==================== sap_controller_flat
==> sap_controller_flat/gate_families.png <==
Scale: 6 px per um.
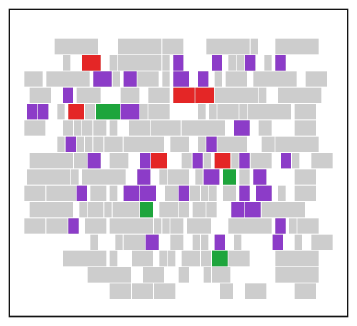
==> sap_controller_flat/met3.png <==
Scale: 8 px per um.
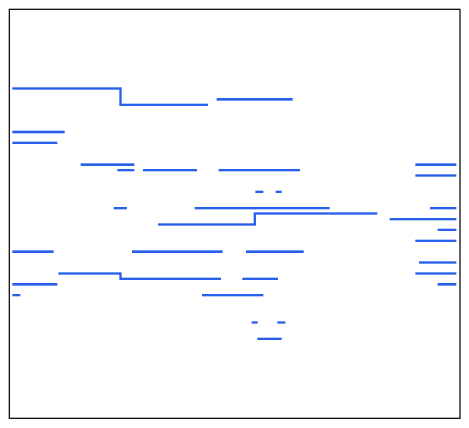
File: src/rtl/sap_controller_if.sv
// Handshake-free control bundle between the SAP sequencer and its environment:
// run/opcode in, control word, ring state and halt flag out.
interface sap_controller_if #(
    parameter int OPCODE_W = 4
);
    logic                run;
    logic [OPCODE_W-1:0] opcode;
    logic [11:0]         control_word;
    logic [5:0]          t_state;
    logic                halted;

    modport master (
        output run,
        output opcode,
        input  control_word,
        input  t_state,
        input  halted
    );

    modport slave (
        input  run,
        input  opcode,
        output control_word,
        output t_state,
        output halted
    );
endinterface

File: src/rtl/sap_controller.sv
// SAP controller-sequencer: six-state one-hot ring (T1..T6) with fetch/execute
// decode for LDA/ADD/SUB/OUT/HLT, producing a registered 12-bit control word.
module sap_controller #(
    parameter int                     OPCODE_W = 4,
    parameter logic [OPCODE_W-1:0]    OP_LDA   = 4'b0000,
    parameter logic [OPCODE_W-1:0]    OP_ADD   = 4'b0001,
    parameter logic [OPCODE_W-1:0]    OP_SUB   = 4'b0010,
    parameter logic [OPCODE_W-1:0]    OP_OUT   = 4'b1110,
    parameter logic [OPCODE_W-1:0]    OP_HLT   = 4'b1111
) (
    input logic              clock,
    input logic              reset,
    sap_controller_if.slave  bus
);

    typedef enum logic [5:0] {
        T1 = 6'b000001,
        T2 = 6'b000010,
        T3 = 6'b000100,
        T4 = 6'b001000,
        T5 = 6'b010000,
        T6 = 6'b100000
    } t_state_e;

    localparam logic [11:0] CW_CP = 12'h800;
    localparam logic [11:0] CW_EP = 12'h400;
    localparam logic [11:0] CW_LM = 12'h200;
    localparam logic [11:0] CW_CE = 12'h100;
    localparam logic [11:0] CW_LI = 12'h080;
    localparam logic [11:0] CW_EI = 12'h040;
    localparam logic [11:0] CW_LA = 12'h020;
    localparam logic [11:0] CW_EA = 12'h010;
    localparam logic [11:0] CW_SU = 12'h008;
    localparam logic [11:0] CW_EU = 12'h004;
    localparam logic [11:0] CW_LB = 12'h002;
    localparam logic [11:0] CW_LO = 12'h001;
    localparam logic [11:0] CW_BUS_DRIVERS = CW_EP | CW_CE | CW_EI | CW_EA | CW_EU;

    t_state_e            r_state;
    logic [11:0]         r_cw;
    logic [OPCODE_W-1:0] r_opcode;
    logic                r_halted;
    // Low after reset or a freeze: the next run edge re-presents the held state instead of stepping.
    logic                r_active;

    t_state_e            w_next_state;
    logic [OPCODE_W-1:0] w_dec_op;

    function automatic logic [11:0] decode(input t_state_e t, input logic [OPCODE_W-1:0] op);
        logic [11:0] cw;
        cw = '0;
        case (t)
            T1: cw = CW_EP | CW_LM;
            T2: cw = CW_CP;
            T3: cw = CW_CE | CW_LI;
            T4: begin
                if (op == OP_LDA || op == OP_ADD || op == OP_SUB) cw = CW_EI | CW_LM;
                else if (op == OP_OUT)                            cw = CW_EA | CW_LO;
            end
            T5: begin
                if (op == OP_LDA)                       cw = CW_CE | CW_LA;
                else if (op == OP_ADD || op == OP_SUB)  cw = CW_CE | CW_LB;
            end
            T6: begin
                if (op == OP_ADD)       cw = CW_EU | CW_LA;
                else if (op == OP_SUB)  cw = CW_EU | CW_SU | CW_LA;
            end
            default: cw = '0;
        endcase
        return cw;
    endfunction

    always_comb begin
        w_next_state = T1;
        case (r_state)
            T1:      w_next_state = T2;
            T2:      w_next_state = T3;
            T3:      w_next_state = T4;
            T4:      w_next_state = T5;
            T5:      w_next_state = T6;
            default: w_next_state = T1;
        endcase
    end

    // The T4 word is decoded from the opcode being captured on this same edge.
    assign w_dec_op = (r_state == T3) ? bus.opcode : r_opcode;

    // NOTE: every register here uses <= so all of them update from the same pre-edge values.
    always_ff @(posedge clock) begin
        if (reset) begin
            r_state  <= T1;
            r_cw     <= '0;
            r_opcode <= '0;
            r_halted <= 1'b0;
            r_active <= 1'b0;
        end else if (!r_halted) begin
            if (!bus.run) begin
                r_cw     <= '0;
                r_active <= 1'b0;
            end else if (!r_active) begin
                r_cw     <= decode(r_state, r_opcode);
                r_active <= 1'b1;
            end else if (r_state == T3 && bus.opcode == OP_HLT) begin
                r_state  <= T4;
                r_opcode <= bus.opcode;
                r_cw     <= '0;
                r_halted <= 1'b1;
            end else begin
                r_state <= w_next_state;
                r_cw    <= decode(w_next_state, w_dec_op);
                if (r_state == T3) r_opcode <= bus.opcode;
            end
        end
    end

    assign bus.control_word = r_cw;
    assign bus.t_state      = r_state;
    assign bus.halted       = r_halted;

    a_bus_exclusive: assert property (@(posedge clock) $onehot0(r_cw & CW_BUS_DRIVERS));

endmodule

File: src/flat_wrapper.sv
// flat-port wrapper written by rule: the top's interface ports become plain ports
module sap_controller_flat 
#(
    parameter int                     OPCODE_W = 4,
    parameter logic [OPCODE_W-1:0]    OP_LDA   = 4'b0000,
    parameter logic [OPCODE_W-1:0]    OP_ADD   = 4'b0001,
    parameter logic [OPCODE_W-1:0]    OP_SUB   = 4'b0010,
    parameter logic [OPCODE_W-1:0]    OP_OUT   = 4'b1110,
    parameter logic [OPCODE_W-1:0]    OP_HLT   = 4'b1111
)
  (clock, reset, bus_run, bus_opcode, bus_control_word, bus_t_state, bus_halted);
  sap_controller_if #(.OPCODE_W(OPCODE_W)) bus_i ();
  input logic clock;
  input logic reset;
  input wire logic [$bits(bus_i.run)-1:0] bus_run;
  input wire logic [$bits(bus_i.opcode)-1:0] bus_opcode;
  output wire logic [$bits(bus_i.control_word)-1:0] bus_control_word;
  output wire logic [$bits(bus_i.t_state)-1:0] bus_t_state;
  output wire logic [$bits(bus_i.halted)-1:0] bus_halted;
  assign bus_i.run = bus_run;
  assign bus_i.opcode = bus_opcode;
  assign bus_control_word = bus_i.control_word;
  assign bus_t_state = bus_i.t_state;
  assign bus_halted = bus_i.halted;
  sap_controller #(.OPCODE_W(OPCODE_W), .OP_LDA(OP_LDA), .OP_ADD(OP_ADD), .OP_SUB(OP_SUB), .OP_OUT(OP_OUT), .OP_HLT(OP_HLT)) u_core (.clock(clock), .reset(reset), .bus(bus_i));
endmodule
File: config.mk
export PLATFORM = sky130hd
export DESIGN_NAME = sap_controller_flat
export DESIGN_NICKNAME = d
export VERILOG_FILES = /design/src/rtl/sap_controller_if.sv /design/src/rtl/sap_controller.sv /design/src/flat_wrapper.sv
export SDC_FILE = /design/constraint.sdc
export NUM_CORES = 1
export LEC_CHECK = 0
export CAP_MARGIN = 20
export CORE_ASPECT_RATIO = 0.9
export CORE_MARGIN = 2
export CORE_UTILIZATION = 54
export CTS_BUF_LIST = sky130_fd_sc_hd__clkbuf_8 sky130_fd_sc_hd__clkbuf_16
export CTS_CLUSTER_DIAMETER = 50
export DETAILED_ROUTE_END_ITERATION = 12
export PLACE_DENSITY = 0.9
export SLEW_MARGIN = 0
export SYNTH_ARGS = -nofsm -noshare
export SYNTH_HDL_FRONTEND = slang
export SYNTH_SLANG_ARGS = --single-unit
File: constraint.sdc
create_clock -name clock -period 4.4 [get_ports clock]
set_input_delay 0.44 -clock clock [delete_from_list [all_inputs] [get_ports clock]]
set_output_delay 0.44 -clock clock [all_outputs]
set_load 0.005 [all_outputs]
==> impl_metrics.csv <==
group,metric,value,unit
routing,routed-wl-met2,1590,um
global_route,grt_max_degree,25,
clock_tree,cts_root_buf,"clkbuf_8",
setup_path,regToRegEndpoint,"u_core.bus.control_word[9]",
logic_synthesis,syn_area,1320,um^2
place,port_buffers,25,
logic_synthesis,async_flop_share,0,
place,gp_congestion,0.946,
pwr,power_density,246,nW/um^2
global_route,antenna_found_initial,0,
floorplanning,die_y,51.0,um
routing,drtPass1Iterations,4,
logic_synthesis,top_area_cell,"dfxtp_1",
setup_path,reg2reg_depth,6,
status,status,"complete, no violations",
setup_path,path_buffers,0,
final_layout,comb_share,0.499,
logic_synthesis,yosys.cell_types.count,44,
Notes on sap_controller_flat/gate_families.png above:
| colour | family | cells |
|---|---|---|
| red | AND-OR and OR-AND gates | 6 |
| purple | inverting AOI/OAI gates | 36 |
| green | AND and OR gates | 4 |

Notes on sap_controller_flat/met3.png above:
main direction: horizontal
longest straight run: 16.6 um
share of all routed wire: 6.8%
wire length on this layer: 222 um
nets with wire on the layer: 29
wirelength, routed: 3280 um
routing usage on met3: 0.0633
vias: 1,313

sequential cells by signal, summed over array words and instances, names as in the netlist:
name	count
u_core.bus.halted	1
u_core.r_opcode	4
u_core.bus.t_state	6
u_core.bus.control_word	11
u_core.r_active	1
routing by layer:
layer	up-vias	GRT usage
li1	646	-
met1	612	0.321
met2	49	0.406
met3	6	0.0633
met4	0	0.0595
met5	-	0
power by group:
group / switching [mW] / leakage (nW) / total, mW / internal, mW
sequential: 0.00559 / 0.187 / 0.218 / 0.212
combinational: 0.0226 / 0.348 / 0.0434 / 0.0208
clock: 0.0655 / 0.0269 / 0.128 / 0.0624

==================== symbol_stream_gen_flat
==> symbol_stream_gen_flat/final_congestion.png <==
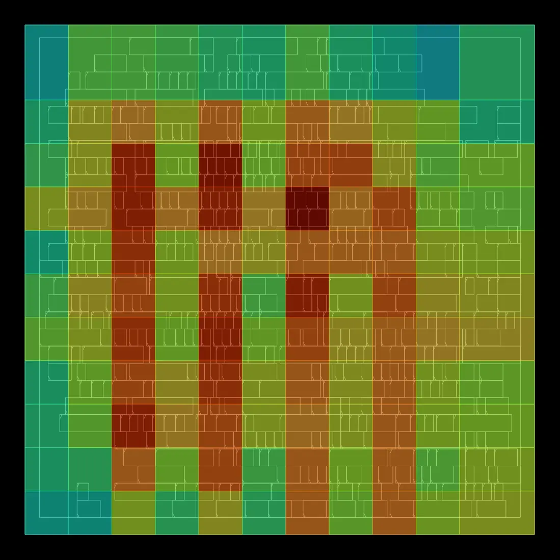
==> symbol_stream_gen_flat/cell_classes.png <==
Scale: 4 px per um. Fill, decap, tap and diode cells in grey.
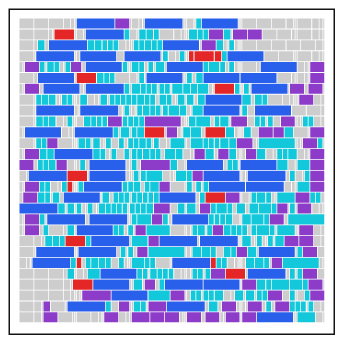
$ cat src/rtl/symbol_stream_gen_if.sv
`default_nettype none
// ============================================================================
// Module      : symbol_stream_gen_if
// Description : Valid/ready symbol stream carrying pattern, index and noise flag.
// Revision    : 1.0 - initial release
// ============================================================================
interface symbol_stream_gen_if #(
    parameter int SYM_W      = 8,
    parameter int DEPTH_LOG2 = 2
);
    logic                  out_valid;
    logic                  out_ready;
    logic [SYM_W-1:0]      symbol;
    logic [DEPTH_LOG2-1:0] sym_idx;
    logic                  sym_noisy;

    modport master (
        output out_valid,
        output symbol,
        output sym_idx,
        output sym_noisy,
        input  out_ready
    );

    modport slave (
        input  out_valid,
        input  symbol,
        input  sym_idx,
        input  sym_noisy,
        output out_ready
    );
endinterface
`default_nettype wire

$ cat src/rtl/symbol_stream_gen.sv
`default_nettype none
// ============================================================================
// Module      : symbol_stream_gen
// Description : Table-driven test-symbol source (random/sequential/fixed pick,
//               optional single-bit noise) behind a valid/ready stream.
// Revision    : 1.0 - initial release
// ============================================================================
module symbol_stream_gen #(
    parameter int          SYM_W      = 8,
    parameter int          DEPTH_LOG2 = 2,
    parameter logic [15:0] SEED       = 16'hACE1
) (
    input  wire logic                  clk,
    input  wire logic                  rstb,
    input  wire logic                  en,
    input  wire logic [1:0]            mode,
    input  wire logic [DEPTH_LOG2-1:0] fix_idx,
    input  wire logic [7:0]            noise_thresh,
    input  wire logic                  wr_en,
    input  wire logic [DEPTH_LOG2-1:0] wr_addr,
    input  wire logic [SYM_W-1:0]      wr_data,
    input  wire logic                  seed_load,
    input  wire logic [15:0]           seed_val,
    symbol_stream_gen_if.master        out_if
);

    localparam int          c_DEPTH    = 1 << DEPTH_LOG2;
    localparam int          c_POS_W    = $clog2(SYM_W);
    localparam logic [1:0]  c_MODE_SEQ = 2'b01;
    localparam logic [1:0]  c_MODE_FIX = 2'b10;
    localparam logic [15:0] c_SEED_NZ  = 16'h0001;

    // Walsh-like reset pattern: bit j of entry k set when popcount(j & k) is even.
    function automatic logic [SYM_W-1:0] f_reset_entry(input int unsigned k);
        logic [SYM_W-1:0] v;
        v = '0;
        for (int unsigned j = 0; j < SYM_W; j++) begin
            v[j] = ~^(j & k);
        end
        return v;
    endfunction

    logic [SYM_W-1:0]      table_q [c_DEPTH];
    logic [SYM_W-1:0]      table_d [c_DEPTH];
    logic [15:0]           lfsr_q,      lfsr_d;
    logic [DEPTH_LOG2-1:0] seq_ptr_q,   seq_ptr_d;
    logic                  out_valid_q, out_valid_d;
    logic [SYM_W-1:0]      symbol_q,    symbol_d;
    logic [DEPTH_LOG2-1:0] sym_idx_q,   sym_idx_d;
    logic                  sym_noisy_q, sym_noisy_d;

    logic                  w_produce;
    logic [DEPTH_LOG2-1:0] w_idx;
    logic                  w_flip;
    logic [c_POS_W-1:0]    w_pos;
    logic [SYM_W-1:0]      w_flip_mask;
    logic [15:0]           w_lfsr_step;

    assign w_produce   = en && (!out_valid_q || out_if.out_ready);
    assign w_flip      = (lfsr_q[15:8] < noise_thresh);
    assign w_pos       = lfsr_q[DEPTH_LOG2 +: c_POS_W];
    assign w_flip_mask = {{(SYM_W-1){1'b0}}, w_flip} << w_pos;
    assign w_lfsr_step = {lfsr_q[14:0], lfsr_q[15] ^ lfsr_q[13] ^ lfsr_q[12] ^ lfsr_q[10]};

    always_comb begin
        case (mode)
            c_MODE_SEQ: w_idx = seq_ptr_q;
            c_MODE_FIX: w_idx = fix_idx;
            default:    w_idx = lfsr_q[DEPTH_LOG2-1:0];
        endcase
    end

    // Table write lands at the edge, so a same-cycle produce reads old contents.
    always_comb begin
        for (int k = 0; k < c_DEPTH; k++) begin
            table_d[k] = table_q[k];
        end
        if (wr_en) begin
            table_d[wr_addr] = wr_data;
        end
    end

    always_comb begin
        out_valid_d = out_valid_q;
        symbol_d    = symbol_q;
        sym_idx_d   = sym_idx_q;
        sym_noisy_d = sym_noisy_q;
        seq_ptr_d   = seq_ptr_q;
        lfsr_d      = lfsr_q;

        if (w_produce) begin
            out_valid_d = 1'b1;
            symbol_d    = table_q[w_idx] ^ w_flip_mask;
            sym_idx_d   = w_idx;
            sym_noisy_d = w_flip;
            lfsr_d      = w_lfsr_step;
            if (mode == c_MODE_SEQ) begin
                seq_ptr_d = seq_ptr_q + DEPTH_LOG2'(1);
            end
        end else if (out_valid_q && out_if.out_ready) begin
            out_valid_d = 1'b0;
        end

        // Seed load overrides the advance; the produce above still used the old state.
        if (seed_load) begin
            lfsr_d = (seed_val == 16'h0000) ? c_SEED_NZ : seed_val;
        end
    end

    always_ff @(posedge clk or negedge rstb) begin
        if (!rstb) begin
            out_valid_q <= 1'b0;
            symbol_q    <= '0;
            sym_idx_q   <= '0;
            sym_noisy_q <= 1'b0;
            seq_ptr_q   <= '0;
            lfsr_q      <= SEED;
            for (int k = 0; k < c_DEPTH; k++) begin
                table_q[k] <= f_reset_entry(k);
            end
        end else begin
            out_valid_q <= out_valid_d;
            symbol_q    <= symbol_d;
            sym_idx_q   <= sym_idx_d;
            sym_noisy_q <= sym_noisy_d;
            seq_ptr_q   <= seq_ptr_d;
            lfsr_q      <= lfsr_d;
            for (int k = 0; k < c_DEPTH; k++) begin
                table_q[k] <= table_d[k];
            end
        end
    end

    assign out_if.out_valid = out_valid_q;
    assign out_if.symbol    = symbol_q;
    assign out_if.sym_idx   = sym_idx_q;
    assign out_if.sym_noisy = sym_noisy_q;

endmodule
`default_nettype wire

$ cat src/flat_wrapper.sv
// flat-port wrapper written by rule: the top's interface ports become plain ports
module symbol_stream_gen_flat 
#(
    parameter int          SYM_W      = 8,
    parameter int          DEPTH_LOG2 = 2,
    parameter logic [15:0] SEED       = 16'hACE1
)
  (clk, rstb, en, mode, fix_idx, noise_thresh, wr_en, wr_addr, wr_data, seed_load, seed_val, out_if_out_valid, out_if_symbol, out_if_sym_idx, out_if_sym_noisy, out_if_out_ready);
  symbol_stream_gen_if #(.SYM_W(SYM_W), .DEPTH_LOG2(DEPTH_LOG2)) out_if_i ();
  input  wire logic clk;
  input  wire logic rstb;
  input  wire logic en;
  input  wire logic [1:0] mode;
  input  wire logic [DEPTH_LOG2-1:0] fix_idx;
  input  wire logic [7:0] noise_thresh;
  input  wire logic wr_en;
  input  wire logic [DEPTH_LOG2-1:0] wr_addr;
  input  wire logic [SYM_W-1:0] wr_data;
  input  wire logic seed_load;
  input  wire logic [15:0] seed_val;
  output wire logic [$bits(out_if_i.out_valid)-1:0] out_if_out_valid;
  output wire logic [$bits(out_if_i.symbol)-1:0] out_if_symbol;
  output wire logic [$bits(out_if_i.sym_idx)-1:0] out_if_sym_idx;
  output wire logic [$bits(out_if_i.sym_noisy)-1:0] out_if_sym_noisy;
  input wire logic [$bits(out_if_i.out_ready)-1:0] out_if_out_ready;
  assign out_if_out_valid = out_if_i.out_valid;
  assign out_if_symbol = out_if_i.symbol;
  assign out_if_sym_idx = out_if_i.sym_idx;
  assign out_if_sym_noisy = out_if_i.sym_noisy;
  assign out_if_i.out_ready = out_if_out_ready;
  symbol_stream_gen #(.SYM_W(SYM_W), .DEPTH_LOG2(DEPTH_LOG2), .SEED(SEED)) u_core (.clk(clk), .rstb(rstb), .en(en), .mode(mode), .fix_idx(fix_idx), .noise_thresh(noise_thresh), .wr_en(wr_en), .wr_addr(wr_addr), .wr_data(wr_data), .seed_load(seed_load), .seed_val(seed_val), .out_if(out_if_i));
endmodule
$ cat config.mk
export PLATFORM = sky130hd
export DESIGN_NAME = symbol_stream_gen_flat
export DESIGN_NICKNAME = d
export VERILOG_FILES = /design/src/rtl/symbol_stream_gen_if.sv /design/src/rtl/symbol_stream_gen.sv /design/src/flat_wrapper.sv
export SDC_FILE = /design/constraint.sdc
export NUM_CORES = 1
export LEC_CHECK = 0
export ABC_AREA = 1
export CAP_MARGIN = 20
export CORE_MARGIN = 2
export CORE_UTILIZATION = 55
export CTS_BUF_LIST = sky130_fd_sc_hd__clkbuf_8
export CTS_CLUSTER_SIZE = 24
export DETAILED_ROUTE_END_ITERATION = 10
export PLACE_DENSITY = 0.83
export SYNTH_ARGS = -nofsm -noshare
export SYNTH_HDL_FRONTEND = slang
export SYNTH_SLANG_ARGS = --single-unit
$ cat constraint.sdc
create_clock -name clk -period 1.93 [get_ports clk]
set_clock_uncertainty 0.1 [all_clocks]
set_input_delay 0.2895 -clock clk [delete_from_list [all_inputs] [get_ports clk]]
set_output_delay 0.2895 -clock clk [all_outputs]
set_load 0.005 [all_outputs]
==> impl_metrics.csv <==
group,metric,value,unit
final_timing,finalCriticalPeriod,1.93,ns
logic_synthesis,syn_area,3250,um^2
pwr,pwr-share-clk,0.248,
place,hpwl,5720,um
final_timing,fin_ws,-0.00488,ns
final_timing,finalSetupViolCount,1,
logic_synthesis,top_area_cell,"dfrtp_1",
setup_path,path_buffers,0,
status,violations,"negative setup slack",
setup_path,regToRegEndpoint,"u_core.out_if.symbol[0]",
logic_synthesis,top_cell,"nand2_1",
logic_synthesis,top_logic_kind,"simple AND/OR/NAND/NOR gates",
pwr,cell_internal_pwr,2.73,mW
final_layout,finish.net_count,546,
status,status,"finished, violations left",
setup_path,cp_num_cells,8,
final_timing,whs,0.346,ns
logic_synthesis,ys_seq_share,0.488,
setup_path,required,2.07,ns
Notes on symbol_stream_gen_flat/final_congestion.png above:
gr busiest metal: met2
GRT Total Usage: 0.257
met1 Use GR: 0.310
final core occ: 0.749
routing usage on met3: 0.0711

Notes on symbol_stream_gen_flat/cell_classes.png above:
| colour | class | cells | share of their area |
|---|---|---|---|
| blue | flops | 62 | 37% |
| purple | other buffers and delay cells | 83 | 19% |
| red | clock drivers and dummy loads | 16 | 4.0% |
| cyan | all other logic | 337 | 40% |

cell type report:
class / instances / share of cell area
Sequential cell: 62 / 0.364
Multi-Input combinational cell: 287 / 0.342
Timing Repair Buffer: 83 / 0.188
Inverter: 50 / 0.0448
Clock buffer: 11 / 0.0348
Tap cell: 75 / 0.0216
Clock inverter: 5 / 0.00460
metal layers:
metal / wire length (um) / vias to the layer above / track usage
li1: - / 1489 / -
met1: 3400 / 1405 / 0.310
met2: 3960 / 109 / 0.433
met3: 450 / 15 / 0.0711
met4: 107 / 0 / 0.105
met5: 0 / - / 0

==================== uart_input_filter
`config.mk`:
```
export PLATFORM = sky130hd
export DESIGN_NAME = uart_input_filter
export DESIGN_NICKNAME = d
export VERILOG_FILES = /design/src/rtl/uart_pkg.sv /design/src/rtl/uart_bit_sync.sv /design/src/rtl/uart_input_filter.sv
export SDC_FILE = /design/constraint.sdc
export NUM_CORES = 1
export LEC_CHECK = 0
export CORE_AREA = 2 2 39 41
export CTS_BUF_LIST = sky130_fd_sc_hd__clkbuf_8
export CTS_CLUSTER_SIZE = 30
export DETAILED_ROUTE_END_ITERATION = 8
export DIE_AREA = 0 0 41 43
export GPL_ROUTABILITY_DRIVEN = 0
export PLACE_DENSITY = 0.35
export SYNTH_ARGS = -nofsm -noshare
export SYNTH_HDL_FRONTEND = slang
export SYNTH_SLANG_ARGS = --single-unit
```
`constraint.sdc`:
```
create_clock -name clk -period 1.65 [get_ports clk]
set_input_delay 0.33 -clock clk [delete_from_list [all_inputs] [get_ports clk]]
set_output_delay 0.33 -clock clk [all_outputs]
set_load 0.02 [all_outputs]
```
`src/rtl/uart_pkg.sv`:
```
// Shared UART constants and helpers: idle line level, default synchronizer
// depth and a 3-input majority function used by the input filter.
package uart_pkg;

  localparam logic UART_IDLE_LEVEL  = 1'b1;
  localparam int   UART_SYNC_STAGES = 2;

  function automatic logic maj3(input logic a, input logic b, input logic c);
    return (a & b) | (a & c) | (b & c);
  endfunction

endpackage

```
`src/rtl/uart_bit_sync.sv`:
```
// Multi-flop synchronizer for a single asynchronous bit. The chain resets to
// IDLE_LEVEL so the line looks idle immediately after reset.
module uart_bit_sync #(
  parameter int   SYNC_STAGES = 2,
  parameter logic IDLE_LEVEL  = 1'b1
) (
  input  logic clk,
  input  logic rst_n,
  input  logic d,
  output logic q
);

  logic [SYNC_STAGES-1:0] sync_q;

  // NOTE: sequential state uses non-blocking assignments so every flop samples
  // the pre-edge value of its neighbour, giving a true shift register.
  always_ff @(posedge clk or negedge rst_n) begin
    if (!rst_n) begin
      sync_q <= {SYNC_STAGES{IDLE_LEVEL}};
    end else begin
      sync_q <= {sync_q[SYNC_STAGES-2:0], d};
    end
  end

  assign q = sync_q[SYNC_STAGES-1];

endmodule

```
`src/rtl/uart_input_filter.sv`:
```
// UART rx front end: synchronizes rx_in, majority-votes three tick_16x samples
// and flags 1->0 transitions. Define UART_INPUT_FILTER_GLITCH_CNT_EN to add the
// saturating glitch_cnt output.
module uart_input_filter
  import uart_pkg::*;
#(
  parameter int   SYNC_STAGES = UART_SYNC_STAGES,
  parameter logic IDLE_LEVEL  = UART_IDLE_LEVEL
) (
  input  logic       clk,
  input  logic       rst_n,
  input  logic       tick_16x,
  input  logic       rx_in,
  output logic       rx_filtered,
  output logic       falling_edge
`ifdef UART_INPUT_FILTER_GLITCH_CNT_EN
  ,
  output logic [7:0] glitch_cnt
`endif
);

  logic rx_sync;
  logic s0;
  logic s1;
  logic maj;

  uart_bit_sync #(
    .SYNC_STAGES (SYNC_STAGES),
    .IDLE_LEVEL  (IDLE_LEVEL)
  ) u_rx_sync (
    .clk   (clk),
    .rst_n (rst_n),
    .d     (rx_in),
    .q     (rx_sync)
  );

  // Vote over the two stored samples plus the current synchronized level.
  assign maj = maj3(s1, s0, rx_sync);

  always_ff @(posedge clk or negedge rst_n) begin
    if (!rst_n) begin
      s0           <= IDLE_LEVEL;
      s1           <= IDLE_LEVEL;
      rx_filtered  <= IDLE_LEVEL;
      falling_edge <= 1'b0;
    end else if (tick_16x) begin
      s1           <= s0;
      s0           <= rx_sync;
      rx_filtered  <= maj;
      falling_edge <= rx_filtered & ~maj;
    end else begin
      falling_edge <= 1'b0;
    end
  end

`ifdef UART_INPUT_FILTER_GLITCH_CNT_EN
  // Counts ticks where the raw sample disagreed with the vote; sticks at 255.
  always_ff @(posedge clk or negedge rst_n) begin
    if (!rst_n) begin
      glitch_cnt <= 8'd0;
    end else if (tick_16x && (rx_sync != maj) && (glitch_cnt != 8'hFF)) begin
      glitch_cnt <= glitch_cnt + 8'd1;
    end
  end
`endif

endmodule

```
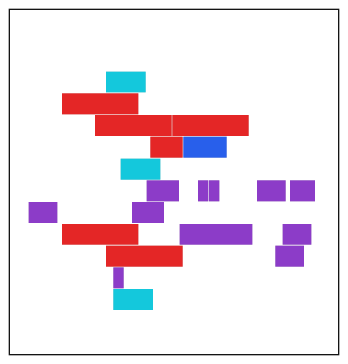
(uart_input_filter/drive_strength.png)
Scale: 8 px per um.
| colour | size | cells | share |
|---|---|---|---|
| purple | drive 1 or less | 11 | 52% |
| blue | drive 3 to 4 | 1 | 4.8% |
| red | drive 2 | 6 | 29% |
| cyan | drive 6 and up | 3 | 14% |
Finished Cell Area: 327 um^2
Non-CTS buffers: 5
fin worst setup slack: 0.187 ns
Layout area overhead: 53.5%

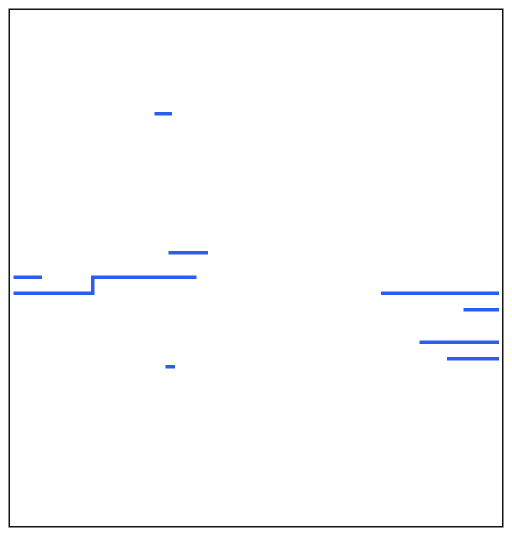
(uart_input_filter/met3.png)
Scale: 12 px per um.
wire length on this layer: 45.3 um
share of all routed wire: 13%
main direction: horizontal
longest straight run: 9.50 um

==> impl_metrics.csv <==
group,metric,value,unit
place,port_buffers,5,
pwr,power.group.top,"the clock network",
pwr,power.switching,99.4,uW
setup_path,endpoint,"falling_edge",
logic_synthesis,synth-area-yosys,213,um^2
logic_synthesis,area_leaders,"dfstp_2 62%, dfrtp_1 12%, mux2_1 11%",
setup_path,crit_start,"falling_edge",
routing,post-route-drc-count,0,
place,dp_slack,0.198,ns
routing,routed-wl-met2,140,um
status,status,"complete, no violations",
global_route,grt_usage,0.0646,
global_route,top_usage_layer,"met4",
logic_synthesis,yosys.area_share.adder,0.0529,
flow_run,warning_count,26,
final_timing,tns,0,ns
logic_synthesis,top_cell_area_share,0.618,
global_route,use_met1,0.0623,
routing,viasPerCell,3.49,
clock_tree,cts_buffers,3,
floorplanning,num_io_pins,6,
routing,met3_length,45,um
final_layout,fill_cells,145,
final_timing,slew_headroom,0.816,
pwr,comb_power_share,0.114,
logic_synthesis,ys_cells,12,
logic_synthesis,syn_nets,16,
global_route,gr-total-overflow,0,
routing,initialDrtViolationCount,1,
setup_path,worst_ep_arrival_time,1.13,ns
final_layout,finish.net_count,26,
final_timing,finalSetupViolCount,0,
final_timing,rsz0062_at_grt,"no",
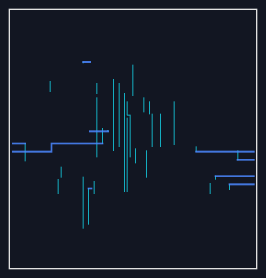
(uart_input_filter/metal_stack.png)
Scale: 6 px per um. Only two layers are drawn.
| colour | layer | wire length |
|---|---|---|
| cyan | met2 | 140 um |
| blue | met3 | 45.3 um |

[area by class of cell]
cell class / count / area (um^2) / share of cell area
clock inverters: 1 / 3.75 / 0.0115
flip-flops and latches: 6 / 156 / 0.479
repair buffers: 5 / 48.8 / 0.149
multi-input cells: 6 / 56.3 / 0.172
well taps: 16 / 20.0 / 0.0613
clock buffers: 3 / 41.3 / 0.126
[flip-flops by register name, indices dropped and copies added (netlist names)]
| signal | flops |
|---|---|
| u_rx_sync.sync_q | 2 |
| s0 | 1 |
| falling_edge | 1 |
| s1 | 1 |
| rx_filtered | 1 |

==================== word_scroll_controller
==> word_scroll_controller/final_congestion.png <==
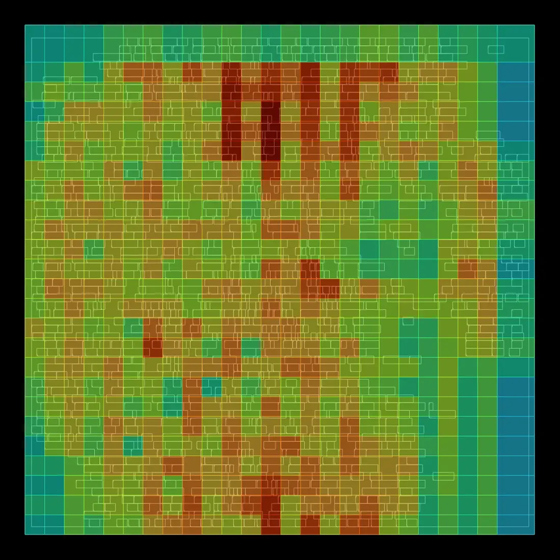
==> word_scroll_controller/met3.png <==
Scale: 3 px per um.
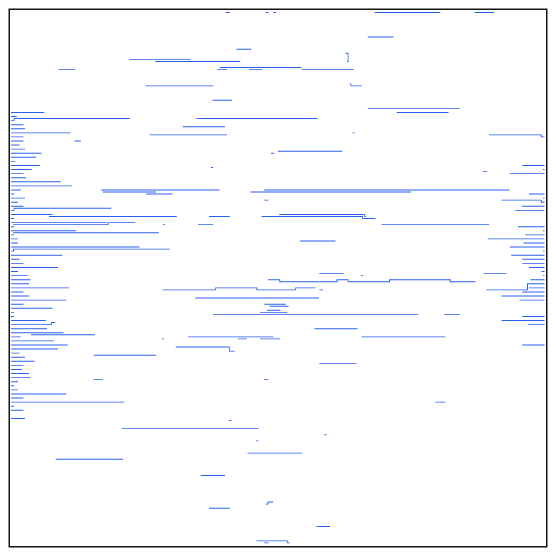
`src/rtl/word_scroll_pkg.sv`:
```
// Shared types and helpers for the word scroll controller.
// Holds the load FSM encoding and the index-width helper.
package word_scroll_pkg;

  typedef enum logic {
    IDLE   = 1'b0,
    LOADED = 1'b1
  } load_state_e;

  function automatic int idx_w(input int n);
    return (n <= 2) ? 1 : $clog2(n);
  endfunction

endpackage

```
`src/rtl/word_scroll_controller_tick_gen.sv`:
```
// Auto-scroll step generator: one-cycle tick every PERIOD
// enabled cycles, restartable from the controller.
module scroll_tick_gen
  import word_scroll_pkg::*;
#(
  parameter int PERIOD = 50_000_000
) (
  input  logic clk,
  input  logic rst_n,
  input  logic en,
  input  logic restart,
  output logic tick
);

  localparam int CW = $clog2(PERIOD);
  localparam logic [CW-1:0] LAST = CW'(PERIOD - 1);

  logic [CW-1:0] count_q, count_d;

  // Counter idles at zero while disabled, so the cycle
  // auto_en rises is the first cycle of a fresh period.
  always_comb begin
    count_d = '0;
    tick    = 1'b0;
    if (en && !restart) begin
      if (count_q == LAST) begin
        tick = 1'b1;
      end else begin
        count_d = count_q + CW'(1);
      end
    end
  end

  always_ff @(posedge clk or negedge rst_n) begin
    if (!rst_n) begin
      count_q <= '0;
    end else begin
      count_q <= count_d;
    end
  end

endmodule

```
`src/rtl/word_scroll_controller.sv`:
```
// Word scroll controller: buffers a sentence and steps
// through its words manually or on an auto-scroll timer.
module word_scroll_controller
  import word_scroll_pkg::*;
#(
  parameter int WORD_W      = 32,
  parameter int NUM_WORDS   = 8,
  parameter int WRAP        = 1,
  parameter int AUTO_PERIOD = 50_000_000
) (
  input  logic                          clk,
  input  logic                          rst_n,
  input  logic [WORD_W*NUM_WORDS-1:0]   sentence,
  input  logic                          load_valid,
  output logic                          load_ready,
  input  logic                          next_word,
  input  logic                          prev_word,
  input  logic                          auto_en,
  output logic [WORD_W-1:0]             current_word,
  output logic [idx_w(NUM_WORDS)-1:0]   word_index,
  output logic                          at_first,
  output logic                          at_last
);

  localparam int IW = idx_w(NUM_WORDS);
  localparam logic [IW-1:0] LAST = IW'(NUM_WORDS - 1);

  load_state_e       state_q, state_d;
  logic [WORD_W-1:0] sent_w [NUM_WORDS];
  logic [WORD_W-1:0] buf_q  [NUM_WORDS];
  logic [WORD_W-1:0] buf_d  [NUM_WORDS];
  logic [IW-1:0]     index_q, index_d;
  logic              at_first_q, at_first_d;
  logic              at_last_q, at_last_d;
  logic              accept;
  logic              restart;
  logic              tick;
  logic              step_fwd;
  logic              step_back;

  // Word 0 sits in the MSBs of the packed sentence.
  for (genvar g = 0; g < NUM_WORDS; g++) begin : g_split
    assign sent_w[g] =
      sentence[(NUM_WORDS-1-g)*WORD_W +: WORD_W];
  end

  assign load_ready = (state_q == IDLE);
  assign accept     = load_valid && load_ready;
  assign restart    = accept || next_word || prev_word;

  scroll_tick_gen #(
    .PERIOD (AUTO_PERIOD)
  ) u_tick (
    .clk     (clk),
    .rst_n   (rst_n),
    .en      (auto_en),
    .restart (restart),
    .tick    (tick)
  );

  always_comb begin
    state_d = state_q;
    unique case (state_q)
      IDLE:    if (accept) state_d = LOADED;
      LOADED:  state_d = IDLE;
      default: state_d = IDLE;
    endcase
  end

  // A manual step restarts the timer, so tick never
  // coincides with next_word/prev_word or a load.
  always_comb begin
    step_fwd  = 1'b0;
    step_back = 1'b0;
    if (!accept) begin
      unique case (1'b1)
        (next_word && !prev_word): step_fwd  = 1'b1;
        (prev_word && !next_word): step_back = 1'b1;
        tick:                      step_fwd  = 1'b1;
        default: ;
      endcase
    end
  end

  always_comb begin
    index_d = index_q;
    buf_d   = buf_q;
    if (accept) begin
      index_d = '0;
      buf_d   = sent_w;
    end else if (step_fwd) begin
      if (index_q == LAST) begin
        index_d = (WRAP != 0) ? '0 : LAST;
      end else begin
        index_d = index_q + IW'(1);
      end
    end else if (step_back) begin
      if (index_q == '0) begin
        index_d = (WRAP != 0) ? LAST : '0;
      end else begin
        index_d = index_q - IW'(1);
      end
    end
    at_first_d = (index_d == '0);
    at_last_d  = (index_d == LAST);
  end

  always_ff @(posedge clk or negedge rst_n) begin
    if (!rst_n) begin
      state_q    <= IDLE;
      buf_q      <= '{default: '0};
      index_q    <= '0;
      at_first_q <= 1'b1;
      at_last_q  <= 1'b0;
    end else begin
      state_q    <= state_d;
      buf_q      <= buf_d;
      index_q    <= index_d;
      at_first_q <= at_first_d;
      at_last_q  <= at_last_d;
    end
  end

  assign current_word = buf_q[index_q];
  assign word_index   = index_q;
  assign at_first     = at_first_q;
  assign at_last      = at_last_q;

endmodule

```
`config.mk`:
```
export PLATFORM = sky130hd
export DESIGN_NAME = word_scroll_controller
export DESIGN_NICKNAME = d
export VERILOG_FILES = /design/src/rtl/word_scroll_pkg.sv /design/src/rtl/word_scroll_controller_tick_gen.sv /design/src/rtl/word_scroll_controller.sv
export SDC_FILE = /design/constraint.sdc
export NUM_CORES = 1
export LEC_CHECK = 0
export CAP_MARGIN = 20
export CORE_MARGIN = 2
export CORE_UTILIZATION = 43
export DETAILED_ROUTE_END_ITERATION = 10
export PLACE_DENSITY = 0.74
export SYNTH_ARGS = -nofsm -noshare
export SYNTH_HDL_FRONTEND = slang
export SYNTH_HIERARCHICAL = 1
export SYNTH_SLANG_ARGS = --single-unit
```
`constraint.sdc`:
```
create_clock -name clk -period 3.7 [get_ports clk]
set_input_delay 0.555 -clock clk [delete_from_list [all_inputs] [get_ports clk]]
set_output_delay 0.555 -clock clk [all_outputs]
set_load 0.02 [all_outputs]
```
==> impl_metrics.csv <==
group,metric,value,unit
setup_path,crit_start,"word_index[1]",
logic_synthesis,synth-area-yosys,13100,um^2
worst_hold_path,hp-class,"input pin to async pin",
status,status,"complete, no violations",
logic_synthesis,aoi_share,0.0152,
final_timing,tns,0,ns
global_route,grtUsageMet3,0.0516,
final_layout,finish.net_count,1472,
setup_path,path_buffers,2,
floorplanning,row_count,63,
routing,met3_length,2340,um
final_layout,logic_gates,552,
place,port_buffers,299,
final_timing,clock.fmax,284,MHz
final_timing,slew_headroom,0.324,
logic_synthesis,synth-main-ff-cell,"dfrtp_1",
floorplanning,dieArea,31900,um^2
final_layout,layout_top_cell,"clkdlybuf4s50_1",
clock_tree,cts.clk_slew.worst_paths,0.06,ns
setup_path,path_common_cell,"nand2_1",
Notes on word_scroll_controller/final_congestion.png above:
met1 Use GR: 0.304
final core occ: 0.589
GRT Total Usage: 0.218
GRT met2 Usage: 0.339

Notes on word_scroll_controller/met3.png above:
wire length on this layer: 2,340 um
main direction: horizontal
nets with wire on the layer: 153
wirelength, routed: 34,600 um
vias: 8,661

sequential cells by signal, summed over array words and instances (netlist names):
name,cells
at_first,1
word_index,3
buf_q,256
at_last,1
u_tick/count_q,26
state_q,1
worst reg2reg max path: cells and delay by family, from the launching register on:
| kind | cells | cell delay [ns] |
|---|---|---|
| muxes | 1 | 0.56 |
| DFF | 1 | 0.40 |
| and+or+nand+nor | 1 | 0.17 |
| buffers and inverters | 2 | 1.17 |

==================== mem_arbiter
## src/rtl/mem_arbiter.sv

```systemverilog
// mem_arbiter
// Shares the 22-bit physical memory bus between the Z80 and the LCD fetch
// engine. The CPU normally owns the bus; the LCD is granted idle slots, or
// steals a CPU read once its request has waited STARVE_LIMIT cycles. A CPU
// write is never interrupted. During an LCD access, and the turnaround cycle
// after it, any CPU memory cycle is held off with wait_n.
//
// Ports:
//   mck       in   master clock
//   rin       in   synchronous active-high reset
//   cpu_ma    in   22-bit physical address from segment decode
//   cpu_mrq_n in   Z80 MREQ (active low)
//   cpu_rd_n  in   Z80 RD (active low)
//   lcd_en    in   LCD fetch enable
//   lcd_req   in   LCD fetch request (level)
//   lcd_addr  in   LCD fetch address, captured at grant
//   mem_di    in   memory read data
//   ma        out  physical address to the memory slots
//   roe_n     out  memory output enable (active low)
//   wrb_n     out  memory write enable (active low)
//   wait_n    out  Z80 WAIT (active low)
//   lcd_gnt   out  high while the LCD owns the bus
//   lcd_ack   out  one-cycle pulse, lcd_data valid
//   lcd_data  out  fetched byte, registered
//   busy      out  arbiter not idle

module mem_arbiter #(
    parameter int ACC_CYC      = 2,
    parameter int STARVE_LIMIT = 24
) (
    input  logic        mck,
    input  logic        rin,
    input  logic [21:0] cpu_ma,
    input  logic        cpu_mrq_n,
    input  logic        cpu_rd_n,
    input  logic        lcd_en,
    input  logic        lcd_req,
    input  logic [21:0] lcd_addr,
    input  logic [7:0]  mem_di,
    output logic [21:0] ma,
    output logic        roe_n,
    output logic        wrb_n,
    output logic        wait_n,
    output logic        lcd_gnt,
    output logic        lcd_ack,
    output logic [7:0]  lcd_data,
    output logic        busy
);

    typedef enum logic [1:0] {
        IDLE = 2'd0,
        LACC = 2'd1,
        TURN = 2'd2
    } state_t;

    localparam logic [7:0] STARVE_MAX = 8'(STARVE_LIMIT);
    localparam logic [3:0] ACC_LOAD   = 4'(ACC_CYC - 1);

    state_t      state_q, state_d;
    logic [7:0]  starve_q, starve_d;
    logic [3:0]  acc_q, acc_d;
    logic [21:0] addr_q, addr_d;
    logic [7:0]  data_q, data_d;
    logic        ack_q, ack_d;
    logic        grant;
    logic        pending;

    // A request only counts while fetching is enabled. Once starved, the LCD
    // may take the bus from a CPU read, but a write (RD high) must finish.
    assign pending = lcd_en & lcd_req;
    assign grant   = (state_q == IDLE) & pending &
                     (cpu_mrq_n | ((starve_q == STARVE_MAX) & ~cpu_rd_n));

    // State and datapath registers. Reset aborts any access in flight, so an
    // interrupted fetch never produces an ack.
    always_ff @(posedge mck) begin
        if (rin) begin
            state_q  <= IDLE;
            starve_q <= 8'd0;
            acc_q    <= 4'd0;
            addr_q   <= 22'd0;
            data_q   <= 8'h00;
            ack_q    <= 1'b0;
        end else begin
            state_q  <= state_d;
            starve_q <= starve_d;
            acc_q    <= acc_d;
            addr_q   <= addr_d;
            data_q   <= data_d;
            ack_q    <= ack_d;
        end
    end

    // Next-state logic. The ack is registered as the access ends, so it
    // coincides with the turnaround cycle.
    always_comb begin
        state_d  = state_q;
        starve_d = starve_q;
        acc_d    = acc_q;
        addr_d   = addr_q;
        data_d   = data_q;
        ack_d    = 1'b0;
        case (state_q)
            IDLE: begin
                if (grant) begin
                    state_d  = LACC;
                    addr_d   = lcd_addr;
                    acc_d    = ACC_LOAD;
                    starve_d = 8'd0;
                end else if (pending && (starve_q != STARVE_MAX)) begin
                    starve_d = starve_q + 8'd1;
                end
            end
            LACC: begin
                if (acc_q == 4'd0) begin
                    data_d  = mem_di;
                    ack_d   = 1'b1;
                    state_d = TURN;
                end else begin
                    acc_d = acc_q - 4'd1;
                end
            end
            TURN: begin
                state_d = IDLE;
            end
            default: begin
                state_d = IDLE;
            end
        endcase
        if (!pending) begin
            starve_d = 8'd0;
        end
    end

    // Bus mux and status outputs, decoded from the registered state.
    always_comb begin
        ma      = cpu_ma;
        roe_n   = ~(~cpu_mrq_n & ~cpu_rd_n);
        wrb_n   = ~(~cpu_mrq_n & cpu_rd_n);
        lcd_gnt = 1'b0;
        if (state_q == LACC) begin
            ma      = addr_q;
            roe_n   = 1'b0;
            wrb_n   = 1'b1;
            lcd_gnt = 1'b1;
        end
        wait_n = ~(((state_q == LACC) | (state_q == TURN)) & ~cpu_mrq_n);
        busy   = (state_q != IDLE);
    end

    assign lcd_ack  = ack_q;
    assign lcd_data = data_q;

endmodule

```

## config.mk

```make
export PLATFORM = sky130hd
export DESIGN_NAME = mem_arbiter
export DESIGN_NICKNAME = d
export VERILOG_FILES = /design/src/rtl/mem_arbiter.sv
export SDC_FILE = /design/constraint.sdc
export NUM_CORES = 1
export LEC_CHECK = 0
export ABC_AREA = 0
export ABC_CLOCK_PERIOD_IN_PS = 3600
export CAP_MARGIN = 40
export CORE_MARGIN = 3
export CORE_UTILIZATION = 47
export CTS_CLUSTER_SIZE = 12
export DETAILED_ROUTE_END_ITERATION = 10
export GPL_ROUTABILITY_DRIVEN = 1
export PLACE_DENSITY_LB_ADDON = 0.1
export SLEW_MARGIN = 30
export SYNTH_ARGS = -nofsm -noshare
export SYNTH_HDL_FRONTEND = slang
export SYNTH_SLANG_ARGS = --single-unit
```

## constraint.sdc

```tcl
create_clock -name mck -period 3.6 [get_ports mck]
set_input_delay 0.36 -clock mck [delete_from_list [all_inputs] [get_ports mck]]
set_output_delay 0.36 -clock mck [all_outputs]
set_load 0.01 [all_outputs]
```

==> impl_metrics.csv <==
group,metric,value,unit
final_timing,rsz0062_at_grt,"no",
logic_synthesis,syn_area,2380,um^2
logic_synthesis,top_logic_kind,"simple AND/OR/NAND/NOR gates",
setup_path,crit_path_top_delay_cell,"clkdlybuf4s50_1",
final_layout,layout.area.seq,901,um^2
place,place_inst,413,
final_layout,final_cell_area,3460,um^2
setup_path,cp-end-kind,"primary output",
clock_tree,clock-sinks,45,
logic_synthesis,yosys.area_share.adder,0.0369,
floorplanning,num_io_pins,94,
setup_path,reg2reg_setup_slack,1.75,ns
final_layout,final-comb-area,1370,um^2
final_timing,fin_ws,0.958,ns
final_timing,slew_violations,0,
logic_synthesis,async_flop_share,0,
logic_synthesis,ys_sh_xor,0.00737,
logic_synthesis,area_leaders,"dfxtp_1 38%, nand2_1 11%, mux2_2 10%",
final_timing,finalSetupViolCount,0,
global_route,top_usage_layer,"met2",
global_route,gr-total-overflow,0,
routing,post-route-drc-count,0,
routing,met1_length,2430,um
logic_synthesis,synth-main-ff-cell,"dfxtp_1",
logic_synthesis,ys_seq_share,0.379,
place,place_area,3340,um^2
logic_synthesis,synth-area-yosys,2380,um^2
routing,routedWlPerCell,13.0,um
final_timing,period_used_share,0.734,
floorplanning,die_y,77.1,um
place,dp_slack,1.22,ns
final_timing,finalCriticalPeriod,2.64,ns
clock_tree,cts_root_buf,"clkbuf_8",
worst_hold_path,worst_hold_startpoint,"lcd_data[1]",
place,gp_congestion,0.864,
final_layout,area_growth,45.6,%
final_timing,whs,0.454,ns
status,status,"complete, no violations",
pwr,p_leak,1.27,nW
clock_tree,insertion_delay,0.29,ns
pwr,comb_power_share,0.495,
setup_path,cp_num_cells,5,
final_layout,inverters,12,
setup_path,crit_fanout,23,
logic_synthesis,synthCells,263,
-- registers in the layout, indices dropped and copies added (netlist names) --
signal    count
addr_q       22
lcd_data      8
starve_q      8
acc_q         4
state_q       2
lcd_ack       1
-- power by group through the flow --
stage          clock, mW  combinational, mW  sequential, mW
2_1_floorplan          0              0.511           0.593
4_1_cts            0.348              0.902           0.577
3_3_place_gp           0              0.882           0.588
5_1_grt            0.362              0.976           0.585
3_5_place_dp           0              0.893           0.589
6_report           0.337              0.896           0.577
-- worst min-delay path, cell delays in order (launching register included) --
cell and delay [ns]:
dfxtp_1 0.31, nand2_1 0.05, a21oi_1 0.05
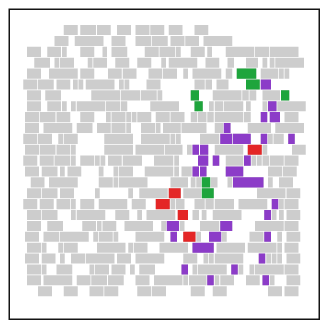
(mem_arbiter/gate_families.png)
Scale: 4 px per um.
| colour | family | cells |
|---|---|---|
| green | AND and OR gates | 7 |
| purple | inverting AOI/OAI gates | 31 |
| red | AND-OR and OR-AND gates | 5 |
highest-count logic cell in the final layout: clkdlybuf4s50_1
Final Instance Count excl. Fillers: 422
multi-input combinational area share: 0.396

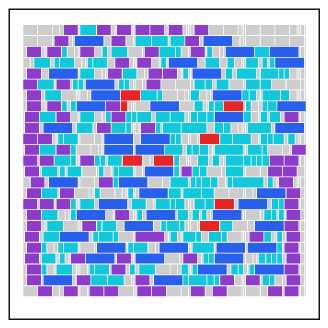
(mem_arbiter/cell_classes.png)
Scale: 4 px per um. Fill, decap, tap and diode cells in grey.
| colour | class | cells | share of their area |
|---|---|---|---|
| cyan | all other logic | 207 | 42% |
| purple | other buffers and delay cells | 95 | 28% |
| red | clock drivers and dummy loads | 8 | 3.0% |
| blue | flops | 45 | 27% |

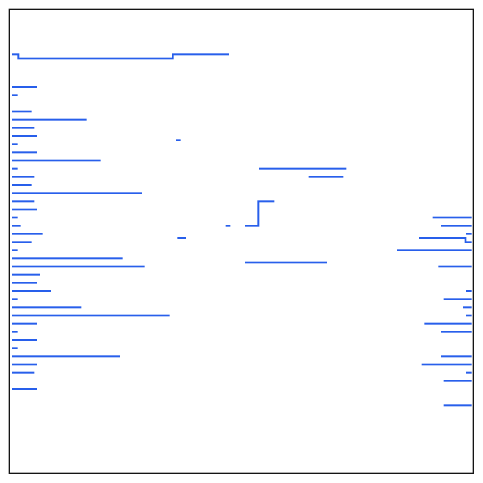
(mem_arbiter/met3.png)
Scale: 6 px per um.
share of all routed wire: 7.0%
main direction: horizontal
longest straight run: 26.0 um
nets with wire on the layer: 57
wire length on this layer: 384 um
wirelength, routed: 5500 um
vias: 2,155
routing usage on met3: 0.0516


==================== usb_rx_phy
==> usb_rx_phy/drive_strength.png <==
Scale: 4 px per um.
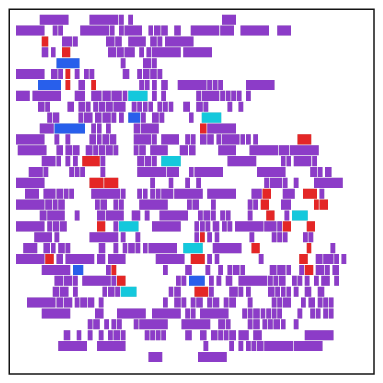
==> usb_rx_phy/final_congestion.png <==
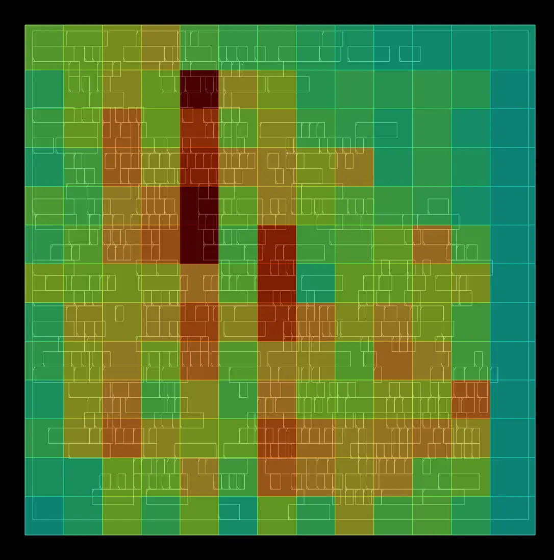
===== config.mk =====
export PLATFORM = sky130hd
export DESIGN_NAME = usb_rx_phy
export DESIGN_NICKNAME = d
export VERILOG_FILES = /design/src/rtl/usb_pkg.sv /design/src/rtl/usb_line_sync.sv /design/src/rtl/usb_rx_phy.sv
export SDC_FILE = /design/constraint.sdc
export NUM_CORES = 1
export LEC_CHECK = 0
export ABC_AREA = 1
export CORE_UTILIZATION = 40
export CTS_CLUSTER_DIAMETER = 80
export DETAILED_ROUTE_END_ITERATION = 10
export GPL_TIMING_DRIVEN = 0
export SYNTH_ARGS = -nofsm -noshare
export SYNTH_HDL_FRONTEND = slang
export SYNTH_SLANG_ARGS = --single-unit
export TNS_END_PERCENT = 10

===== constraint.sdc =====
create_clock -name clock48 -period 5.15 [get_ports clock48]
set_input_delay 1.2875 -clock clock48 [delete_from_list [all_inputs] [get_ports clock48]]
set_output_delay 1.2875 -clock clock48 [all_outputs]
set_load 0.05 [all_outputs]

===== src/rtl/usb_pkg.sv =====
// Shared line-state encodings, receiver states and SYNC pattern for the
// full-speed USB receive front end.
package usb_pkg;

  localparam logic [1:0] LINE_J   = 2'b10;
  localparam logic [1:0] LINE_K   = 2'b01;
  localparam logic [1:0] LINE_SE0 = 2'b00;
  localparam logic [1:0] LINE_SE1 = 2'b11;

  localparam logic [7:0] SYNC_PATTERN = 8'h80;

  typedef enum logic [2:0] {
    IDLE,
    SYNC,
    DATA,
    EOP,
    IGNORE
  } rx_state_t;

  // NRZI: no transition between samples carries a 1.
  function automatic logic nrzi_decode(input logic [1:0] line, input logic [1:0] prev);
    return (line == prev);
  endfunction

endpackage


===== src/rtl/usb_line_sync.sv =====
// Multi-flop synchroniser for the asynchronous D+/D- pins; resets to the
// idle J state so no spurious edge is seen leaving reset.
module usb_line_sync
  import usb_pkg::*;
#(
  parameter int unsigned STAGES = 2
) (
  input  logic       clk_i,
  input  logic       reset_i,
  input  logic       d_p_i,
  input  logic       d_n_i,
  output logic [1:0] line_o
);

  logic [STAGES-1:0] dp_q;
  logic [STAGES-1:0] dn_q;

  always_ff @(posedge clk_i) begin
    if (reset_i) begin
      dp_q <= {STAGES{LINE_J[1]}};
      dn_q <= {STAGES{LINE_J[0]}};
    end else begin
      dp_q <= {dp_q[STAGES-2:0], d_p_i};
      dn_q <= {dn_q[STAGES-2:0], d_n_i};
    end
  end

  assign line_o = {dp_q[STAGES-1], dn_q[STAGES-1]};

endmodule


===== src/rtl/usb_rx_phy.sv =====
// Full-speed USB receive front end: 4x-oversampling DPLL, NRZI decode,
// bit unstuffing, SYNC/EOP framing and bus-reset detection.
module usb_rx_phy
  import usb_pkg::*;
#(
  parameter int unsigned SYNC_STAGES     = 2,
  parameter int unsigned SAMPLES_PER_BIT = 4,
  parameter int unsigned SAMPLE_PHASE    = 2,
  parameter int unsigned RESET_CYCLES    = 120,
  parameter int unsigned STUFF_LIMIT     = 6
) (
  input  logic clock48,
  input  logic reset,
  input  logic usb_d_p,
  input  logic usb_d_n,
  output logic rx_active,
  output logic packet_start,
  output logic bit_valid,
  output logic bit_data,
  output logic packet_end,
  output logic rx_error,
  output logic bus_reset
);

  localparam int unsigned    PW         = (SAMPLES_PER_BIT > 1) ? $clog2(SAMPLES_PER_BIT) : 1;
  localparam logic [PW-1:0]  PH_SAMPLE  = PW'(SAMPLE_PHASE);
  localparam logic [PW-1:0]  PH_LAST    = PW'(SAMPLES_PER_BIT - 1);
  localparam int unsigned    OW         = $clog2(STUFF_LIMIT + 1);
  localparam logic [OW-1:0]  ONES_MAX   = OW'(STUFF_LIMIT);
  localparam logic [15:0]    RST_THRESH = 16'(RESET_CYCLES);

  logic [1:0]    line_s;
  logic [1:0]    line_q;
  logic [PW-1:0] phase_q, phase_d;
  logic [15:0]   se0_cnt_q, se0_cnt_d;
  logic          bus_reset_q, bus_reset_d;
  rx_state_t     state_q, state_d;
  logic [1:0]    prev_q, prev_d;
  logic [7:0]    sreg_q, sreg_d;
  logic [2:0]    bcnt_q, bcnt_d;
  logic [OW-1:0] ones_q, ones_d;
  logic [1:0]    eop_cnt_q, eop_cnt_d;
  logic [2:0]    ign_j_q, ign_j_d;
  logic          ign_se0_q, ign_se0_d;
  logic          active_q, active_d;
  logic          start_q, start_d;
  logic          valid_q, valid_d;
  logic          data_q, data_d;
  logic          end_q, end_d;
  logic          err_q, err_d;

  logic          sample_s;
  logic          dec_s;
  logic          line_jk_s;
  logic [7:0]    sync_shift_s;

  usb_line_sync #(
    .STAGES(SYNC_STAGES)
  ) u_line_sync (
    .clk_i  (clock48),
    .reset_i(reset),
    .d_p_i  (usb_d_p),
    .d_n_i  (usb_d_n),
    .line_o (line_s)
  );

  // line_q/phase_q describe the same stable interval, so sampling uses line_q.
  assign sample_s     = (phase_q == PH_SAMPLE);
  assign dec_s        = nrzi_decode(line_q, prev_q);
  assign line_jk_s    = (line_q == LINE_J) || (line_q == LINE_K);
  assign sync_shift_s = {dec_s, sreg_q[7:1]};

  // DPLL phase tracking and bus-reset SE0 timer.
  always_comb begin
    phase_d   = phase_q;
    se0_cnt_d = se0_cnt_q;
    if (line_s != line_q) begin
      phase_d = {PW{1'b0}};
    end else if (phase_q == PH_LAST) begin
      phase_d = {PW{1'b0}};
    end else begin
      phase_d = phase_q + PW'(1'b1);
    end
    if (line_s != LINE_SE0) begin
      se0_cnt_d = 16'd0;
    end else if (se0_cnt_q != 16'hFFFF) begin
      se0_cnt_d = se0_cnt_q + 16'd1;
    end else begin
      se0_cnt_d = se0_cnt_q;
    end
    bus_reset_d = (se0_cnt_d >= RST_THRESH);
  end

  // Receiver FSM; IGNORE trackers are held clear outside IGNORE.
  always_comb begin
    state_d   = state_q;
    prev_d    = prev_q;
    sreg_d    = sreg_q;
    bcnt_d    = bcnt_q;
    ones_d    = ones_q;
    eop_cnt_d = eop_cnt_q;
    ign_j_d   = (state_q == IGNORE) ? ign_j_q : 3'd0;
    ign_se0_d = (state_q == IGNORE) ? ign_se0_q : 1'b0;
    active_d  = active_q;
    start_d   = 1'b0;
    valid_d   = 1'b0;
    data_d    = 1'b0;
    end_d     = 1'b0;
    err_d     = 1'b0;

    if (bus_reset_d) begin
      state_d  = IDLE;
      active_d = 1'b0;
    end else if (sample_s) begin
      case (state_q)
        IDLE: begin
          if (line_q == LINE_K) begin
            // First SYNC bit decodes to 0 against an implied J.
            state_d = SYNC;
            prev_d  = LINE_K;
            sreg_d  = 8'h00;
            bcnt_d  = 3'd1;
          end else begin
            state_d = IDLE;
          end
        end
        SYNC: begin
          if (!line_jk_s) begin
            err_d   = 1'b1;
            state_d = IGNORE;
          end else if (bcnt_q == 3'd7) begin
            prev_d = line_q;
            sreg_d = sync_shift_s;
            // Stuffing run starts fresh with the first payload bit.
            ones_d = {OW{1'b0}};
            if (sync_shift_s == SYNC_PATTERN) begin
              start_d  = 1'b1;
              active_d = 1'b1;
              state_d  = DATA;
            end else begin
              err_d   = 1'b1;
              state_d = IGNORE;
            end
          end else begin
            prev_d = line_q;
            sreg_d = sync_shift_s;
            bcnt_d = bcnt_q + 3'd1;
          end
        end
        DATA: begin
          case (line_q)
            LINE_SE0: begin
              state_d   = EOP;
              ones_d    = {OW{1'b0}};
              eop_cnt_d = 2'd1;
            end
            LINE_SE1: begin
              err_d    = 1'b1;
              active_d = 1'b0;
              state_d  = IGNORE;
            end
            default: begin
              prev_d = line_q;
              if (ones_q == ONES_MAX) begin
                if (dec_s) begin
                  err_d    = 1'b1;
                  active_d = 1'b0;
                  state_d  = IGNORE;
                end else begin
                  ones_d = {OW{1'b0}};
                end
              end else begin
                valid_d = 1'b1;
                data_d  = dec_s;
                ones_d  = dec_s ? (ones_q + OW'(1'b1)) : {OW{1'b0}};
              end
            end
          endcase
        end
        EOP: begin
          if (line_q == LINE_J) begin
            end_d    = 1'b1;
            active_d = 1'b0;
            state_d  = IDLE;
          end else if ((line_q == LINE_SE0) && (eop_cnt_q != 2'd3)) begin
            eop_cnt_d = eop_cnt_q + 2'd1;
          end else begin
            err_d    = 1'b1;
            active_d = 1'b0;
            state_d  = IGNORE;
          end
        end
        IGNORE: begin
          if (line_q == LINE_SE0) begin
            ign_se0_d = 1'b1;
            ign_j_d   = 3'd0;
          end else if (line_q == LINE_J) begin
            if (ign_se0_q || (ign_j_q == 3'd7)) begin
              state_d = IDLE;
            end else begin
              ign_j_d = ign_j_q + 3'd1;
            end
          end else begin
            ign_se0_d = 1'b0;
            ign_j_d   = 3'd0;
          end
        end
        default: begin
          state_d  = IDLE;
          active_d = 1'b0;
        end
      endcase
    end else begin
      state_d = state_q;
    end
  end

  always_ff @(posedge clock48) begin
    if (reset) begin
      line_q      <= LINE_J;
      phase_q     <= {PW{1'b0}};
      se0_cnt_q   <= 16'd0;
      bus_reset_q <= 1'b0;
      state_q     <= IDLE;
      prev_q      <= LINE_J;
      sreg_q      <= 8'h00;
      bcnt_q      <= 3'd0;
      ones_q      <= {OW{1'b0}};
      eop_cnt_q   <= 2'd0;
      ign_j_q     <= 3'd0;
      ign_se0_q   <= 1'b0;
      active_q    <= 1'b0;
      start_q     <= 1'b0;
      valid_q     <= 1'b0;
      data_q      <= 1'b0;
      end_q       <= 1'b0;
      err_q       <= 1'b0;
    end else begin
      line_q      <= line_s;
      phase_q     <= phase_d;
      se0_cnt_q   <= se0_cnt_d;
      bus_reset_q <= bus_reset_d;
      state_q     <= state_d;
      prev_q      <= prev_d;
      sreg_q      <= sreg_d;
      bcnt_q      <= bcnt_d;
      ones_q      <= ones_d;
      eop_cnt_q   <= eop_cnt_d;
      ign_j_q     <= ign_j_d;
      ign_se0_q   <= ign_se0_d;
      active_q    <= active_d;
      start_q     <= start_d;
      valid_q     <= valid_d;
      data_q      <= data_d;
      end_q       <= end_d;
      err_q       <= err_d;
    end
  end

  assign rx_active    = active_q;
  assign packet_start = start_q;
  assign bit_valid    = valid_q;
  assign bit_data     = data_q;
  assign packet_end   = end_q;
  assign rx_error     = err_q;
  assign bus_reset    = bus_reset_q;

endmodule


==> impl_metrics.csv <==
group,metric,value,unit
logic_synthesis,ys_sh_simple,0.393,
routing,vias,2978,
final_layout,area_share_nonclk_buffers,0.0466,
logic_synthesis,aoi_share,0.0956,
floorplanning,die_x,90.8,um
floorplanning,core_util_floorplan,0.410,
pwr,pwr-share-clk,0.336,
final_layout,largest_register_ffs,16,
logic_synthesis,top_area_cell,"dfxtp_1",
setup_path,crit_start,"rx_active",
clock_tree,cts_root_buf,"clkbuf_8",
clock_tree,hold_buffers,0,
flow_run,warning_count,31,
logic_synthesis,synth-main-ff-cell,"dfxtp_1",
pwr,cell_internal_pwr,534,uW
final_layout,layout_top_cell,"nand2_1",
clock_tree,cts_buffer_depth,2,
setup_path,crit_path_top_delay_cell,"clkdlybuf4s50_1",
logic_synthesis,top_cell,"nand2_1",
setup_path,r2r_start,"se0_cnt_q[0]",
worst_hold_path,hold_depth,2,
logic_synthesis,area_leaders,"dfxtp_1 35%, nand2_1 13%, nor2_1 7.5%",
status,status,"complete, no violations",
pwr,power_density,205,nW/um^2
flow_run,drv_cap,0,
routing,post-route-drc-count,0,
global_route,grt_first_pass_wirelength,12100,um
setup_path,cp_top_family,"buffers and inverters",
About usb_rx_phy/drive_strength.png:
| colour | size | cells | share |
|---|---|---|---|
| red | drive 2 | 29 | 6.0% |
| blue | drive 3 to 4 | 6 | 1.2% |
| cyan | drive 6 and up | 7 | 1.4% |
| purple | drive 1 or less | 442 | 91% |

About usb_rx_phy/final_congestion.png:
GRT Total Usage: 0.181
wire length per cell: 12.3 um

-- stage by stage --
step / total power, mW / util / area [um^2]
6_report: 0.709 / 0.451 / 3470
5_1_grt: 0.743 / 0.451 / 3470
4_1_cts: 0.718 / 0.451 / 3470
3_5_place_dp: 0.481 / 0.440 / 3380
3_3_place_gp: 0.480 / 0.440 / 3380
2_1_floorplan: 0.468 / - / 3160
-- layer usage --
layer  wire (um)  global-route usage  up-vias
met2        3240               0.293       82
li1            -                   -     1545
met3         312              0.0278       10
met5           0                   0        -
met1        3540               0.251     1341
met4          93              0.0463        0

==================== exu_issue_ctrl
<file path="src/rtl/exu_issue_ctrl_pkg.sv">
`default_nettype none
// +----------------------------------------------------------------------------+
// | exu_issue_ctrl_pkg: instruction bundle layout and shared types             |
// | Rev 1.0                                                                    |
// +----------------------------------------------------------------------------+
package exu_issue_ctrl_pkg;

  localparam int DYN_INST_WIDTH = 32;
  localparam int REG_ADDR_WIDTH = 5;
  localparam int NREG           = 32;
  localparam int MAX_INFLIGHT   = 4;
  localparam int CNT_WIDTH      = 32;

  // Bundle layout: [4:0] rd, [9:5] rs1, [14:10] rs2, then use flags; upper bits are payload.
  localparam int RD_LO       = 0;
  localparam int RD_HI       = 4;
  localparam int RS1_LO      = 5;
  localparam int RS1_HI      = 9;
  localparam int RS2_LO      = 10;
  localparam int RS2_HI      = 14;
  localparam int USE_RD_BIT  = 15;
  localparam int USE_RS1_BIT = 16;
  localparam int USE_RS2_BIT = 17;

  typedef enum logic [0:0] {
    ST_EMPTY = 1'b0,
    ST_HOLD  = 1'b1
  } state_e;

endpackage
`default_nettype wire

</file>
<file path="src/rtl/exu_issue_ctrl_scoreboard.sv">
`default_nettype none
// +----------------------------------------------------------------------------+
// | exu_issue_ctrl_scoreboard: busy vector, in-flight count, sticky wb error   |
// | Rev 1.0                                                                    |
// +----------------------------------------------------------------------------+
module exu_issue_ctrl_scoreboard
  import exu_issue_ctrl_pkg::*;
#(
  parameter int REG_ADDR_WIDTH_P = REG_ADDR_WIDTH,
  parameter int NREG_P           = NREG,
  parameter int MAX_INFLIGHT_P   = MAX_INFLIGHT,
  parameter int INF_W            = $clog2(MAX_INFLIGHT_P + 1)
) (
  input  logic                        clk,
  input  logic                        rst,
  input  logic                        set_en_i,
  input  logic [REG_ADDR_WIDTH_P-1:0] set_rd_i,
  input  logic                        wb_en_i,
  input  logic [REG_ADDR_WIDTH_P-1:0] wb_rd_i,
  output logic [NREG_P-1:0]           busy_o,
  output logic [INF_W-1:0]            inflight_o,
  output logic                        wb_err_o
);

  logic [NREG_P-1:0] busy_q, busy_d;
  logic [INF_W-1:0]  inflight_q, inflight_d;
  logic              wb_err_q, wb_err_d;
  logic              set_v, wb_v, wb_hit;

  always_comb begin
    set_v  = set_en_i && (set_rd_i != '0);
    wb_v   = wb_en_i && (wb_rd_i != '0);
    // A writeback colliding with a same-cycle set of that register counts as retiring it.
    wb_hit = wb_v && (busy_q[wb_rd_i] || (set_v && (set_rd_i == wb_rd_i)));

    busy_d = busy_q;
    if (wb_hit) busy_d[wb_rd_i] = 1'b0;
    if (set_v)  busy_d[set_rd_i] = 1'b1;

    inflight_d = inflight_q;
    case ({set_v, wb_hit})
      2'b10:   inflight_d = inflight_q + INF_W'(1);
      2'b01:   inflight_d = inflight_q - INF_W'(1);
      default: inflight_d = inflight_q;
    endcase

    wb_err_d = wb_err_q || (wb_v && !wb_hit);
  end

  always_ff @(posedge clk) begin
    if (rst) begin
      busy_q     <= '0;
      inflight_q <= '0;
      wb_err_q   <= 1'b0;
    end else begin
      busy_q     <= busy_d;
      inflight_q <= inflight_d;
      wb_err_q   <= wb_err_d;
    end
  end

  assign busy_o     = busy_q;
  assign inflight_o = inflight_q;
  assign wb_err_o   = wb_err_q;

endmodule
`default_nettype wire

</file>
<file path="src/rtl/exu_issue_ctrl.sv">
`default_nettype none
// +----------------------------------------------------------------------------+
// | exu_issue_ctrl: single-entry IDU->EXU issue stage with RAW/WAW interlock   |
// | Rev 1.0                                                                    |
// +----------------------------------------------------------------------------+
module exu_issue_ctrl
  import exu_issue_ctrl_pkg::*;
#(
  parameter int MAX_INFLIGHT_P = MAX_INFLIGHT,
  parameter int CNT_WIDTH_P    = CNT_WIDTH
) (
  input  logic                      clk,
  input  logic                      rst,
  input  logic                      idu_valid_i,
  output logic                      idu_ready_o,
  input  logic [DYN_INST_WIDTH-1:0] idu_instr_i,
  output logic                      exu_valid_o,
  input  logic                      exu_ready_i,
  output logic [DYN_INST_WIDTH-1:0] exu_instr_o,
  input  logic                      wb_en_i,
  input  logic [REG_ADDR_WIDTH-1:0] wb_rd_i,
  input  logic                      flush_i,
  output logic [CNT_WIDTH_P-1:0]    stall_cnt_o,
  output logic                      wb_err_o
);

  localparam int INF_W = $clog2(MAX_INFLIGHT_P + 1);

  state_e                    state_q, state_d;
  logic [DYN_INST_WIDTH-1:0] instr_q, instr_d;
  logic [CNT_WIDTH_P-1:0]    stall_q, stall_d;

  logic [NREG-1:0]           busy;
  logic [INF_W-1:0]          inflight;
  logic                      held_vld, hazard, issue, accept;
  logic [REG_ADDR_WIDTH-1:0] rd, rs1, rs2;
  logic                      use_rd, use_rs1, use_rs2;

  assign rd      = instr_q[RD_HI:RD_LO];
  assign rs1     = instr_q[RS1_HI:RS1_LO];
  assign rs2     = instr_q[RS2_HI:RS2_LO];
  assign use_rd  = instr_q[USE_RD_BIT];
  assign use_rs1 = instr_q[USE_RS1_BIT];
  assign use_rs2 = instr_q[USE_RS2_BIT];

  always_comb begin
    held_vld = (state_q == ST_HOLD);
    hazard   = (use_rs1 && (rs1 != '0) && busy[rs1])
             | (use_rs2 && (rs2 != '0) && busy[rs2])
             | (use_rd  && (rd  != '0) && busy[rd])
             | (use_rd  && (inflight == INF_W'(MAX_INFLIGHT_P)));

    exu_valid_o = held_vld && !hazard && !flush_i;
    issue       = exu_valid_o && exu_ready_i;
    // Flush frees the slot, so a new instruction may be captured in the same cycle.
    idu_ready_o = !held_vld || issue || flush_i;
    accept      = idu_valid_i && idu_ready_o;

    state_d = state_q;
    instr_d = instr_q;
    if (accept) begin
      state_d = ST_HOLD;
      instr_d = idu_instr_i;
    end else if (issue || flush_i) begin
      state_d = ST_EMPTY;
    end

    stall_d = stall_q;
    if (held_vld && hazard && !flush_i && !(&stall_q))
      stall_d = stall_q + CNT_WIDTH_P'(1);
  end

  always_ff @(posedge clk) begin
    if (rst) begin
      state_q <= ST_EMPTY;
      instr_q <= '0;
      stall_q <= '0;
    end else begin
      state_q <= state_d;
      instr_q <= instr_d;
      stall_q <= stall_d;
    end
  end

  exu_issue_ctrl_scoreboard #(
    .REG_ADDR_WIDTH_P (REG_ADDR_WIDTH),
    .NREG_P           (NREG),
    .MAX_INFLIGHT_P   (MAX_INFLIGHT_P),
    .INF_W            (INF_W)
  ) u_sb (
    .clk        (clk),
    .rst        (rst),
    .set_en_i   (issue && use_rd),
    .set_rd_i   (rd),
    .wb_en_i    (wb_en_i),
    .wb_rd_i    (wb_rd_i),
    .busy_o     (busy),
    .inflight_o (inflight),
    .wb_err_o   (wb_err_o)
  );

  assign exu_instr_o = instr_q;
  assign stall_cnt_o = stall_q;

endmodule
`default_nettype wire

</file>
<file path="config.mk">
export PLATFORM = sky130hd
export DESIGN_NAME = exu_issue_ctrl
export DESIGN_NICKNAME = d
export VERILOG_FILES = /design/src/rtl/exu_issue_ctrl_pkg.sv /design/src/rtl/exu_issue_ctrl_scoreboard.sv /design/src/rtl/exu_issue_ctrl.sv
export SDC_FILE = /design/constraint.sdc
export NUM_CORES = 1
export LEC_CHECK = 0
export CAP_MARGIN = 20
export CORE_UTILIZATION = 48
export CTS_CLUSTER_DIAMETER = 30
export DETAILED_ROUTE_END_ITERATION = 6
export PLACE_DENSITY = 0.86
export SYNTH_ARGS = -nofsm -noshare
export SYNTH_HDL_FRONTEND = slang
export SYNTH_SLANG_ARGS = --single-unit
</file>
<file path="constraint.sdc">
create_clock -name clk -period 3.36 [get_ports clk]
set_input_delay 0.672 -clock clk [delete_from_list [all_inputs] [get_ports clk]]
set_output_delay 0.672 -clock clk [all_outputs]
set_load 0.05 [all_outputs]
</file>
==> impl_metrics.csv <==
group,metric,value,unit
status,status,"finished, violations left",
status,violations,"negative setup slack",
final_layout,n_antenna_cell,0,
setup_path,startpoint_type,"register",
place,port_buffers,109,
final_layout,clock_area_frac,0.0360,
final_timing,finalSetupViolCount,3,
routing,routed-wl-met2,9080,um
setup_path,crit_fanout,7,
pwr,sw_frac_of_total,0.289,
logic_synthesis,synthCells,654,
global_route,grt_pass1_vias,5790,
global_route,grt_max_degree,51,
setup_path,path_class,"register to primary output",
final_layout,n_clock_buffer,12,
logic_synthesis,top_area_cell,"dfxtp_1",
final_timing,tns,-0.339,ns
final_timing,fin_ws,-0.181,ns
final_timing,period_used_share,1.05,
logic_synthesis,ys_seq_share,0.337,
-- worst reg2reg max path: stages (launching register included) --
cell     delay [ns]
dfxtp_4        0.41
mux4_2         0.51
a32o_1         0.27
or4_4          0.43
a32oi_4        0.33
buf_6          0.15
a41oi_4        0.08
inv_2          0.08
ha_4           0.12
inv_2          0.03
fa_2           0.32
xor2_1         0.16
or3_1          0.34
a21oi_2        0.12
-- registers in the layout, summed over array words and instances (netlist names) --
name / count
stall_cnt_o: 32
u_sb.inflight_o: 3
u_sb.wb_err_o: 1
u_sb.busy_o: 32
exu_instr_o: 32
held_vld: 1
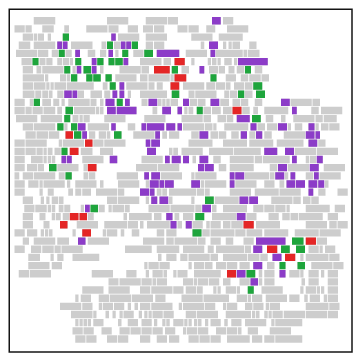
(exu_issue_ctrl/gate_families.png)
Scale: 3 px per um.
| colour | family | cells |
|---|---|---|
| purple | inverting AOI/OAI gates | 106 |
| red | AND-OR and OR-AND gates | 18 |
| green | AND and OR gates | 49 |
multi-input combinational area share: 0.458
highest-count logic cell in the final layout: clkdlybuf4s50_1
Final Instance Count excl. Fillers: 957


==================== rr_mux_arb
==> rr_mux_arb/gate_families.png <==
Scale: 4 px per um.
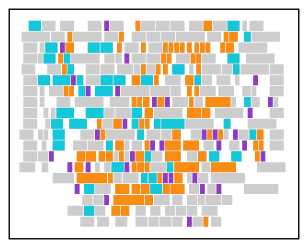
File: src/rtl/rr_mux_arb.sv
// N-channel arbitrating multiplexer with valid/ready handshakes and a registered
// one-word output stage; round-robin or fixed-priority grant with optional packet lock.
module rr_mux_arb #(
  parameter int DATA_WIDTH = 8,
  parameter int NUM_CH     = 4,
  parameter int SEL_WIDTH  = 2,
  parameter int ARB_MODE   = 0,
  parameter int PKT_LOCK   = 1
) (
  input  logic                         clk_i,
  input  logic                         rst_i,
  input  logic [NUM_CH*DATA_WIDTH-1:0] in_data_i,
  input  logic [NUM_CH-1:0]            in_valid_i,
  input  logic [NUM_CH-1:0]            in_last_i,
  output logic [NUM_CH-1:0]            in_ready_o,
  output logic [DATA_WIDTH-1:0]        out_data_o,
  output logic                         out_valid_o,
  output logic                         out_last_o,
  output logic [SEL_WIDTH-1:0]         out_ch_o,
  input  logic                         out_ready_i
);

  localparam int unsigned NCH = NUM_CH;

  typedef enum logic {
    LOCK_OPEN,
    LOCK_HELD
  } lock_state_e;

  lock_state_e            lock_st_q, lock_st_d;
  logic [SEL_WIDTH-1:0]   lock_ch_q, lock_ch_d;
  logic [SEL_WIDTH-1:0]   ptr_q, ptr_d;
  logic [DATA_WIDTH-1:0]  out_data_q, out_data_d;
  logic                   out_valid_q, out_valid_d;
  logic                   out_last_q, out_last_d;
  logic [SEL_WIDTH-1:0]   out_ch_q, out_ch_d;

  logic [NUM_CH-1:0]      grant;
  logic [NUM_CH-1:0]      ready;
  logic                   load_en;
  logic                   found;
  int unsigned            cand;

  // Grant already includes the request bit, so an idle locked channel yields no grant
  // while still blocking every other channel.
  always_comb begin
    grant = '0;
    found = 1'b0;
    cand  = 0;
    if (lock_st_q == LOCK_HELD) begin
      for (int unsigned k = 0; k < NCH; k++) begin
        if (SEL_WIDTH'(k) == lock_ch_q) grant[k] = in_valid_i[k];
      end
    end else if (ARB_MODE == 1) begin
      for (int unsigned k = 0; k < NCH; k++) begin
        if (!found && in_valid_i[k]) begin
          grant[k] = 1'b1;
          found    = 1'b1;
        end
      end
    end else begin
      for (int unsigned i = 1; i <= NCH; i++) begin
        cand = 32'(ptr_q) + i;
        if (cand >= NCH) cand = cand - NCH;
        for (int unsigned k = 0; k < NCH; k++) begin
          if (!found && (k == cand) && in_valid_i[k]) begin
            grant[k] = 1'b1;
            found    = 1'b1;
          end
        end
      end
    end
  end

  assign load_en = !out_valid_q || out_ready_i;
  assign ready   = (load_en && !rst_i) ? grant : '0;

  always_comb begin
    out_data_d  = out_data_q;
    out_last_d  = out_last_q;
    out_ch_d    = out_ch_q;
    out_valid_d = out_valid_q;
    ptr_d       = ptr_q;
    lock_st_d   = lock_st_q;
    lock_ch_d   = lock_ch_q;
    if (|ready) begin
      out_valid_d = 1'b1;
      for (int unsigned k = 0; k < NCH; k++) begin
        if (ready[k]) begin
          out_data_d = in_data_i[k*DATA_WIDTH +: DATA_WIDTH];
          out_last_d = in_last_i[k];
          out_ch_d   = SEL_WIDTH'(k);
          ptr_d      = SEL_WIDTH'(k);
          if (in_last_i[k]) begin
            lock_st_d = LOCK_OPEN;
          end else if (PKT_LOCK != 0) begin
            lock_st_d = LOCK_HELD;
            lock_ch_d = SEL_WIDTH'(k);
          end
        end
      end
    end else if (out_ready_i) begin
      out_valid_d = 1'b0;
    end
  end

  always_ff @(posedge clk_i) begin
    if (rst_i) begin
      out_data_q  <= '0;
      out_last_q  <= 1'b0;
      out_ch_q    <= '0;
      out_valid_q <= 1'b0;
      ptr_q       <= SEL_WIDTH'(NUM_CH - 1);
      lock_st_q   <= LOCK_OPEN;
      lock_ch_q   <= '0;
    end else begin
      out_data_q  <= out_data_d;
      out_last_q  <= out_last_d;
      out_ch_q    <= out_ch_d;
      out_valid_q <= out_valid_d;
      ptr_q       <= ptr_d;
      lock_st_q   <= lock_st_d;
      lock_ch_q   <= lock_ch_d;
    end
  end

  assign in_ready_o  = ready;
  assign out_data_o  = out_data_q;
  assign out_valid_o = out_valid_q;
  assign out_last_o  = out_last_q;
  assign out_ch_o    = out_ch_q;

endmodule

File: config.mk
export PLATFORM = sky130hd
export DESIGN_NAME = rr_mux_arb
export DESIGN_NICKNAME = d
export VERILOG_FILES = /design/src/rtl/rr_mux_arb.sv
export SDC_FILE = /design/constraint.sdc
export NUM_CORES = 1
export LEC_CHECK = 0
export ABC_AREA = 1
export CORE_AREA = 2 2 70 55
export DETAILED_ROUTE_END_ITERATION = 12
export DIE_AREA = 0 0 72 57
export PLACE_DENSITY_LB_ADDON = 0.25
export SLEW_MARGIN = 20
export SYNTH_ARGS = -nofsm -noshare
export SYNTH_HDL_FRONTEND = slang
export SYNTH_SLANG_ARGS = --single-unit
File: constraint.sdc
create_clock -name clk_i -period 2.6 [get_ports clk_i]
set_clock_uncertainty 0.15 [all_clocks]
set_input_delay 0.39 -clock clk_i [delete_from_list [all_inputs] [get_ports clk_i]]
set_output_delay 0.39 -clock clk_i [all_outputs]
set_load 0.01 [all_outputs]
==> impl_metrics.csv <==
group,metric,value,unit
clock_tree,cts_root_buf,"clkbuf_8",
place,place_inst,353,
setup_path,path_common_cell,"buf_6",
final_timing,finalCriticalPeriod,2.66,ns
setup_path,crit_fanout,4,
pwr,power.switching,1.34,mW
floorplanning,die_x,72,um
logic_synthesis,yosys.cell_types.count,31,
logic_synthesis,area_leaders,"dfxtp_1 24%, nand2_1 17%, nor2_1 6.6%",
setup_path,cp-end-kind,"primary output",
global_route,antenna_found_initial,0,
pwr,peakVddDrop,0.619,mV
final_timing,whs,0.322,ns
final_layout,finish.net_count,370,
routing,viasPerCell,5.22,
global_route,grtUsageMet3,0.0795,
final_layout,nFlopsAndLatches,17,
status,violations,"negative setup slack",
setup_path,slowest_delay,0.37,ns
final_layout,n_clock_buffer,3,
routing,ant_nets,0,
final_layout,dominant_cells,"multi-input combinational cells",
final_layout,area_growth,81.2,%
final_timing,fin_ws,-0.0631,ns
final_timing,finalSetupViolCount,2,
final_timing,clock.fmax,376,MHz
floorplanning,row_count,19,
logic_synthesis,syn_area,1420,um^2
final_layout,num-nonclk-buffers,101,
logic_synthesis,ys_warn_count,0,
logic_synthesis,top_cell,"nand2_1",
final_timing,hold_violations,0,
pwr,powerSeq,465,uW
final_timing,worst_pin_slew,0.473,ns
final_timing,rsz0062_at_grt,"yes",
routing,dr.max_layer_used,"met4",
clock_tree,cts_buffers,3,
pwr,pwr-share-clk,0.071,
status,status,"finished, violations left",
Notes on rr_mux_arb/gate_families.png above:
| colour | family | cells |
|---|---|---|
| orange | NAND gates | 89 |
| cyan | inverting AOI/OAI gates | 46 |
| purple | inverters | 34 |

## worst paths after layout
path / start / to / slack, ns / depth (start not counted)
worst max-delay path: ptr_q[0] / in_ready_o[2] / -0.06 / 15
worst min-delay path: out_ch_o[0] / out_ch_o[0] / 0.32 / 2
worst max register to register: ptr_q[0] / out_data_o[0] / -0.01 / 21
worst min register to register: out_ch_o[0] / out_ch_o[0] / 0.32 / 2
## logic make-up (layout without fill, tap and decap cells)
group                  count (synthesis)  after routing  share of synthesized area
AND/OR/NAND/NOR                      124            124                      0.408
AND-OR/OR-AND                         46             46                      0.225
buffers and inverters                 40            139                      0.128
flip-flops                            17             17                      0.240

==================== uart_tx
--- src/rtl/uart_tx.sv ---
// 8N1 UART transmitter: one byte per valid/ready handshake, sent LSB-first
// as start bit, 8 data bits and stop bit, with bit timing from an integer clock divider.
module uart_tx #(
    parameter int FREQ_HZ      = 33330000,
    parameter int BAUD_RATE    = 115200,
    parameter int CLKS_PER_BIT = FREQ_HZ / BAUD_RATE
) (
    input  logic       clk,
    input  logic       rst_n,
    input  logic       tx_valid,
    input  logic [7:0] tx_data,
    output logic       tx_ready,
    output logic       serial_tx,
    output logic       tx_busy,
    output logic       tx_done
);

    localparam int CNT_W = $clog2(CLKS_PER_BIT);
    localparam logic [CNT_W-1:0] LAST_CNT = CNT_W'(CLKS_PER_BIT - 1);

    typedef enum logic [1:0] {
        IDLE,
        START,
        DATA,
        STOP
    } state_t;

    state_t           state_q, state_d;
    logic [CNT_W-1:0] cnt_q, cnt_d;
    logic [2:0]       bit_q, bit_d;
    logic [7:0]       shift_q, shift_d;
    logic             serial_d;
    logic             done_d;
    logic             bit_end;

    assign bit_end  = (cnt_q == LAST_CNT);
    assign tx_busy  = (state_q != IDLE);
    assign tx_ready = (state_q == IDLE);

    always_comb begin
        state_d  = state_q;
        cnt_d    = cnt_q;
        bit_d    = bit_q;
        shift_d  = shift_q;
        done_d   = 1'b0;
        serial_d = 1'b1;

        case (state_q)
            IDLE: begin
                cnt_d = '0;
                bit_d = '0;
                if (tx_valid) begin
                    state_d = START;
                    shift_d = tx_data;
                end
            end
            START: begin
                if (bit_end) begin
                    cnt_d   = '0;
                    bit_d   = '0;
                    state_d = DATA;
                end else begin
                    cnt_d = cnt_q + CNT_W'(1);
                end
            end
            DATA: begin
                if (bit_end) begin
                    cnt_d   = '0;
                    shift_d = {1'b0, shift_q[7:1]};
                    bit_d   = bit_q + 3'd1;
                    if (bit_q == 3'd7) begin
                        state_d = STOP;
                    end
                end else begin
                    cnt_d = cnt_q + CNT_W'(1);
                end
            end
            STOP: begin
                if (bit_end) begin
                    cnt_d   = '0;
                    state_d = IDLE;
                    done_d  = 1'b1;
                end else begin
                    cnt_d = cnt_q + CNT_W'(1);
                end
            end
            default: begin
                state_d = IDLE;
            end
        endcase

        // The line level is decided from the next state so serial_tx can be a flop.
        case (state_d)
            START:   serial_d = 1'b0;
            DATA:    serial_d = shift_d[0];
            default: serial_d = 1'b1;
        endcase
    end

    always_ff @(posedge clk or negedge rst_n) begin
        if (!rst_n) begin
            state_q   <= IDLE;
            cnt_q     <= '0;
            bit_q     <= '0;
            shift_q   <= '0;
            serial_tx <= 1'b1;
            tx_done   <= 1'b0;
        end else begin
            state_q   <= state_d;
            cnt_q     <= cnt_d;
            bit_q     <= bit_d;
            shift_q   <= shift_d;
            serial_tx <= serial_d;
            tx_done   <= done_d;
        end
    end

endmodule

--- config.mk ---
export PLATFORM = sky130hd
export DESIGN_NAME = uart_tx
export DESIGN_NICKNAME = d
export VERILOG_FILES = /design/src/rtl/uart_tx.sv
export SDC_FILE = /design/constraint.sdc
export NUM_CORES = 1
export LEC_CHECK = 0
export CAP_MARGIN = 10
export CORE_MARGIN = 5
export CORE_UTILIZATION = 49
export CTS_BUF_LIST = sky130_fd_sc_hd__clkbuf_4 sky130_fd_sc_hd__clkbuf_8 sky130_fd_sc_hd__clkbuf_16
export DETAILED_ROUTE_END_ITERATION = 10
export PLACE_DENSITY = 0.72
export SLEW_MARGIN = 20
export SYNTH_ARGS = -nofsm -noshare
export SYNTH_HDL_FRONTEND = slang
export SYNTH_SLANG_ARGS = --single-unit
--- constraint.sdc ---
create_clock -name clk -period 3.71 [get_ports clk]
set_input_delay 0.5565 -clock clk [delete_from_list [all_inputs] [get_ports clk]]
set_output_delay 0.5565 -clock clk [all_outputs]
set_load 0.02 [all_outputs]
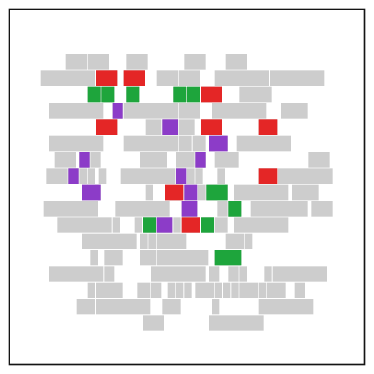
(uart_tx/gate_families.png)
Scale: 6 px per um.
| colour | family | cells |
|---|---|---|
| purple | inverting AOI/OAI gates | 11 |
| green | AND and OR gates | 10 |
| red | AND-OR and OR-AND gates | 9 |

==> impl_metrics.csv <==
group,metric,value,unit
status,status,"complete, no violations",
clock_tree,clock-sinks,24,
final_layout,finish.net_count,139,
logic_synthesis,top_cell_area_share,0.490,
floorplanning,tapCellCount,28,
pwr,pg_comb,127,uW
global_route,grtUsageMet3,0.0329,
final_timing,whs,0.195,ns
pwr,power.group.top,"sequential cells",
logic_synthesis,synthMuxAreaShare,0.0128,
pwr,power.total,629,uW
final_timing,fin_ws,1.03,ns
final_layout,fill_cells,212,
pwr,peakVddDrop,0.349,mV
global_route,gr-usage-met2,0.207,
setup_path,startpoint_type,"register",
pwr,pg_clk,140,uW
logic_synthesis,syn_area,1170,um^2
flow_run,drv_cap,0,
final_layout,inverters,6,
final_layout,clock_area_frac,0.0267,
final_timing,clock.fmax,373,MHz
-- state kept, by name, summed over array words and instances (netlist names) --
| name | cells |
|---|---|
| shift_q | 8 |
| serial_tx | 1 |
| cnt_q | 9 |
| state_q | 2 |
| bit_q | 3 |
| tx_done | 1 |
-- critical path, stage by stage (launching register included) --
cell             delay [ns]
dfrtp_1                0.53
nor2_1                 0.52
inv_1                  0.18
clkdlybuf4s50_1        0.58
-- cell families after synthesis --
group                    after synthesis
flip-flops                            24
AND-OR/OR-AND                         20
multiplexers                           1
buffers and inverters                 11
adder cells (fa/ha/maj)                5
XOR/XNOR                               8
AND/OR/NAND/NOR                       41

==================== cam_pattern_gen
## src/rtl/cam_pkg.sv

```systemverilog
// Camera pattern generator shared types: pattern modes, FSM state,
// default sensor timing (1568 PCLK lines, 510-line frames).
package cam_pkg;

    typedef enum logic [1:0] {
        MODE_LEGACY = 2'd0,
        MODE_BARS   = 2'd1,
        MODE_RAMP   = 2'd2,
        MODE_FIXED  = 2'd3
    } cam_mode_e;

    typedef enum logic {
        ST_IDLE = 1'b0,
        ST_RUN  = 1'b1
    } cam_state_e;

    localparam int DEF_HEND      = 1567;
    localparam int DEF_HON       = 287;
    localparam int DEF_VEND      = 509;
    localparam int DEF_VPEND     = 2;
    localparam int DEF_VBEND     = 19;
    localparam int DEF_HWIDTH    = 11;
    localparam int DEF_VWIDTH    = 9;
    localparam int DEF_DW        = 8;
    localparam int DEF_BAR_SHIFT = 7;

endpackage

```

## src/rtl/cam_timing_cnt.sv

```systemverilog
// Horizontal/vertical raster counters with frame and window flags.
// Ports: PCLK, RST_N, run (count enable); h_cnt, v_cnt, frame_first,
// frame_end, line_active (active pixel window), vsync_line.
module cam_timing_cnt
    import cam_pkg::*;
#(
    parameter int HEND   = DEF_HEND,
    parameter int HON    = DEF_HON,
    parameter int VEND   = DEF_VEND,
    parameter int VPEND  = DEF_VPEND,
    parameter int VBEND  = DEF_VBEND,
    parameter int HWIDTH = DEF_HWIDTH,
    parameter int VWIDTH = DEF_VWIDTH
) (
    input  logic              PCLK,
    input  logic              RST_N,
    input  logic              run,
    output logic [HWIDTH-1:0] h_cnt,
    output logic [VWIDTH-1:0] v_cnt,
    output logic              frame_first,
    output logic              frame_end,
    output logic              line_active,
    output logic              vsync_line
);

    logic h_end;
    logic v_end;

    assign h_end = (h_cnt == HWIDTH'(HEND));
    assign v_end = (v_cnt == VWIDTH'(VEND));

    assign frame_first = (h_cnt == '0) && (v_cnt == '0);
    assign frame_end   = h_end && v_end;
    // h never exceeds HEND, so only the lower bounds matter
    assign line_active = (h_cnt > HWIDTH'(HON)) &&
                         (v_cnt > VWIDTH'(VBEND));
    assign vsync_line  = (v_cnt <= VWIDTH'(VPEND));

    always_ff @(posedge PCLK) begin
        if (!RST_N) begin
            h_cnt <= '0;
            v_cnt <= '0;
        end else if (run) begin
            if (h_end) begin
                h_cnt <= '0;
                v_cnt <= v_end ? '0 : v_cnt + 1'b1;
            end else begin
                h_cnt <= h_cnt + 1'b1;
            end
        end
    end

endmodule

```

## src/rtl/cam_pattern_gen.sv

```systemverilog
// Camera sensor emulator: raster timing plus selectable test pattern.
// Ports: PCLK, RST_N, EN, MODE, FIXED_VAL in; CamHsync, CamVsync,
// CamData, FrameStart, FrameCnt out (all registered).
module cam_pattern_gen
    import cam_pkg::*;
#(
    parameter int HEND      = DEF_HEND,
    parameter int HON       = DEF_HON,
    parameter int VEND      = DEF_VEND,
    parameter int VPEND     = DEF_VPEND,
    parameter int VBEND     = DEF_VBEND,
    parameter int HWIDTH    = DEF_HWIDTH,
    parameter int VWIDTH    = DEF_VWIDTH,
    parameter int DW        = DEF_DW,
    parameter int BAR_SHIFT = DEF_BAR_SHIFT
) (
    input  logic          PCLK,
    input  logic          RST_N,
    input  logic          EN,
    input  logic [1:0]    MODE,
    input  logic [DW-1:0] FIXED_VAL,
    output logic          CamHsync,
    output logic          CamVsync,
    output logic [DW-1:0] CamData,
    output logic          FrameStart,
    output logic [15:0]   FrameCnt
);

    cam_state_e        state;
    cam_mode_e         mode_q;
    logic [DW-1:0]     fixed_q;
    logic [15:0]       frame_cnt;

    logic [HWIDTH-1:0] h_cnt;
    logic [VWIDTH-1:0] v_cnt;
    logic              frame_first;
    logic              frame_end;
    logic              line_active;
    logic              vsync_line;

    logic [HWIDTH-1:0] pix_idx;
    logic [2:0]        bar;
    logic [DW-1:0]     pix;

    cam_timing_cnt #(
        .HEND   (HEND),
        .HON    (HON),
        .VEND   (VEND),
        .VPEND  (VPEND),
        .VBEND  (VBEND),
        .HWIDTH (HWIDTH),
        .VWIDTH (VWIDTH)
    ) u_tcnt (
        .PCLK        (PCLK),
        .RST_N       (RST_N),
        .run         (state == ST_RUN),
        .h_cnt       (h_cnt),
        .v_cnt       (v_cnt),
        .frame_first (frame_first),
        .frame_end   (frame_end),
        .line_active (line_active),
        .vsync_line  (vsync_line)
    );

    assign pix_idx = h_cnt - HWIDTH'(HON + 1);
    assign bar     = 3'(pix_idx >> BAR_SHIFT);

    always_comb begin
        pix = '0;
        unique case (mode_q)
            MODE_LEGACY: pix = h_cnt[3] ? DW'(v_cnt) : DW'(h_cnt >> 4);
            MODE_BARS:   pix = {bar, {(DW-3){1'b0}}};
            MODE_RAMP:   pix = DW'(pix_idx) + DW'(frame_cnt);
            MODE_FIXED:  pix = fixed_q;
        endcase
    end

    always_ff @(posedge PCLK) begin
        if (!RST_N) begin
            state      <= ST_IDLE;
            mode_q     <= MODE_LEGACY;
            fixed_q    <= '0;
            frame_cnt  <= '0;
            CamHsync   <= 1'b0;
            CamVsync   <= 1'b1;
            CamData    <= '0;
            FrameStart <= 1'b0;
        end else begin
            unique case (state)
                ST_IDLE: begin
                    CamHsync   <= 1'b0;
                    CamVsync   <= 1'b1;
                    CamData    <= '0;
                    FrameStart <= 1'b0;
                    if (EN)
                        state <= ST_RUN;
                end
                ST_RUN: begin
                    CamHsync   <= line_active;
                    CamVsync   <= vsync_line;
                    CamData    <= line_active ? pix : '0;
                    FrameStart <= frame_first;
                    // line 0 is always blank, so latching here
                    // cannot disturb a visible pixel
                    if (frame_first) begin
                        mode_q  <= cam_mode_e'(MODE);
                        fixed_q <= FIXED_VAL;
                    end
                    if (frame_end) begin
                        frame_cnt <= frame_cnt + 16'd1;
                        if (!EN)
                            state <= ST_IDLE;
                    end
                end
            endcase
        end
    end

    assign FrameCnt = frame_cnt;

endmodule

```

## config.mk

```make
export PLATFORM = sky130hd
export DESIGN_NAME = cam_pattern_gen
export DESIGN_NICKNAME = d
export VERILOG_FILES = /design/src/rtl/cam_pkg.sv /design/src/rtl/cam_timing_cnt.sv /design/src/rtl/cam_pattern_gen.sv
export SDC_FILE = /design/constraint.sdc
export NUM_CORES = 1
export LEC_CHECK = 0
export CORE_ASPECT_RATIO = 0.9
export CORE_MARGIN = 10
export CORE_UTILIZATION = 48
export CTS_BUF_LIST = sky130_fd_sc_hd__clkbuf_4 sky130_fd_sc_hd__clkbuf_8 sky130_fd_sc_hd__clkbuf_16
export DETAILED_ROUTE_END_ITERATION = 8
export PLACE_DENSITY = 0.71
export SLEW_MARGIN = 20
export SYNTH_ARGS = -nofsm -noshare
export SYNTH_HDL_FRONTEND = slang
export SYNTH_HIERARCHICAL = 1
export SYNTH_SLANG_ARGS = --single-unit
```

## constraint.sdc

```tcl
create_clock -name PCLK -period 2.77 [get_ports PCLK]
set_input_delay 0.554 -clock PCLK [delete_from_list [all_inputs] [get_ports PCLK]]
set_output_delay 0.554 -clock PCLK [all_outputs]
set_load 0.02 [all_outputs]
```

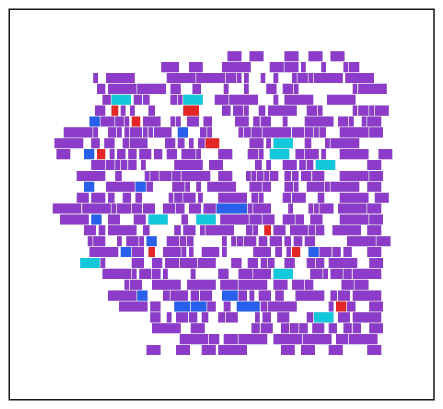
(cam_pattern_gen/drive_strength.png)
Scale: 4 px per um.
| colour | size | cells | share |
|---|---|---|---|
| cyan | drive 6 and up | 10 | 2.4% |
| purple | drive 1 or less | 380 | 92% |
| blue | drive 3 to 4 | 15 | 3.6% |
| red | drive 2 | 9 | 2.2% |

==> impl_metrics.csv <==
group,metric,value,unit
logic_synthesis,edf_count,0,
global_route,gr-total-overflow,0,
pwr,power_density,433,nW/um^2
routing,ant_nets,0,
logic_synthesis,area_leaders,"dfxtp_1 36%, ha_1 5.9%, xnor2_1 5.2%",
logic_synthesis,top_logic_kind,"simple AND/OR/NAND/NOR gates",
clock_tree,insertion_delay,0.35,ns
routing,drtPass1Iterations,4,
logic_synthesis,ys_cells,367,
global_route,grt_max_degree,25,
final_layout,inverters,15,
clock_tree,cts_buffers,9,
setup_path,required,3.01,ns
setup_path,cp_top_family,"simple AND/OR/NAND/NOR gates",
final_layout,largest_register_ffs,16,
clock_tree,htreeDepth,3,
final_timing,period_used_share,0.893,
routing,wl,7330,um
pwr,sw_frac_of_total,0.248,
pwr,p_leak,1.45,nW
routing,routedWlPerCell,14.5,um
pwr,pg_clk,692,uW
clock_tree,cts_tree,"yes",
final_layout,layout_top_cell,"dfxtp_1",
status,status,"complete, no violations",
global_route,grt_pass1_vias,2571,
setup_path,crit_path_top_delay_cell,"dfxtp_1",
logic_synthesis,top_cell_area_share,0.365,
floorplanning,tapCellCount,90,
clock_tree,cts_resized,0,
logic_synthesis,async_flop_share,0,
pwr,cell_internal_pwr,1.25,mW
clock_tree,cts.clk_slew.worst_paths,0.07,ns
pwr,power.switching,412,uW
final_layout,n_clock_buffer,11,
logic_synthesis,syn_area,3180,um^2
clock_tree,clock-sinks,58,
pwr,powerSeq,866,uW
setup_path,path_buffers,1,
final_layout,nFlopsAndLatches,58,
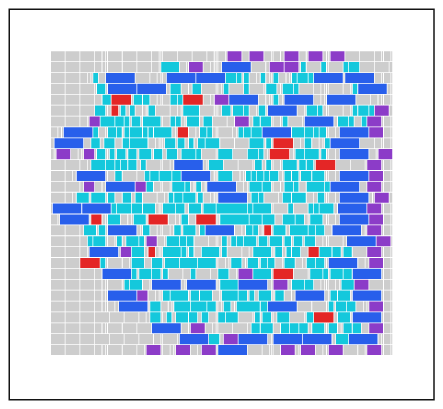
(cam_pattern_gen/cell_classes.png)
Scale: 4 px per um. Fill, decap, tap and diode cells in grey.
| colour | class | cells | share of their area |
|---|---|---|---|
| red | clock drivers and dummy loads | 16 | 4.7% |
| cyan | all other logic | 294 | 52% |
| purple | other buffers and delay cells | 46 | 12% |
| blue | flops | 58 | 31% |
flop share of the area: 0.303
final core occ: 0.588
standard-cell rows: 28
area of the core: 6520 um^2

## layer usage
metal  vias to the layer above  GRT usage  share of wire
met1                      1278      0.189           0.49
li1                       1384          -              -
met3                         6     0.0584          0.053
met4                         0     0.0416          0.010
met5                         -          0              0
met2                        59      0.221           0.45
## stage by stage
step / worst slack (ns) / hold WS (ns) / cell area (um^2)
floorplan: 0.606 / 0.443 / 3180
global placement: 0.440 / 0.457 / 3650
detailed placement: 0.319 / 0.460 / 3650
CTS: 0.301 / 0.470 / 3830
global route: 0.129 / 0.494 / 3830
finish: 0.295 / 0.470 / 3830

==================== booth_mult_sched
==> booth_mult_sched/cell_classes.png <==
Scale: 4 px per um. Fill, decap, tap and diode cells in grey.
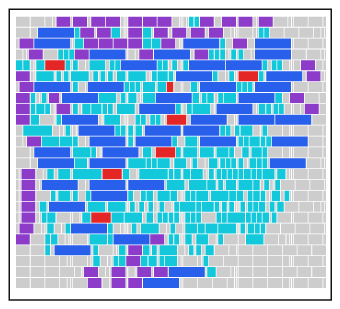
<file path="src/rtl/booth_mult_sched_pkg.sv">
// Shared types for booth_mult_sched: FSM state encoding and the Booth
// recoding values seen on {Q[0], Q_1}.
package booth_mult_sched_pkg;

  typedef enum logic [1:0] {
    IDLE = 2'd0,
    RUN  = 2'd1,
    DONE = 2'd2
  } booth_state_t;

  localparam logic [1:0] BOOTH_ADD = 2'b01;
  localparam logic [1:0] BOOTH_SUB = 2'b10;

endpackage

</file>
<file path="src/rtl/booth_mult_sched_step.sv">
// booth_step: one combinational radix-2 Booth step followed by the
// arithmetic right shift of {A, Q, Q_1}.
module booth_step
  import booth_mult_sched_pkg::*;
#(
  parameter int WIDTH = 8
) (
  input  logic [WIDTH:0]   a_i,
  input  logic [WIDTH-1:0] q_i,
  input  logic             q1_i,
  input  logic [WIDTH-1:0] m_i,
  output logic [WIDTH:0]   a_o,
  output logic [WIDTH-1:0] q_o,
  output logic             q1_o
);

  logic [WIDTH:0] m_ext;
  logic [WIDTH:0] sum;

  always_comb begin
    // One guard bit keeps A - M exact when M is the most negative value.
    m_ext = {m_i[WIDTH-1], m_i};
    case ({q_i[0], q1_i})
      BOOTH_ADD: sum = a_i + m_ext;
      BOOTH_SUB: sum = a_i - m_ext;
      default:   sum = a_i;
    endcase
    a_o  = {sum[WIDTH], sum[WIDTH:1]};
    q_o  = {sum[0], q_i[WIDTH-1:1]};
    q1_o = q_i[0];
  end

endmodule

</file>
<file path="src/rtl/booth_mult_sched.sv">
// Sequential radix-2 Booth multiplier shared by NREQ requesters.
// Define BOOTH_MULT_SCHED_ROUND_ROBIN_EN for round-robin arbitration; otherwise lowest index wins.
module booth_mult_sched
  import booth_mult_sched_pkg::*;
#(
  parameter int WIDTH = 8,
  parameter int NREQ  = 2,
  localparam int IDW  = (NREQ > 1) ? $clog2(NREQ) : 1
) (
  input  logic                  clk,
  input  logic                  rst,
  input  logic [NREQ-1:0]       req_valid,
  output logic [NREQ-1:0]       req_ready,
  input  logic [NREQ*WIDTH-1:0] req_multiplier,
  input  logic [NREQ*WIDTH-1:0] req_multiplicand,
  output logic                  rsp_valid,
  input  logic                  rsp_ready,
  output logic [2*WIDTH-1:0]    rsp_product,
  output logic [IDW-1:0]        rsp_id,
  output logic                  busy
);

  localparam int CW = $clog2(WIDTH);
  localparam logic [CW-1:0] LAST_STEP = CW'(WIDTH - 1);

  booth_state_t       state_q, state_d;
  logic [WIDTH-1:0]   m_q, m_d;
  logic [WIDTH:0]     a_q, a_d;
  logic [WIDTH-1:0]   q_q, q_d;
  logic               q1_q, q1_d;
  logic [CW-1:0]      cnt_q, cnt_d;
  logic [IDW-1:0]     id_q, id_d;
  logic [2*WIDTH-1:0] prod_q, prod_d;

  logic [WIDTH:0]     a_nxt;
  logic [WIDTH-1:0]   q_nxt;
  logic               q1_nxt;

  logic               grant_vld;
  logic [IDW-1:0]     grant_idx;
  logic [IDW-1:0]     grant_inc;

  booth_step #(.WIDTH(WIDTH)) u_step (
    .a_i  (a_q),
    .q_i  (q_q),
    .q1_i (q1_q),
    .m_i  (m_q),
    .a_o  (a_nxt),
    .q_o  (q_nxt),
    .q1_o (q1_nxt)
  );

`ifdef BOOTH_MULT_SCHED_ROUND_ROBIN_EN
  logic [IDW-1:0] ptr_q, ptr_d;

  // Scan from the pointer with wrap; the descending loop lets the
  // lowest offset overwrite any later match.
  always_comb begin
    grant_vld = 1'b0;
    grant_idx = '0;
    for (int off = NREQ - 1; off >= 0; off--) begin
      if (req_valid[(int'(ptr_q) + off) % NREQ]) begin
        grant_vld = 1'b1;
        grant_idx = IDW'((int'(ptr_q) + off) % NREQ);
      end
    end
  end

  always_comb begin
    ptr_d = ptr_q;
    if (state_q == IDLE && grant_vld) begin
      ptr_d = grant_inc;
    end
  end

  always_ff @(posedge clk or posedge rst) begin
    if (rst) begin
      ptr_q <= '0;
    end else begin
      ptr_q <= ptr_d;
    end
  end
`else
  always_comb begin
    grant_vld = 1'b0;
    grant_idx = '0;
    for (int i = NREQ - 1; i >= 0; i--) begin
      if (req_valid[i]) begin
        grant_vld = 1'b1;
        grant_idx = IDW'(i);
      end
    end
  end
`endif

  assign grant_inc = (grant_idx == IDW'(NREQ - 1)) ? '0 : grant_idx + 1'b1;

  always_comb begin
    req_ready = '0;
    if (!rst && state_q == IDLE && grant_vld) begin
      req_ready[grant_idx] = 1'b1;
    end
  end

  always_comb begin
    state_d = state_q;
    m_d     = m_q;
    a_d     = a_q;
    q_d     = q_q;
    q1_d    = q1_q;
    cnt_d   = cnt_q;
    id_d    = id_q;
    prod_d  = prod_q;
    case (state_q)
      IDLE: begin
        if (grant_vld) begin
          m_d     = req_multiplier[grant_idx*WIDTH +: WIDTH];
          a_d     = '0;
          q_d     = req_multiplicand[grant_idx*WIDTH +: WIDTH];
          q1_d    = 1'b0;
          cnt_d   = '0;
          id_d    = grant_idx;
          state_d = RUN;
        end
      end
      RUN: begin
        a_d   = a_nxt;
        q_d   = q_nxt;
        q1_d  = q1_nxt;
        cnt_d = cnt_q + 1'b1;
        if (cnt_q == LAST_STEP) begin
          cnt_d   = '0;
          prod_d  = {a_nxt[WIDTH-1:0], q_nxt};
          state_d = DONE;
        end
      end
      DONE: begin
        if (rsp_ready) begin
          state_d = IDLE;
        end
      end
      default: state_d = IDLE;
    endcase
  end

  always_ff @(posedge clk or posedge rst) begin
    if (rst) begin
      state_q <= IDLE;
      m_q     <= '0;
      a_q     <= '0;
      q_q     <= '0;
      q1_q    <= 1'b0;
      cnt_q   <= '0;
      id_q    <= '0;
      prod_q  <= '0;
    end else begin
      state_q <= state_d;
      m_q     <= m_d;
      a_q     <= a_d;
      q_q     <= q_d;
      q1_q    <= q1_d;
      cnt_q   <= cnt_d;
      id_q    <= id_d;
      prod_q  <= prod_d;
    end
  end

  assign rsp_valid   = (state_q == DONE);
  assign rsp_product = prod_q;
  assign rsp_id      = id_q;
  assign busy        = (state_q != IDLE);

endmodule

</file>
<file path="config.mk">
export PLATFORM = sky130hd
export DESIGN_NAME = booth_mult_sched
export DESIGN_NICKNAME = d
export VERILOG_FILES = /design/src/rtl/booth_mult_sched_pkg.sv /design/src/rtl/booth_mult_sched_step.sv /design/src/rtl/booth_mult_sched.sv
export SDC_FILE = /design/constraint.sdc
export NUM_CORES = 1
export LEC_CHECK = 0
export ABC_AREA = 1
export CAP_MARGIN = 10
export CORE_ASPECT_RATIO = 0.9
export CORE_UTILIZATION = 51
export CTS_CLUSTER_DIAMETER = 80
export DETAILED_ROUTE_END_ITERATION = 6
export GPL_TIMING_DRIVEN = 1
export PLACE_DENSITY = 0.9
export SLEW_MARGIN = 20
export SYNTH_ARGS = -nofsm -noshare
export SYNTH_HDL_FRONTEND = slang
export SYNTH_SLANG_ARGS = --single-unit
</file>
<file path="constraint.sdc">
create_clock -name clk -period 3.15 [get_ports clk]
set_clock_uncertainty 0.15 [all_clocks]
set_input_delay 0.63 -clock clk [delete_from_list [all_inputs] [get_ports clk]]
set_output_delay 0.63 -clock clk [all_outputs]
set_load 0.02 [all_outputs]
</file>
==> impl_metrics.csv <==
group,metric,value,unit
routing,initialDrtViolationCount,118,
pwr,peakVddDrop,0.719,mV
routing,vias,2424,
final_timing,clock.fmax,343,MHz
logic_synthesis,top_cell,"nand2_1",
final_layout,area_growth,23.4,%
setup_path,crit_path_top_delay_cell,"clkdlybuf4s50_1",
flow_run,warning_count,26,
final_timing,finalCriticalPeriod,2.91,ns
logic_synthesis,ys_seq_share,0.420,
logic_synthesis,top_cell_area_share,0.420,
setup_path,path_class,"input pin to primary output",
logic_synthesis,yosys.area_share.adder,0.0607,
clock_tree,cts_tree,"yes",
pwr,pg_comb,2.98,mW
floorplanning,tapCellCount,67,
floorplanning,num_io_pins,58,
routing,ant_nets,0,
final_timing,hold_violations,0,
logic_synthesis,synthCells,331,
logic_synthesis,yosys.cell_types.count,39,
routing,post-route-drc-count,0,
floorplanning,dieArea,5790,um^2
logic_synthesis,synth-area-yosys,2800,um^2
final_layout,num-nonclk-buffers,58,
global_route,grt_usage,0.238,
setup_path,worst_ep_arrival_time,2.13,ns
final_layout,final_cell_area,3460,um^2
final_layout,clock_area_frac,0.0253,
final_timing,slew_violations,0,
flow_run,drv_cap,0,
status,status,"complete, no violations",
floorplanning,coreArea,5290,um^2
logic_synthesis,top_logic_kind,"simple AND/OR/NAND/NOR gates",
worst_hold_path,hp-class,"register to register",
place,hpwl,4550,um
logic_synthesis,edf_count,0,
## Picture notes: booth_mult_sched/cell_classes.png
| colour | class | cells | share of their area |
|---|---|---|---|
| red | clock drivers and dummy loads | 7 | 2.6% |
| blue | flops | 47 | 35% |
| purple | other buffers and delay cells | 58 | 17% |
| cyan | all other logic | 274 | 45% |

path summary, 6_finish.rpt:
check	from	cells after the start	end
min reg2reg	rsp_product[5]	2	rsp_product[5]
min	rsp_product[5]	2	rsp_product[5]
max in group asynchronous	rst	3	rsp_product[13]
max	req_valid[0]	4	req_ready[0]
max reg2reg	m_q[0]	20	rsp_product[15]
min in group asynchronous	rst	3	q_q[4]
critical path: cells and delay by family:
family | cells | cell delay (ns)
buf+inv | 3 | 1.28
simple gates | 1 | 0.21
metal layers:
metal,share of wire,wire (um)
met4,0.0084,51
met3,0.047,283
met5,0,0
met1,0.43,2610
met2,0.51,3110

==================== tonegen_poly
==> tonegen_poly/drive_strength.png <==
Scale: 2 px per um.
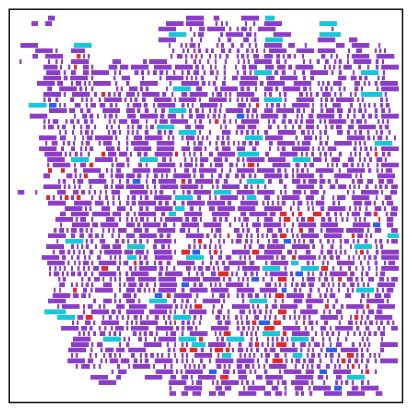
==> tonegen_poly/met3.png <==
Scale: 2 px per um.
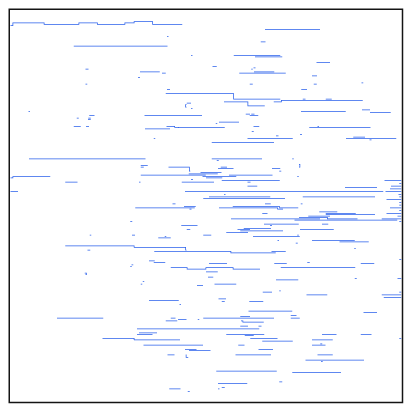
==> tonegen_poly/cell_classes.png <==
Scale: 2 px per um. Fill, decap, tap and diode cells in grey.
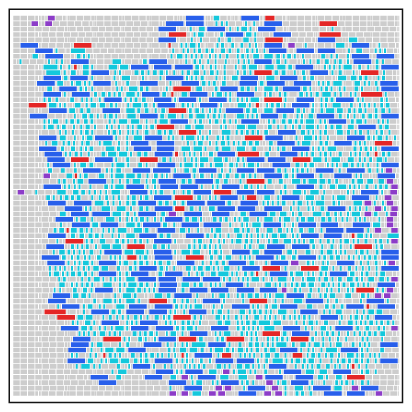
`src/rtl/tonegen_poly.sv`:
```
// Polyphonic square-wave tone generator: per-voice dividers and timed durations,
// mixed onto one speaker pin by a first-order sigma-delta modulator.
module tonegen_poly #(
    parameter int unsigned CHANNELS  = 4,
    parameter int unsigned DIV_WIDTH = 24,
    parameter int unsigned DUR_WIDTH = 16,
    parameter int unsigned TICK_DIV  = 16000
) (
    input  logic                CLK,
    input  logic                RST,
    input  logic [31:0]         cfg_wdata,
    input  logic [2:0]          cfg_chan,
    input  logic                cfg_we_div,
    input  logic                cfg_we_dur,
    output logic [CHANNELS-1:0] voice,
    output logic [CHANNELS-1:0] busy,
    output logic [CHANNELS-1:0] done,
    output logic                speaker
);

    localparam int unsigned TW = $clog2(TICK_DIV);
    localparam int unsigned AW = $clog2(CHANNELS) + 1;

    logic [TW-1:0] tick_cnt;
    logic          tick;
    logic          wdata_unused;

    always_comb begin
        tick         = (tick_cnt == TW'(TICK_DIV - 1));
        wdata_unused = ^cfg_wdata;
    end

    always_ff @(posedge CLK or posedge RST) begin
        if (RST) begin
            tick_cnt <= '0;
        end else if (tick) begin
            tick_cnt <= '0;
        end else begin
            tick_cnt <= tick_cnt + 1'b1;
        end
    end

    for (genvar c = 0; c < CHANNELS; c++) begin : g_ch
        logic [DIV_WIDTH-1:0] div;
        logic [DIV_WIDTH-1:0] phase;
        logic [DUR_WIDTH-1:0] dur;
        logic                 tone;
        logic                 done_r;
        logic                 sel;
        logic                 wr_div;
        logic                 wr_dur;
        logic                 expire;

        // Out-of-range cfg_chan values match no voice, so such writes are dropped.
        always_comb begin
            sel    = (cfg_chan == 3'(c));
            wr_div = cfg_we_div && sel;
            wr_dur = cfg_we_dur && sel;
            expire = tick && !wr_dur && (dur == DUR_WIDTH'(1));
        end

        always_ff @(posedge CLK or posedge RST) begin
            if (RST) begin
                dur    <= '0;
                done_r <= 1'b0;
            end else begin
                done_r <= expire;
                if (wr_dur) begin
                    dur <= cfg_wdata[DUR_WIDTH-1:0];
                end else if (tick && (dur != '0)) begin
                    dur <= dur - 1'b1;
                end
            end
        end

        // A div write takes priority over expiry; done still pulses from expire.
        always_ff @(posedge CLK or posedge RST) begin
            if (RST) begin
                div   <= '0;
                phase <= '0;
                tone  <= 1'b0;
            end else if (wr_div) begin
                div   <= cfg_wdata[DIV_WIDTH-1:0];
                phase <= '0;
                tone  <= 1'b0;
            end else if (expire) begin
                div   <= '0;
                phase <= '0;
                tone  <= 1'b0;
            end else if (div == '0) begin
                phase <= '0;
                tone  <= 1'b0;
            end else if (phase >= div) begin
                phase <= '0;
                tone  <= ~tone;
            end else begin
                phase <= phase + 1'b1;
            end
        end

        assign voice[c] = tone;
        assign busy[c]  = (dur != '0);
        assign done[c]  = done_r;
    end

    logic [AW-1:0] acc;
    logic [AW-1:0] ones;
    logic [AW-1:0] sum;

    always_comb begin
        ones = '0;
        for (int unsigned i = 0; i < CHANNELS; i++) begin
            ones = ones + AW'(voice[i]);
        end
        sum = acc + ones;
    end

    always_ff @(posedge CLK or posedge RST) begin
        if (RST) begin
            acc     <= '0;
            speaker <= 1'b0;
        end else if (sum >= AW'(CHANNELS)) begin
            acc     <= sum - AW'(CHANNELS);
            speaker <= 1'b1;
        end else begin
            acc     <= sum;
            speaker <= 1'b0;
        end
    end

endmodule

```
`config.mk`:
```
export PLATFORM = sky130hd
export DESIGN_NAME = tonegen_poly
export DESIGN_NICKNAME = d
export VERILOG_FILES = /design/src/rtl/tonegen_poly.sv
export SDC_FILE = /design/constraint.sdc
export NUM_CORES = 1
export LEC_CHECK = 0
export ABC_AREA = 1
export CELL_PAD_IN_SITES_DETAIL_PLACEMENT = 1
export CELL_PAD_IN_SITES_GLOBAL_PLACEMENT = 1
export CORE_UTILIZATION = 45
export DETAILED_ROUTE_END_ITERATION = 6
export PLACE_DENSITY = 0.85
export SLEW_MARGIN = 30
export SYNTH_ARGS = -nofsm -noshare
export SYNTH_HDL_FRONTEND = slang
export SYNTH_SLANG_ARGS = --single-unit
```
`constraint.sdc`:
```
create_clock -name CLK -period 11.55 [get_ports CLK]
set_clock_uncertainty 0.15 [all_clocks]
set_input_delay 1.155 -clock CLK [delete_from_list [all_inputs] [get_ports CLK]]
set_output_delay 1.155 -clock CLK [all_outputs]
set_load 0.05 [all_outputs]
```
==> impl_metrics.csv <==
group,metric,value,unit
status,status,"complete, no violations",
logic_synthesis,top_area_cell,"dfrtp_1",
final_layout,layout.area.seq,7060,um^2
final_layout,n_antenna_cell,0,
routing,met1_length,22600,um
final_timing,tns,0,ns
final_layout,dominant_cells,"multi-input combinational cells",
logic_synthesis,synth-area-yosys,16900,um^2
clock_tree,clock-sinks,282,
flow_run,warning_count,40,
setup_path,crit_chain,"inv_1, ha_1, nand2_1, nor2_1, nand3_1, or2_2, clkdlybuf4s50_1",
setup_path,worst_ep_arrival_time,2.90,ns
global_route,grt_pass1_vias,16200,
routing,dr.max_layer_used,"met4",
final_layout,n_clock_buffer,50,
final_layout,logic_gates,1443,
pwr,powerSeq,1.30,mW
setup_path,endpoint,"busy[3]",
final_timing,worst_pin_slew,0.944,ns
global_route,gr-total-overflow,0,
pwr,power_density,172,nW/um^2
logic_synthesis,yosys.cell_types.count,54,
pwr,power.total,3.24,mW
place,dp_slack,7.26,ns
clock_tree,cts_resized,0,
## Picture notes: tonegen_poly/drive_strength.png
| colour | size | cells | share |
|---|---|---|---|
| blue | drive 3 to 4 | 16 | 0.75% |
| red | drive 2 | 74 | 3.4% |
| purple | drive 1 or less | 2,004 | 93% |
| cyan | drive 6 and up | 51 | 2.4% |

## Picture notes: tonegen_poly/met3.png
share of all routed wire: 4.9%
nets with wire on the layer: 133
main direction: horizontal
wirelength, routed: 52,400 um
routing usage on met3: 0.0380
vias: 14,900

## Picture notes: tonegen_poly/cell_classes.png
| colour | class | cells | share of their area |
|---|---|---|---|
| cyan | all other logic | 1,756 | 52% |
| purple | other buffers and delay cells | 46 | 2.5% |
| red | clock drivers and dummy loads | 61 | 6.5% |
| blue | flops | 282 | 39% |

critical path, delay by kind of cell (launching register included):
family | cells | cell delay, ns
and+or+nand+nor | 4 | 0.93
buffers and inverters | 2 | 0.83
DFF | 1 | 0.41
adders and majority gates | 1 | 0.20
metrics by stage:
step                 util  hold WS [ns]  std cells
global placement    0.479         0.276       2552
floorplan               -         0.266       2086
finish              0.513         0.283       2613
global route        0.513         0.325       2613
CTS                 0.512         0.287       2613
detailed placement  0.480         0.279       2552

==================== softmax_max_buffer
## config.mk

```make
export PLATFORM = sky130hd
export DESIGN_NAME = softmax_max_buffer
export DESIGN_NICKNAME = d
export VERILOG_FILES = /design/src/rtl/softmax_max_buffer.sv
export SDC_FILE = /design/constraint.sdc
export NUM_CORES = 1
export LEC_CHECK = 0
export CORE_ASPECT_RATIO = 0.5
export CORE_UTILIZATION = 55
export CTS_CLUSTER_DIAMETER = 80
export DETAILED_ROUTE_END_ITERATION = 6
export PLACE_DENSITY = 0.74
export SLEW_MARGIN = 20
export SYNTH_ARGS = -nofsm -noshare
export SYNTH_HDL_FRONTEND = slang
export SYNTH_SLANG_ARGS = --single-unit
```

## constraint.sdc

```tcl
create_clock -name clock_i -period 10.35 [get_ports clock_i]
set_clock_uncertainty 0.05 [all_clocks]
set_input_delay 2.07 -clock clock_i [delete_from_list [all_inputs] [get_ports clock_i]]
set_output_delay 2.07 -clock clock_i [all_outputs]
set_load 0.005 [all_outputs]
```

## src/rtl/softmax_max_buffer.sv

```systemverilog
// Input stage of the softmax pipeline: buffers one frame of float32 scores while
// tracking the frame maximum, then replays each score paired with that maximum.
module softmax_max_buffer #(
  parameter int data_size      = 32,
  parameter int number_of_data = 10,
  parameter int cnt_w          = $clog2(number_of_data)
) (
  input  logic                 clock_i,
  input  logic                 reset_n_i,
  input  logic                 start_i,
  input  logic [data_size-1:0] data_i,
  output logic                 data_valid_o,
  output logic [data_size-1:0] data_o,
  output logic [data_size-1:0] max_o,
  output logic                 last_o,
  output logic                 busy_o
);

  typedef enum logic [1:0] {IDLE, LOAD, REPLAY} state_t;

  localparam logic [cnt_w-1:0] LAST_IDX = cnt_w'(number_of_data - 1);

  state_t               state_q, state_d;
  logic [data_size-1:0] mem [number_of_data];
  logic [data_size-1:0] max_q;
  logic [cnt_w-1:0]     wr_idx, rd_idx;
  logic                 capture;

  // Bit-level float compare: true only when cand is strictly greater than cur,
  // so ties (including +0 vs -0) keep the value already held.
  function automatic logic exceeds(input logic [data_size-1:0] cand,
                                   input logic [data_size-1:0] cur);
    logic [data_size-2:0] cand_mag, cur_mag;
    cand_mag = cand[data_size-2:0];
    cur_mag  = cur[data_size-2:0];
    if (cand_mag == '0 && cur_mag == '0)
      return 1'b0;
    if (cand[data_size-1] != cur[data_size-1])
      return ~cand[data_size-1];
    if (!cand[data_size-1])
      return cand_mag > cur_mag;
    return cand_mag < cur_mag;
  endfunction

  assign capture = start_i && (state_q != REPLAY);

  always_ff @(posedge clock_i) begin
    if (!reset_n_i)
      state_q <= IDLE;
    else
      state_q <= state_d;
  end

  always_comb begin
    state_d = state_q;
    case (state_q)
      IDLE:    if (start_i) state_d = LOAD;
      LOAD:    if (start_i && wr_idx == LAST_IDX) state_d = REPLAY;
      REPLAY:  if (last_o) state_d = IDLE;
      default: state_d = IDLE;
    endcase
  end

  always_ff @(posedge clock_i) begin
    if (capture)
      mem[(state_q == IDLE) ? '0 : wr_idx] <= data_i;
  end

  always_ff @(posedge clock_i) begin
    if (!reset_n_i) begin
      wr_idx       <= '0;
      rd_idx       <= '0;
      max_q        <= '0;
      data_valid_o <= 1'b0;
      data_o       <= '0;
      max_o        <= '0;
      last_o       <= 1'b0;
      busy_o       <= 1'b0;
    end else begin
      case (state_q)
        IDLE: begin
          if (start_i) begin
            max_q  <= data_i;
            wr_idx <= cnt_w'(1);
          end
        end
        LOAD: begin
          if (start_i) begin
            if (exceeds(data_i, max_q))
              max_q <= data_i;
            wr_idx <= wr_idx + cnt_w'(1);
            if (wr_idx == LAST_IDX)
              rd_idx <= '0;
          end
        end
        REPLAY: begin
          // last_o marks the final beat already on the outputs; this edge closes the frame.
          if (last_o) begin
            data_valid_o <= 1'b0;
            last_o       <= 1'b0;
            busy_o       <= 1'b0;
            wr_idx       <= '0;
          end else begin
            data_valid_o <= 1'b1;
            data_o       <= mem[rd_idx];
            max_o        <= max_q;
            busy_o       <= 1'b1;
            last_o       <= (rd_idx == LAST_IDX);
            rd_idx       <= rd_idx + cnt_w'(1);
          end
        end
        default: begin
          data_valid_o <= 1'b0;
          last_o       <= 1'b0;
          busy_o       <= 1'b0;
        end
      endcase
    end
  end

endmodule
```

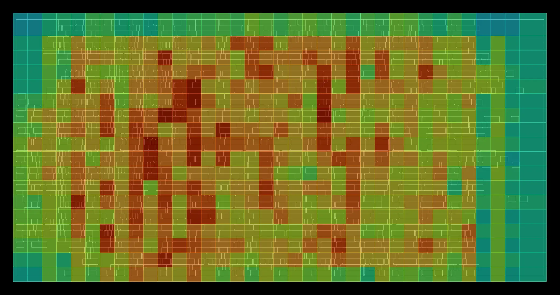
(softmax_max_buffer/final_congestion.png)
GRT Total Usage: 0.248
wire length per cell: 23.1 um

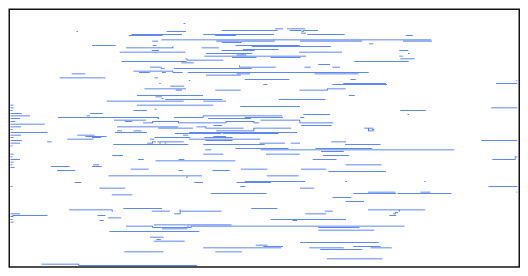
(softmax_max_buffer/met3.png)
Scale: 2 px per um.
wire length on this layer: 3,870 um
longest straight run: 135 um
main direction: horizontal
share of all routed wire: 9.8%
wirelength, routed: 39,500 um
routing usage on met3: 0.0542

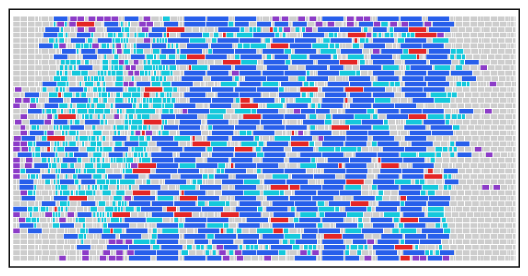
(softmax_max_buffer/cell_classes.png)
Scale: 2 px per um. Fill, decap, tap and diode cells in grey.
| colour | class | cells | share of their area |
|---|---|---|---|
| purple | other buffers and delay cells | 118 | 5.8% |
| blue | flops | 428 | 60% |
| red | clock drivers and dummy loads | 67 | 6.0% |
| cyan | all other logic | 674 | 28% |

==> impl_metrics.csv <==
group,metric,value,unit
place,place_area,18900,um^2
clock_tree,cts_resized,0,
routing,viasPerCell,6.00,
global_route,top_usage_layer,"met2",
logic_synthesis,edf_count,320,
routing,met3_length,3870,um
global_route,gr-total-overflow,0,
clock_tree,cts_tree,"yes",
logic_synthesis,yosys.cell_types.count,47,
final_timing,clock.fmax,189,MHz
logic_synthesis,synthCells,1170,
clock_tree,cts_buffers,37,
worst_hold_path,hold_depth,2,
setup_path,reg2reg_depth,8,
place,dp_slack,4.58,ns
setup_path,cp-end-kind,"register",
logic_synthesis,aoi_share,0.0710,
place,gp_congestion,0.847,
logic_synthesis,top_logic_kind,"multiplexers",
floorplanning,coreArea,30800,um^2
final_layout,layout-drive-gt1-share,0.127,
logic_synthesis,top_cell,"edfxtp_1",
place,hpwl,22700,um
final_timing,slew_violations,0,
setup_path,cp_top_family,"buffers and inverters",
logic_synthesis,synth-area-yosys,17500,um^2
status,status,"complete, no violations",
floorplanning,die_y,128,um
floorplanning,dieArea,32600,um^2
logic_synthesis,top_cell_area_share,0.549,
pwr,comb_power_share,0.059,
final_layout,largest-register,"mem",
final_timing,rsz0062_at_grt,"no",
logic_synthesis,ys_sh_simple,0.0804,
global_route,grt_max_degree,76,
setup_path,startpoint_type,"input pin",
pwr,pg_comb,205,uW
clock_tree,insertion_delay,0.53,ns
area by class of cell:
cell class / instances / area [um^2] / area share
flip-flops and latches: 428 / 11800 / 0.587
repair buffers: 118 / 1140 / 0.0566
well taps: 423 / 529 / 0.0264
clock buffers: 56 / 1090 / 0.0544
multi-input cells: 636 / 5300 / 0.264
clock inverters: 11 / 88.8 / 0.00443
inverters: 38 / 143 / 0.00711
path summary, 6_finish.rpt:
path                   from         end  slack, ns
hold / removal     max_o[6]    max_o[6]       0.42
setup reg to reg  rd_idx[0]  data_o[31]       6.70
hold reg to reg    max_o[6]    max_o[6]       0.42
setup / recovery  data_i[7]    max_q[4]       5.07


==> gallery <==
Track usage over the die.
image #1
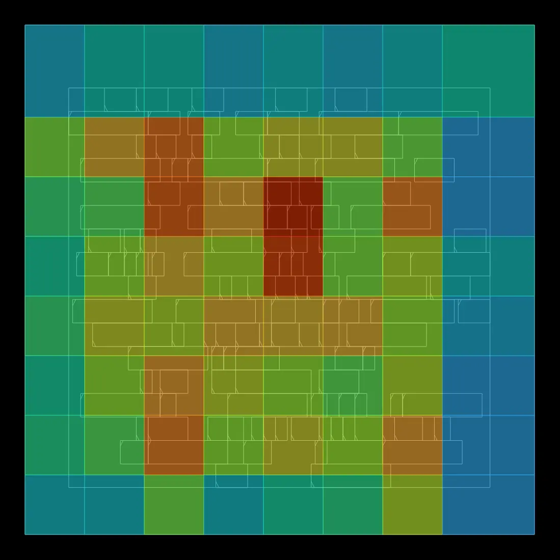
image #2
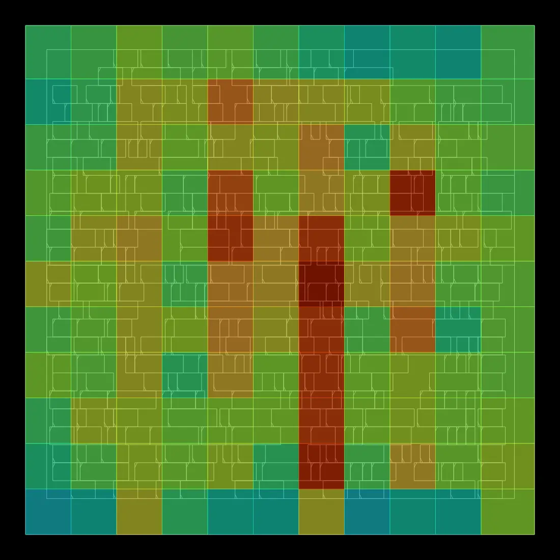
image #3
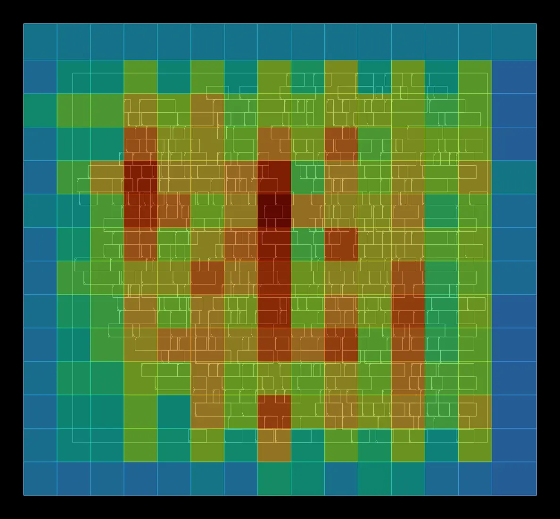
image #4
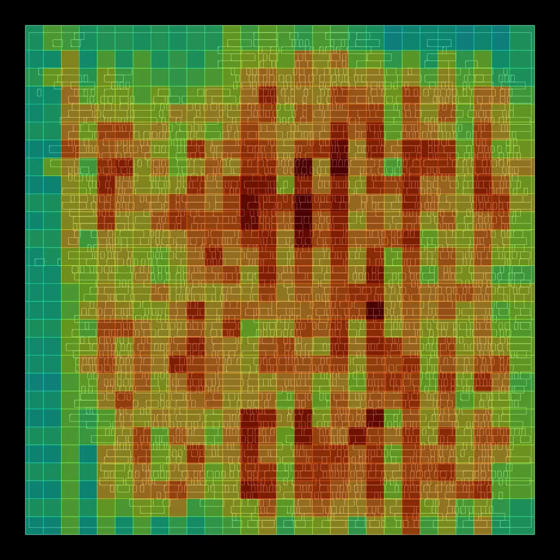
image #5
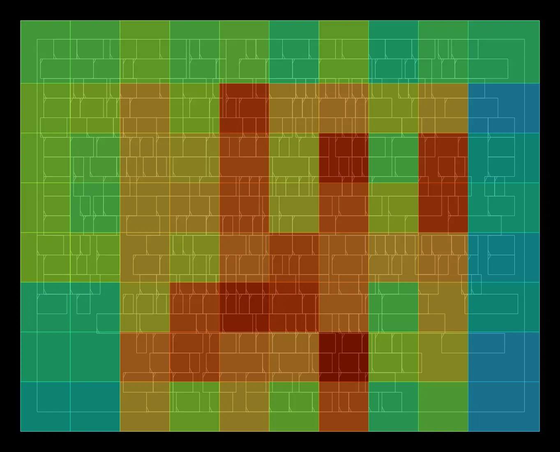
image #6
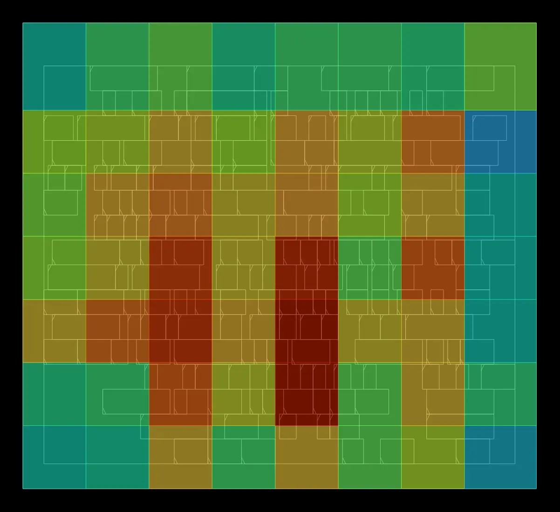
image #2: mem_arbiter
image #3: cam_pattern_gen
image #6: sap_controller_flat
image #5: rr_mux_arb
image #1: uart_tx
image #4: tonegen_poly
The one with the most wire per cell is image #4.


==> notes/layouts.md <==
Pictures saved along the way, in no particular order.

Gate families picked out.
Plate I
Scale: 4 px per um.
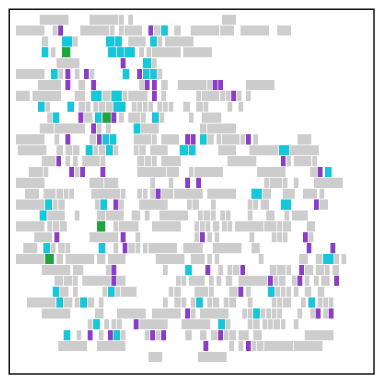
Plate II
Scale: 2 px per um.
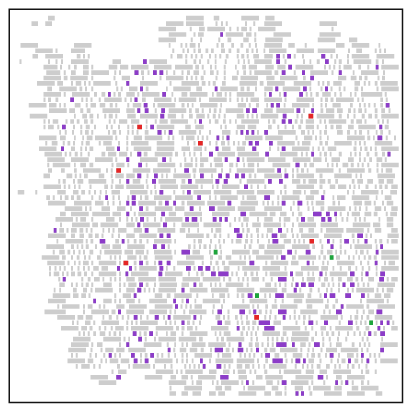
Plate III
Scale: 4 px per um.
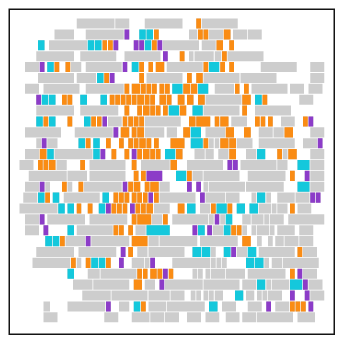
Plate IV
Scale: 2 px per um.
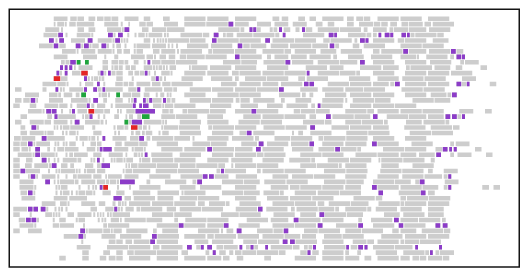
Plate V
Scale: 2 px per um.
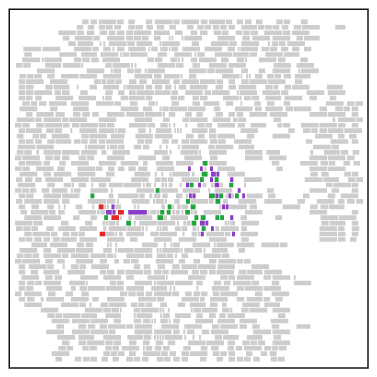
Plate VI
Scale: 4 px per um.
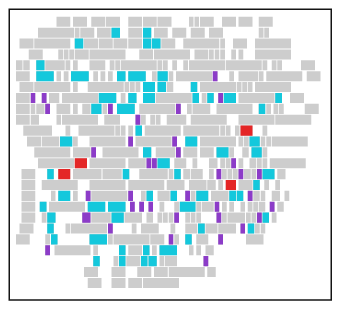
symbol_stream_gen_flat -> Plate III
booth_mult_sched -> Plate VI
word_scroll_controller -> Plate V
tonegen_poly -> Plate II
softmax_max_buffer -> Plate IV
usb_rx_phy -> Plate I
- largest die: Plate II
- most cells: Plate II

Power is estimated from default activity; no workload was simulated.
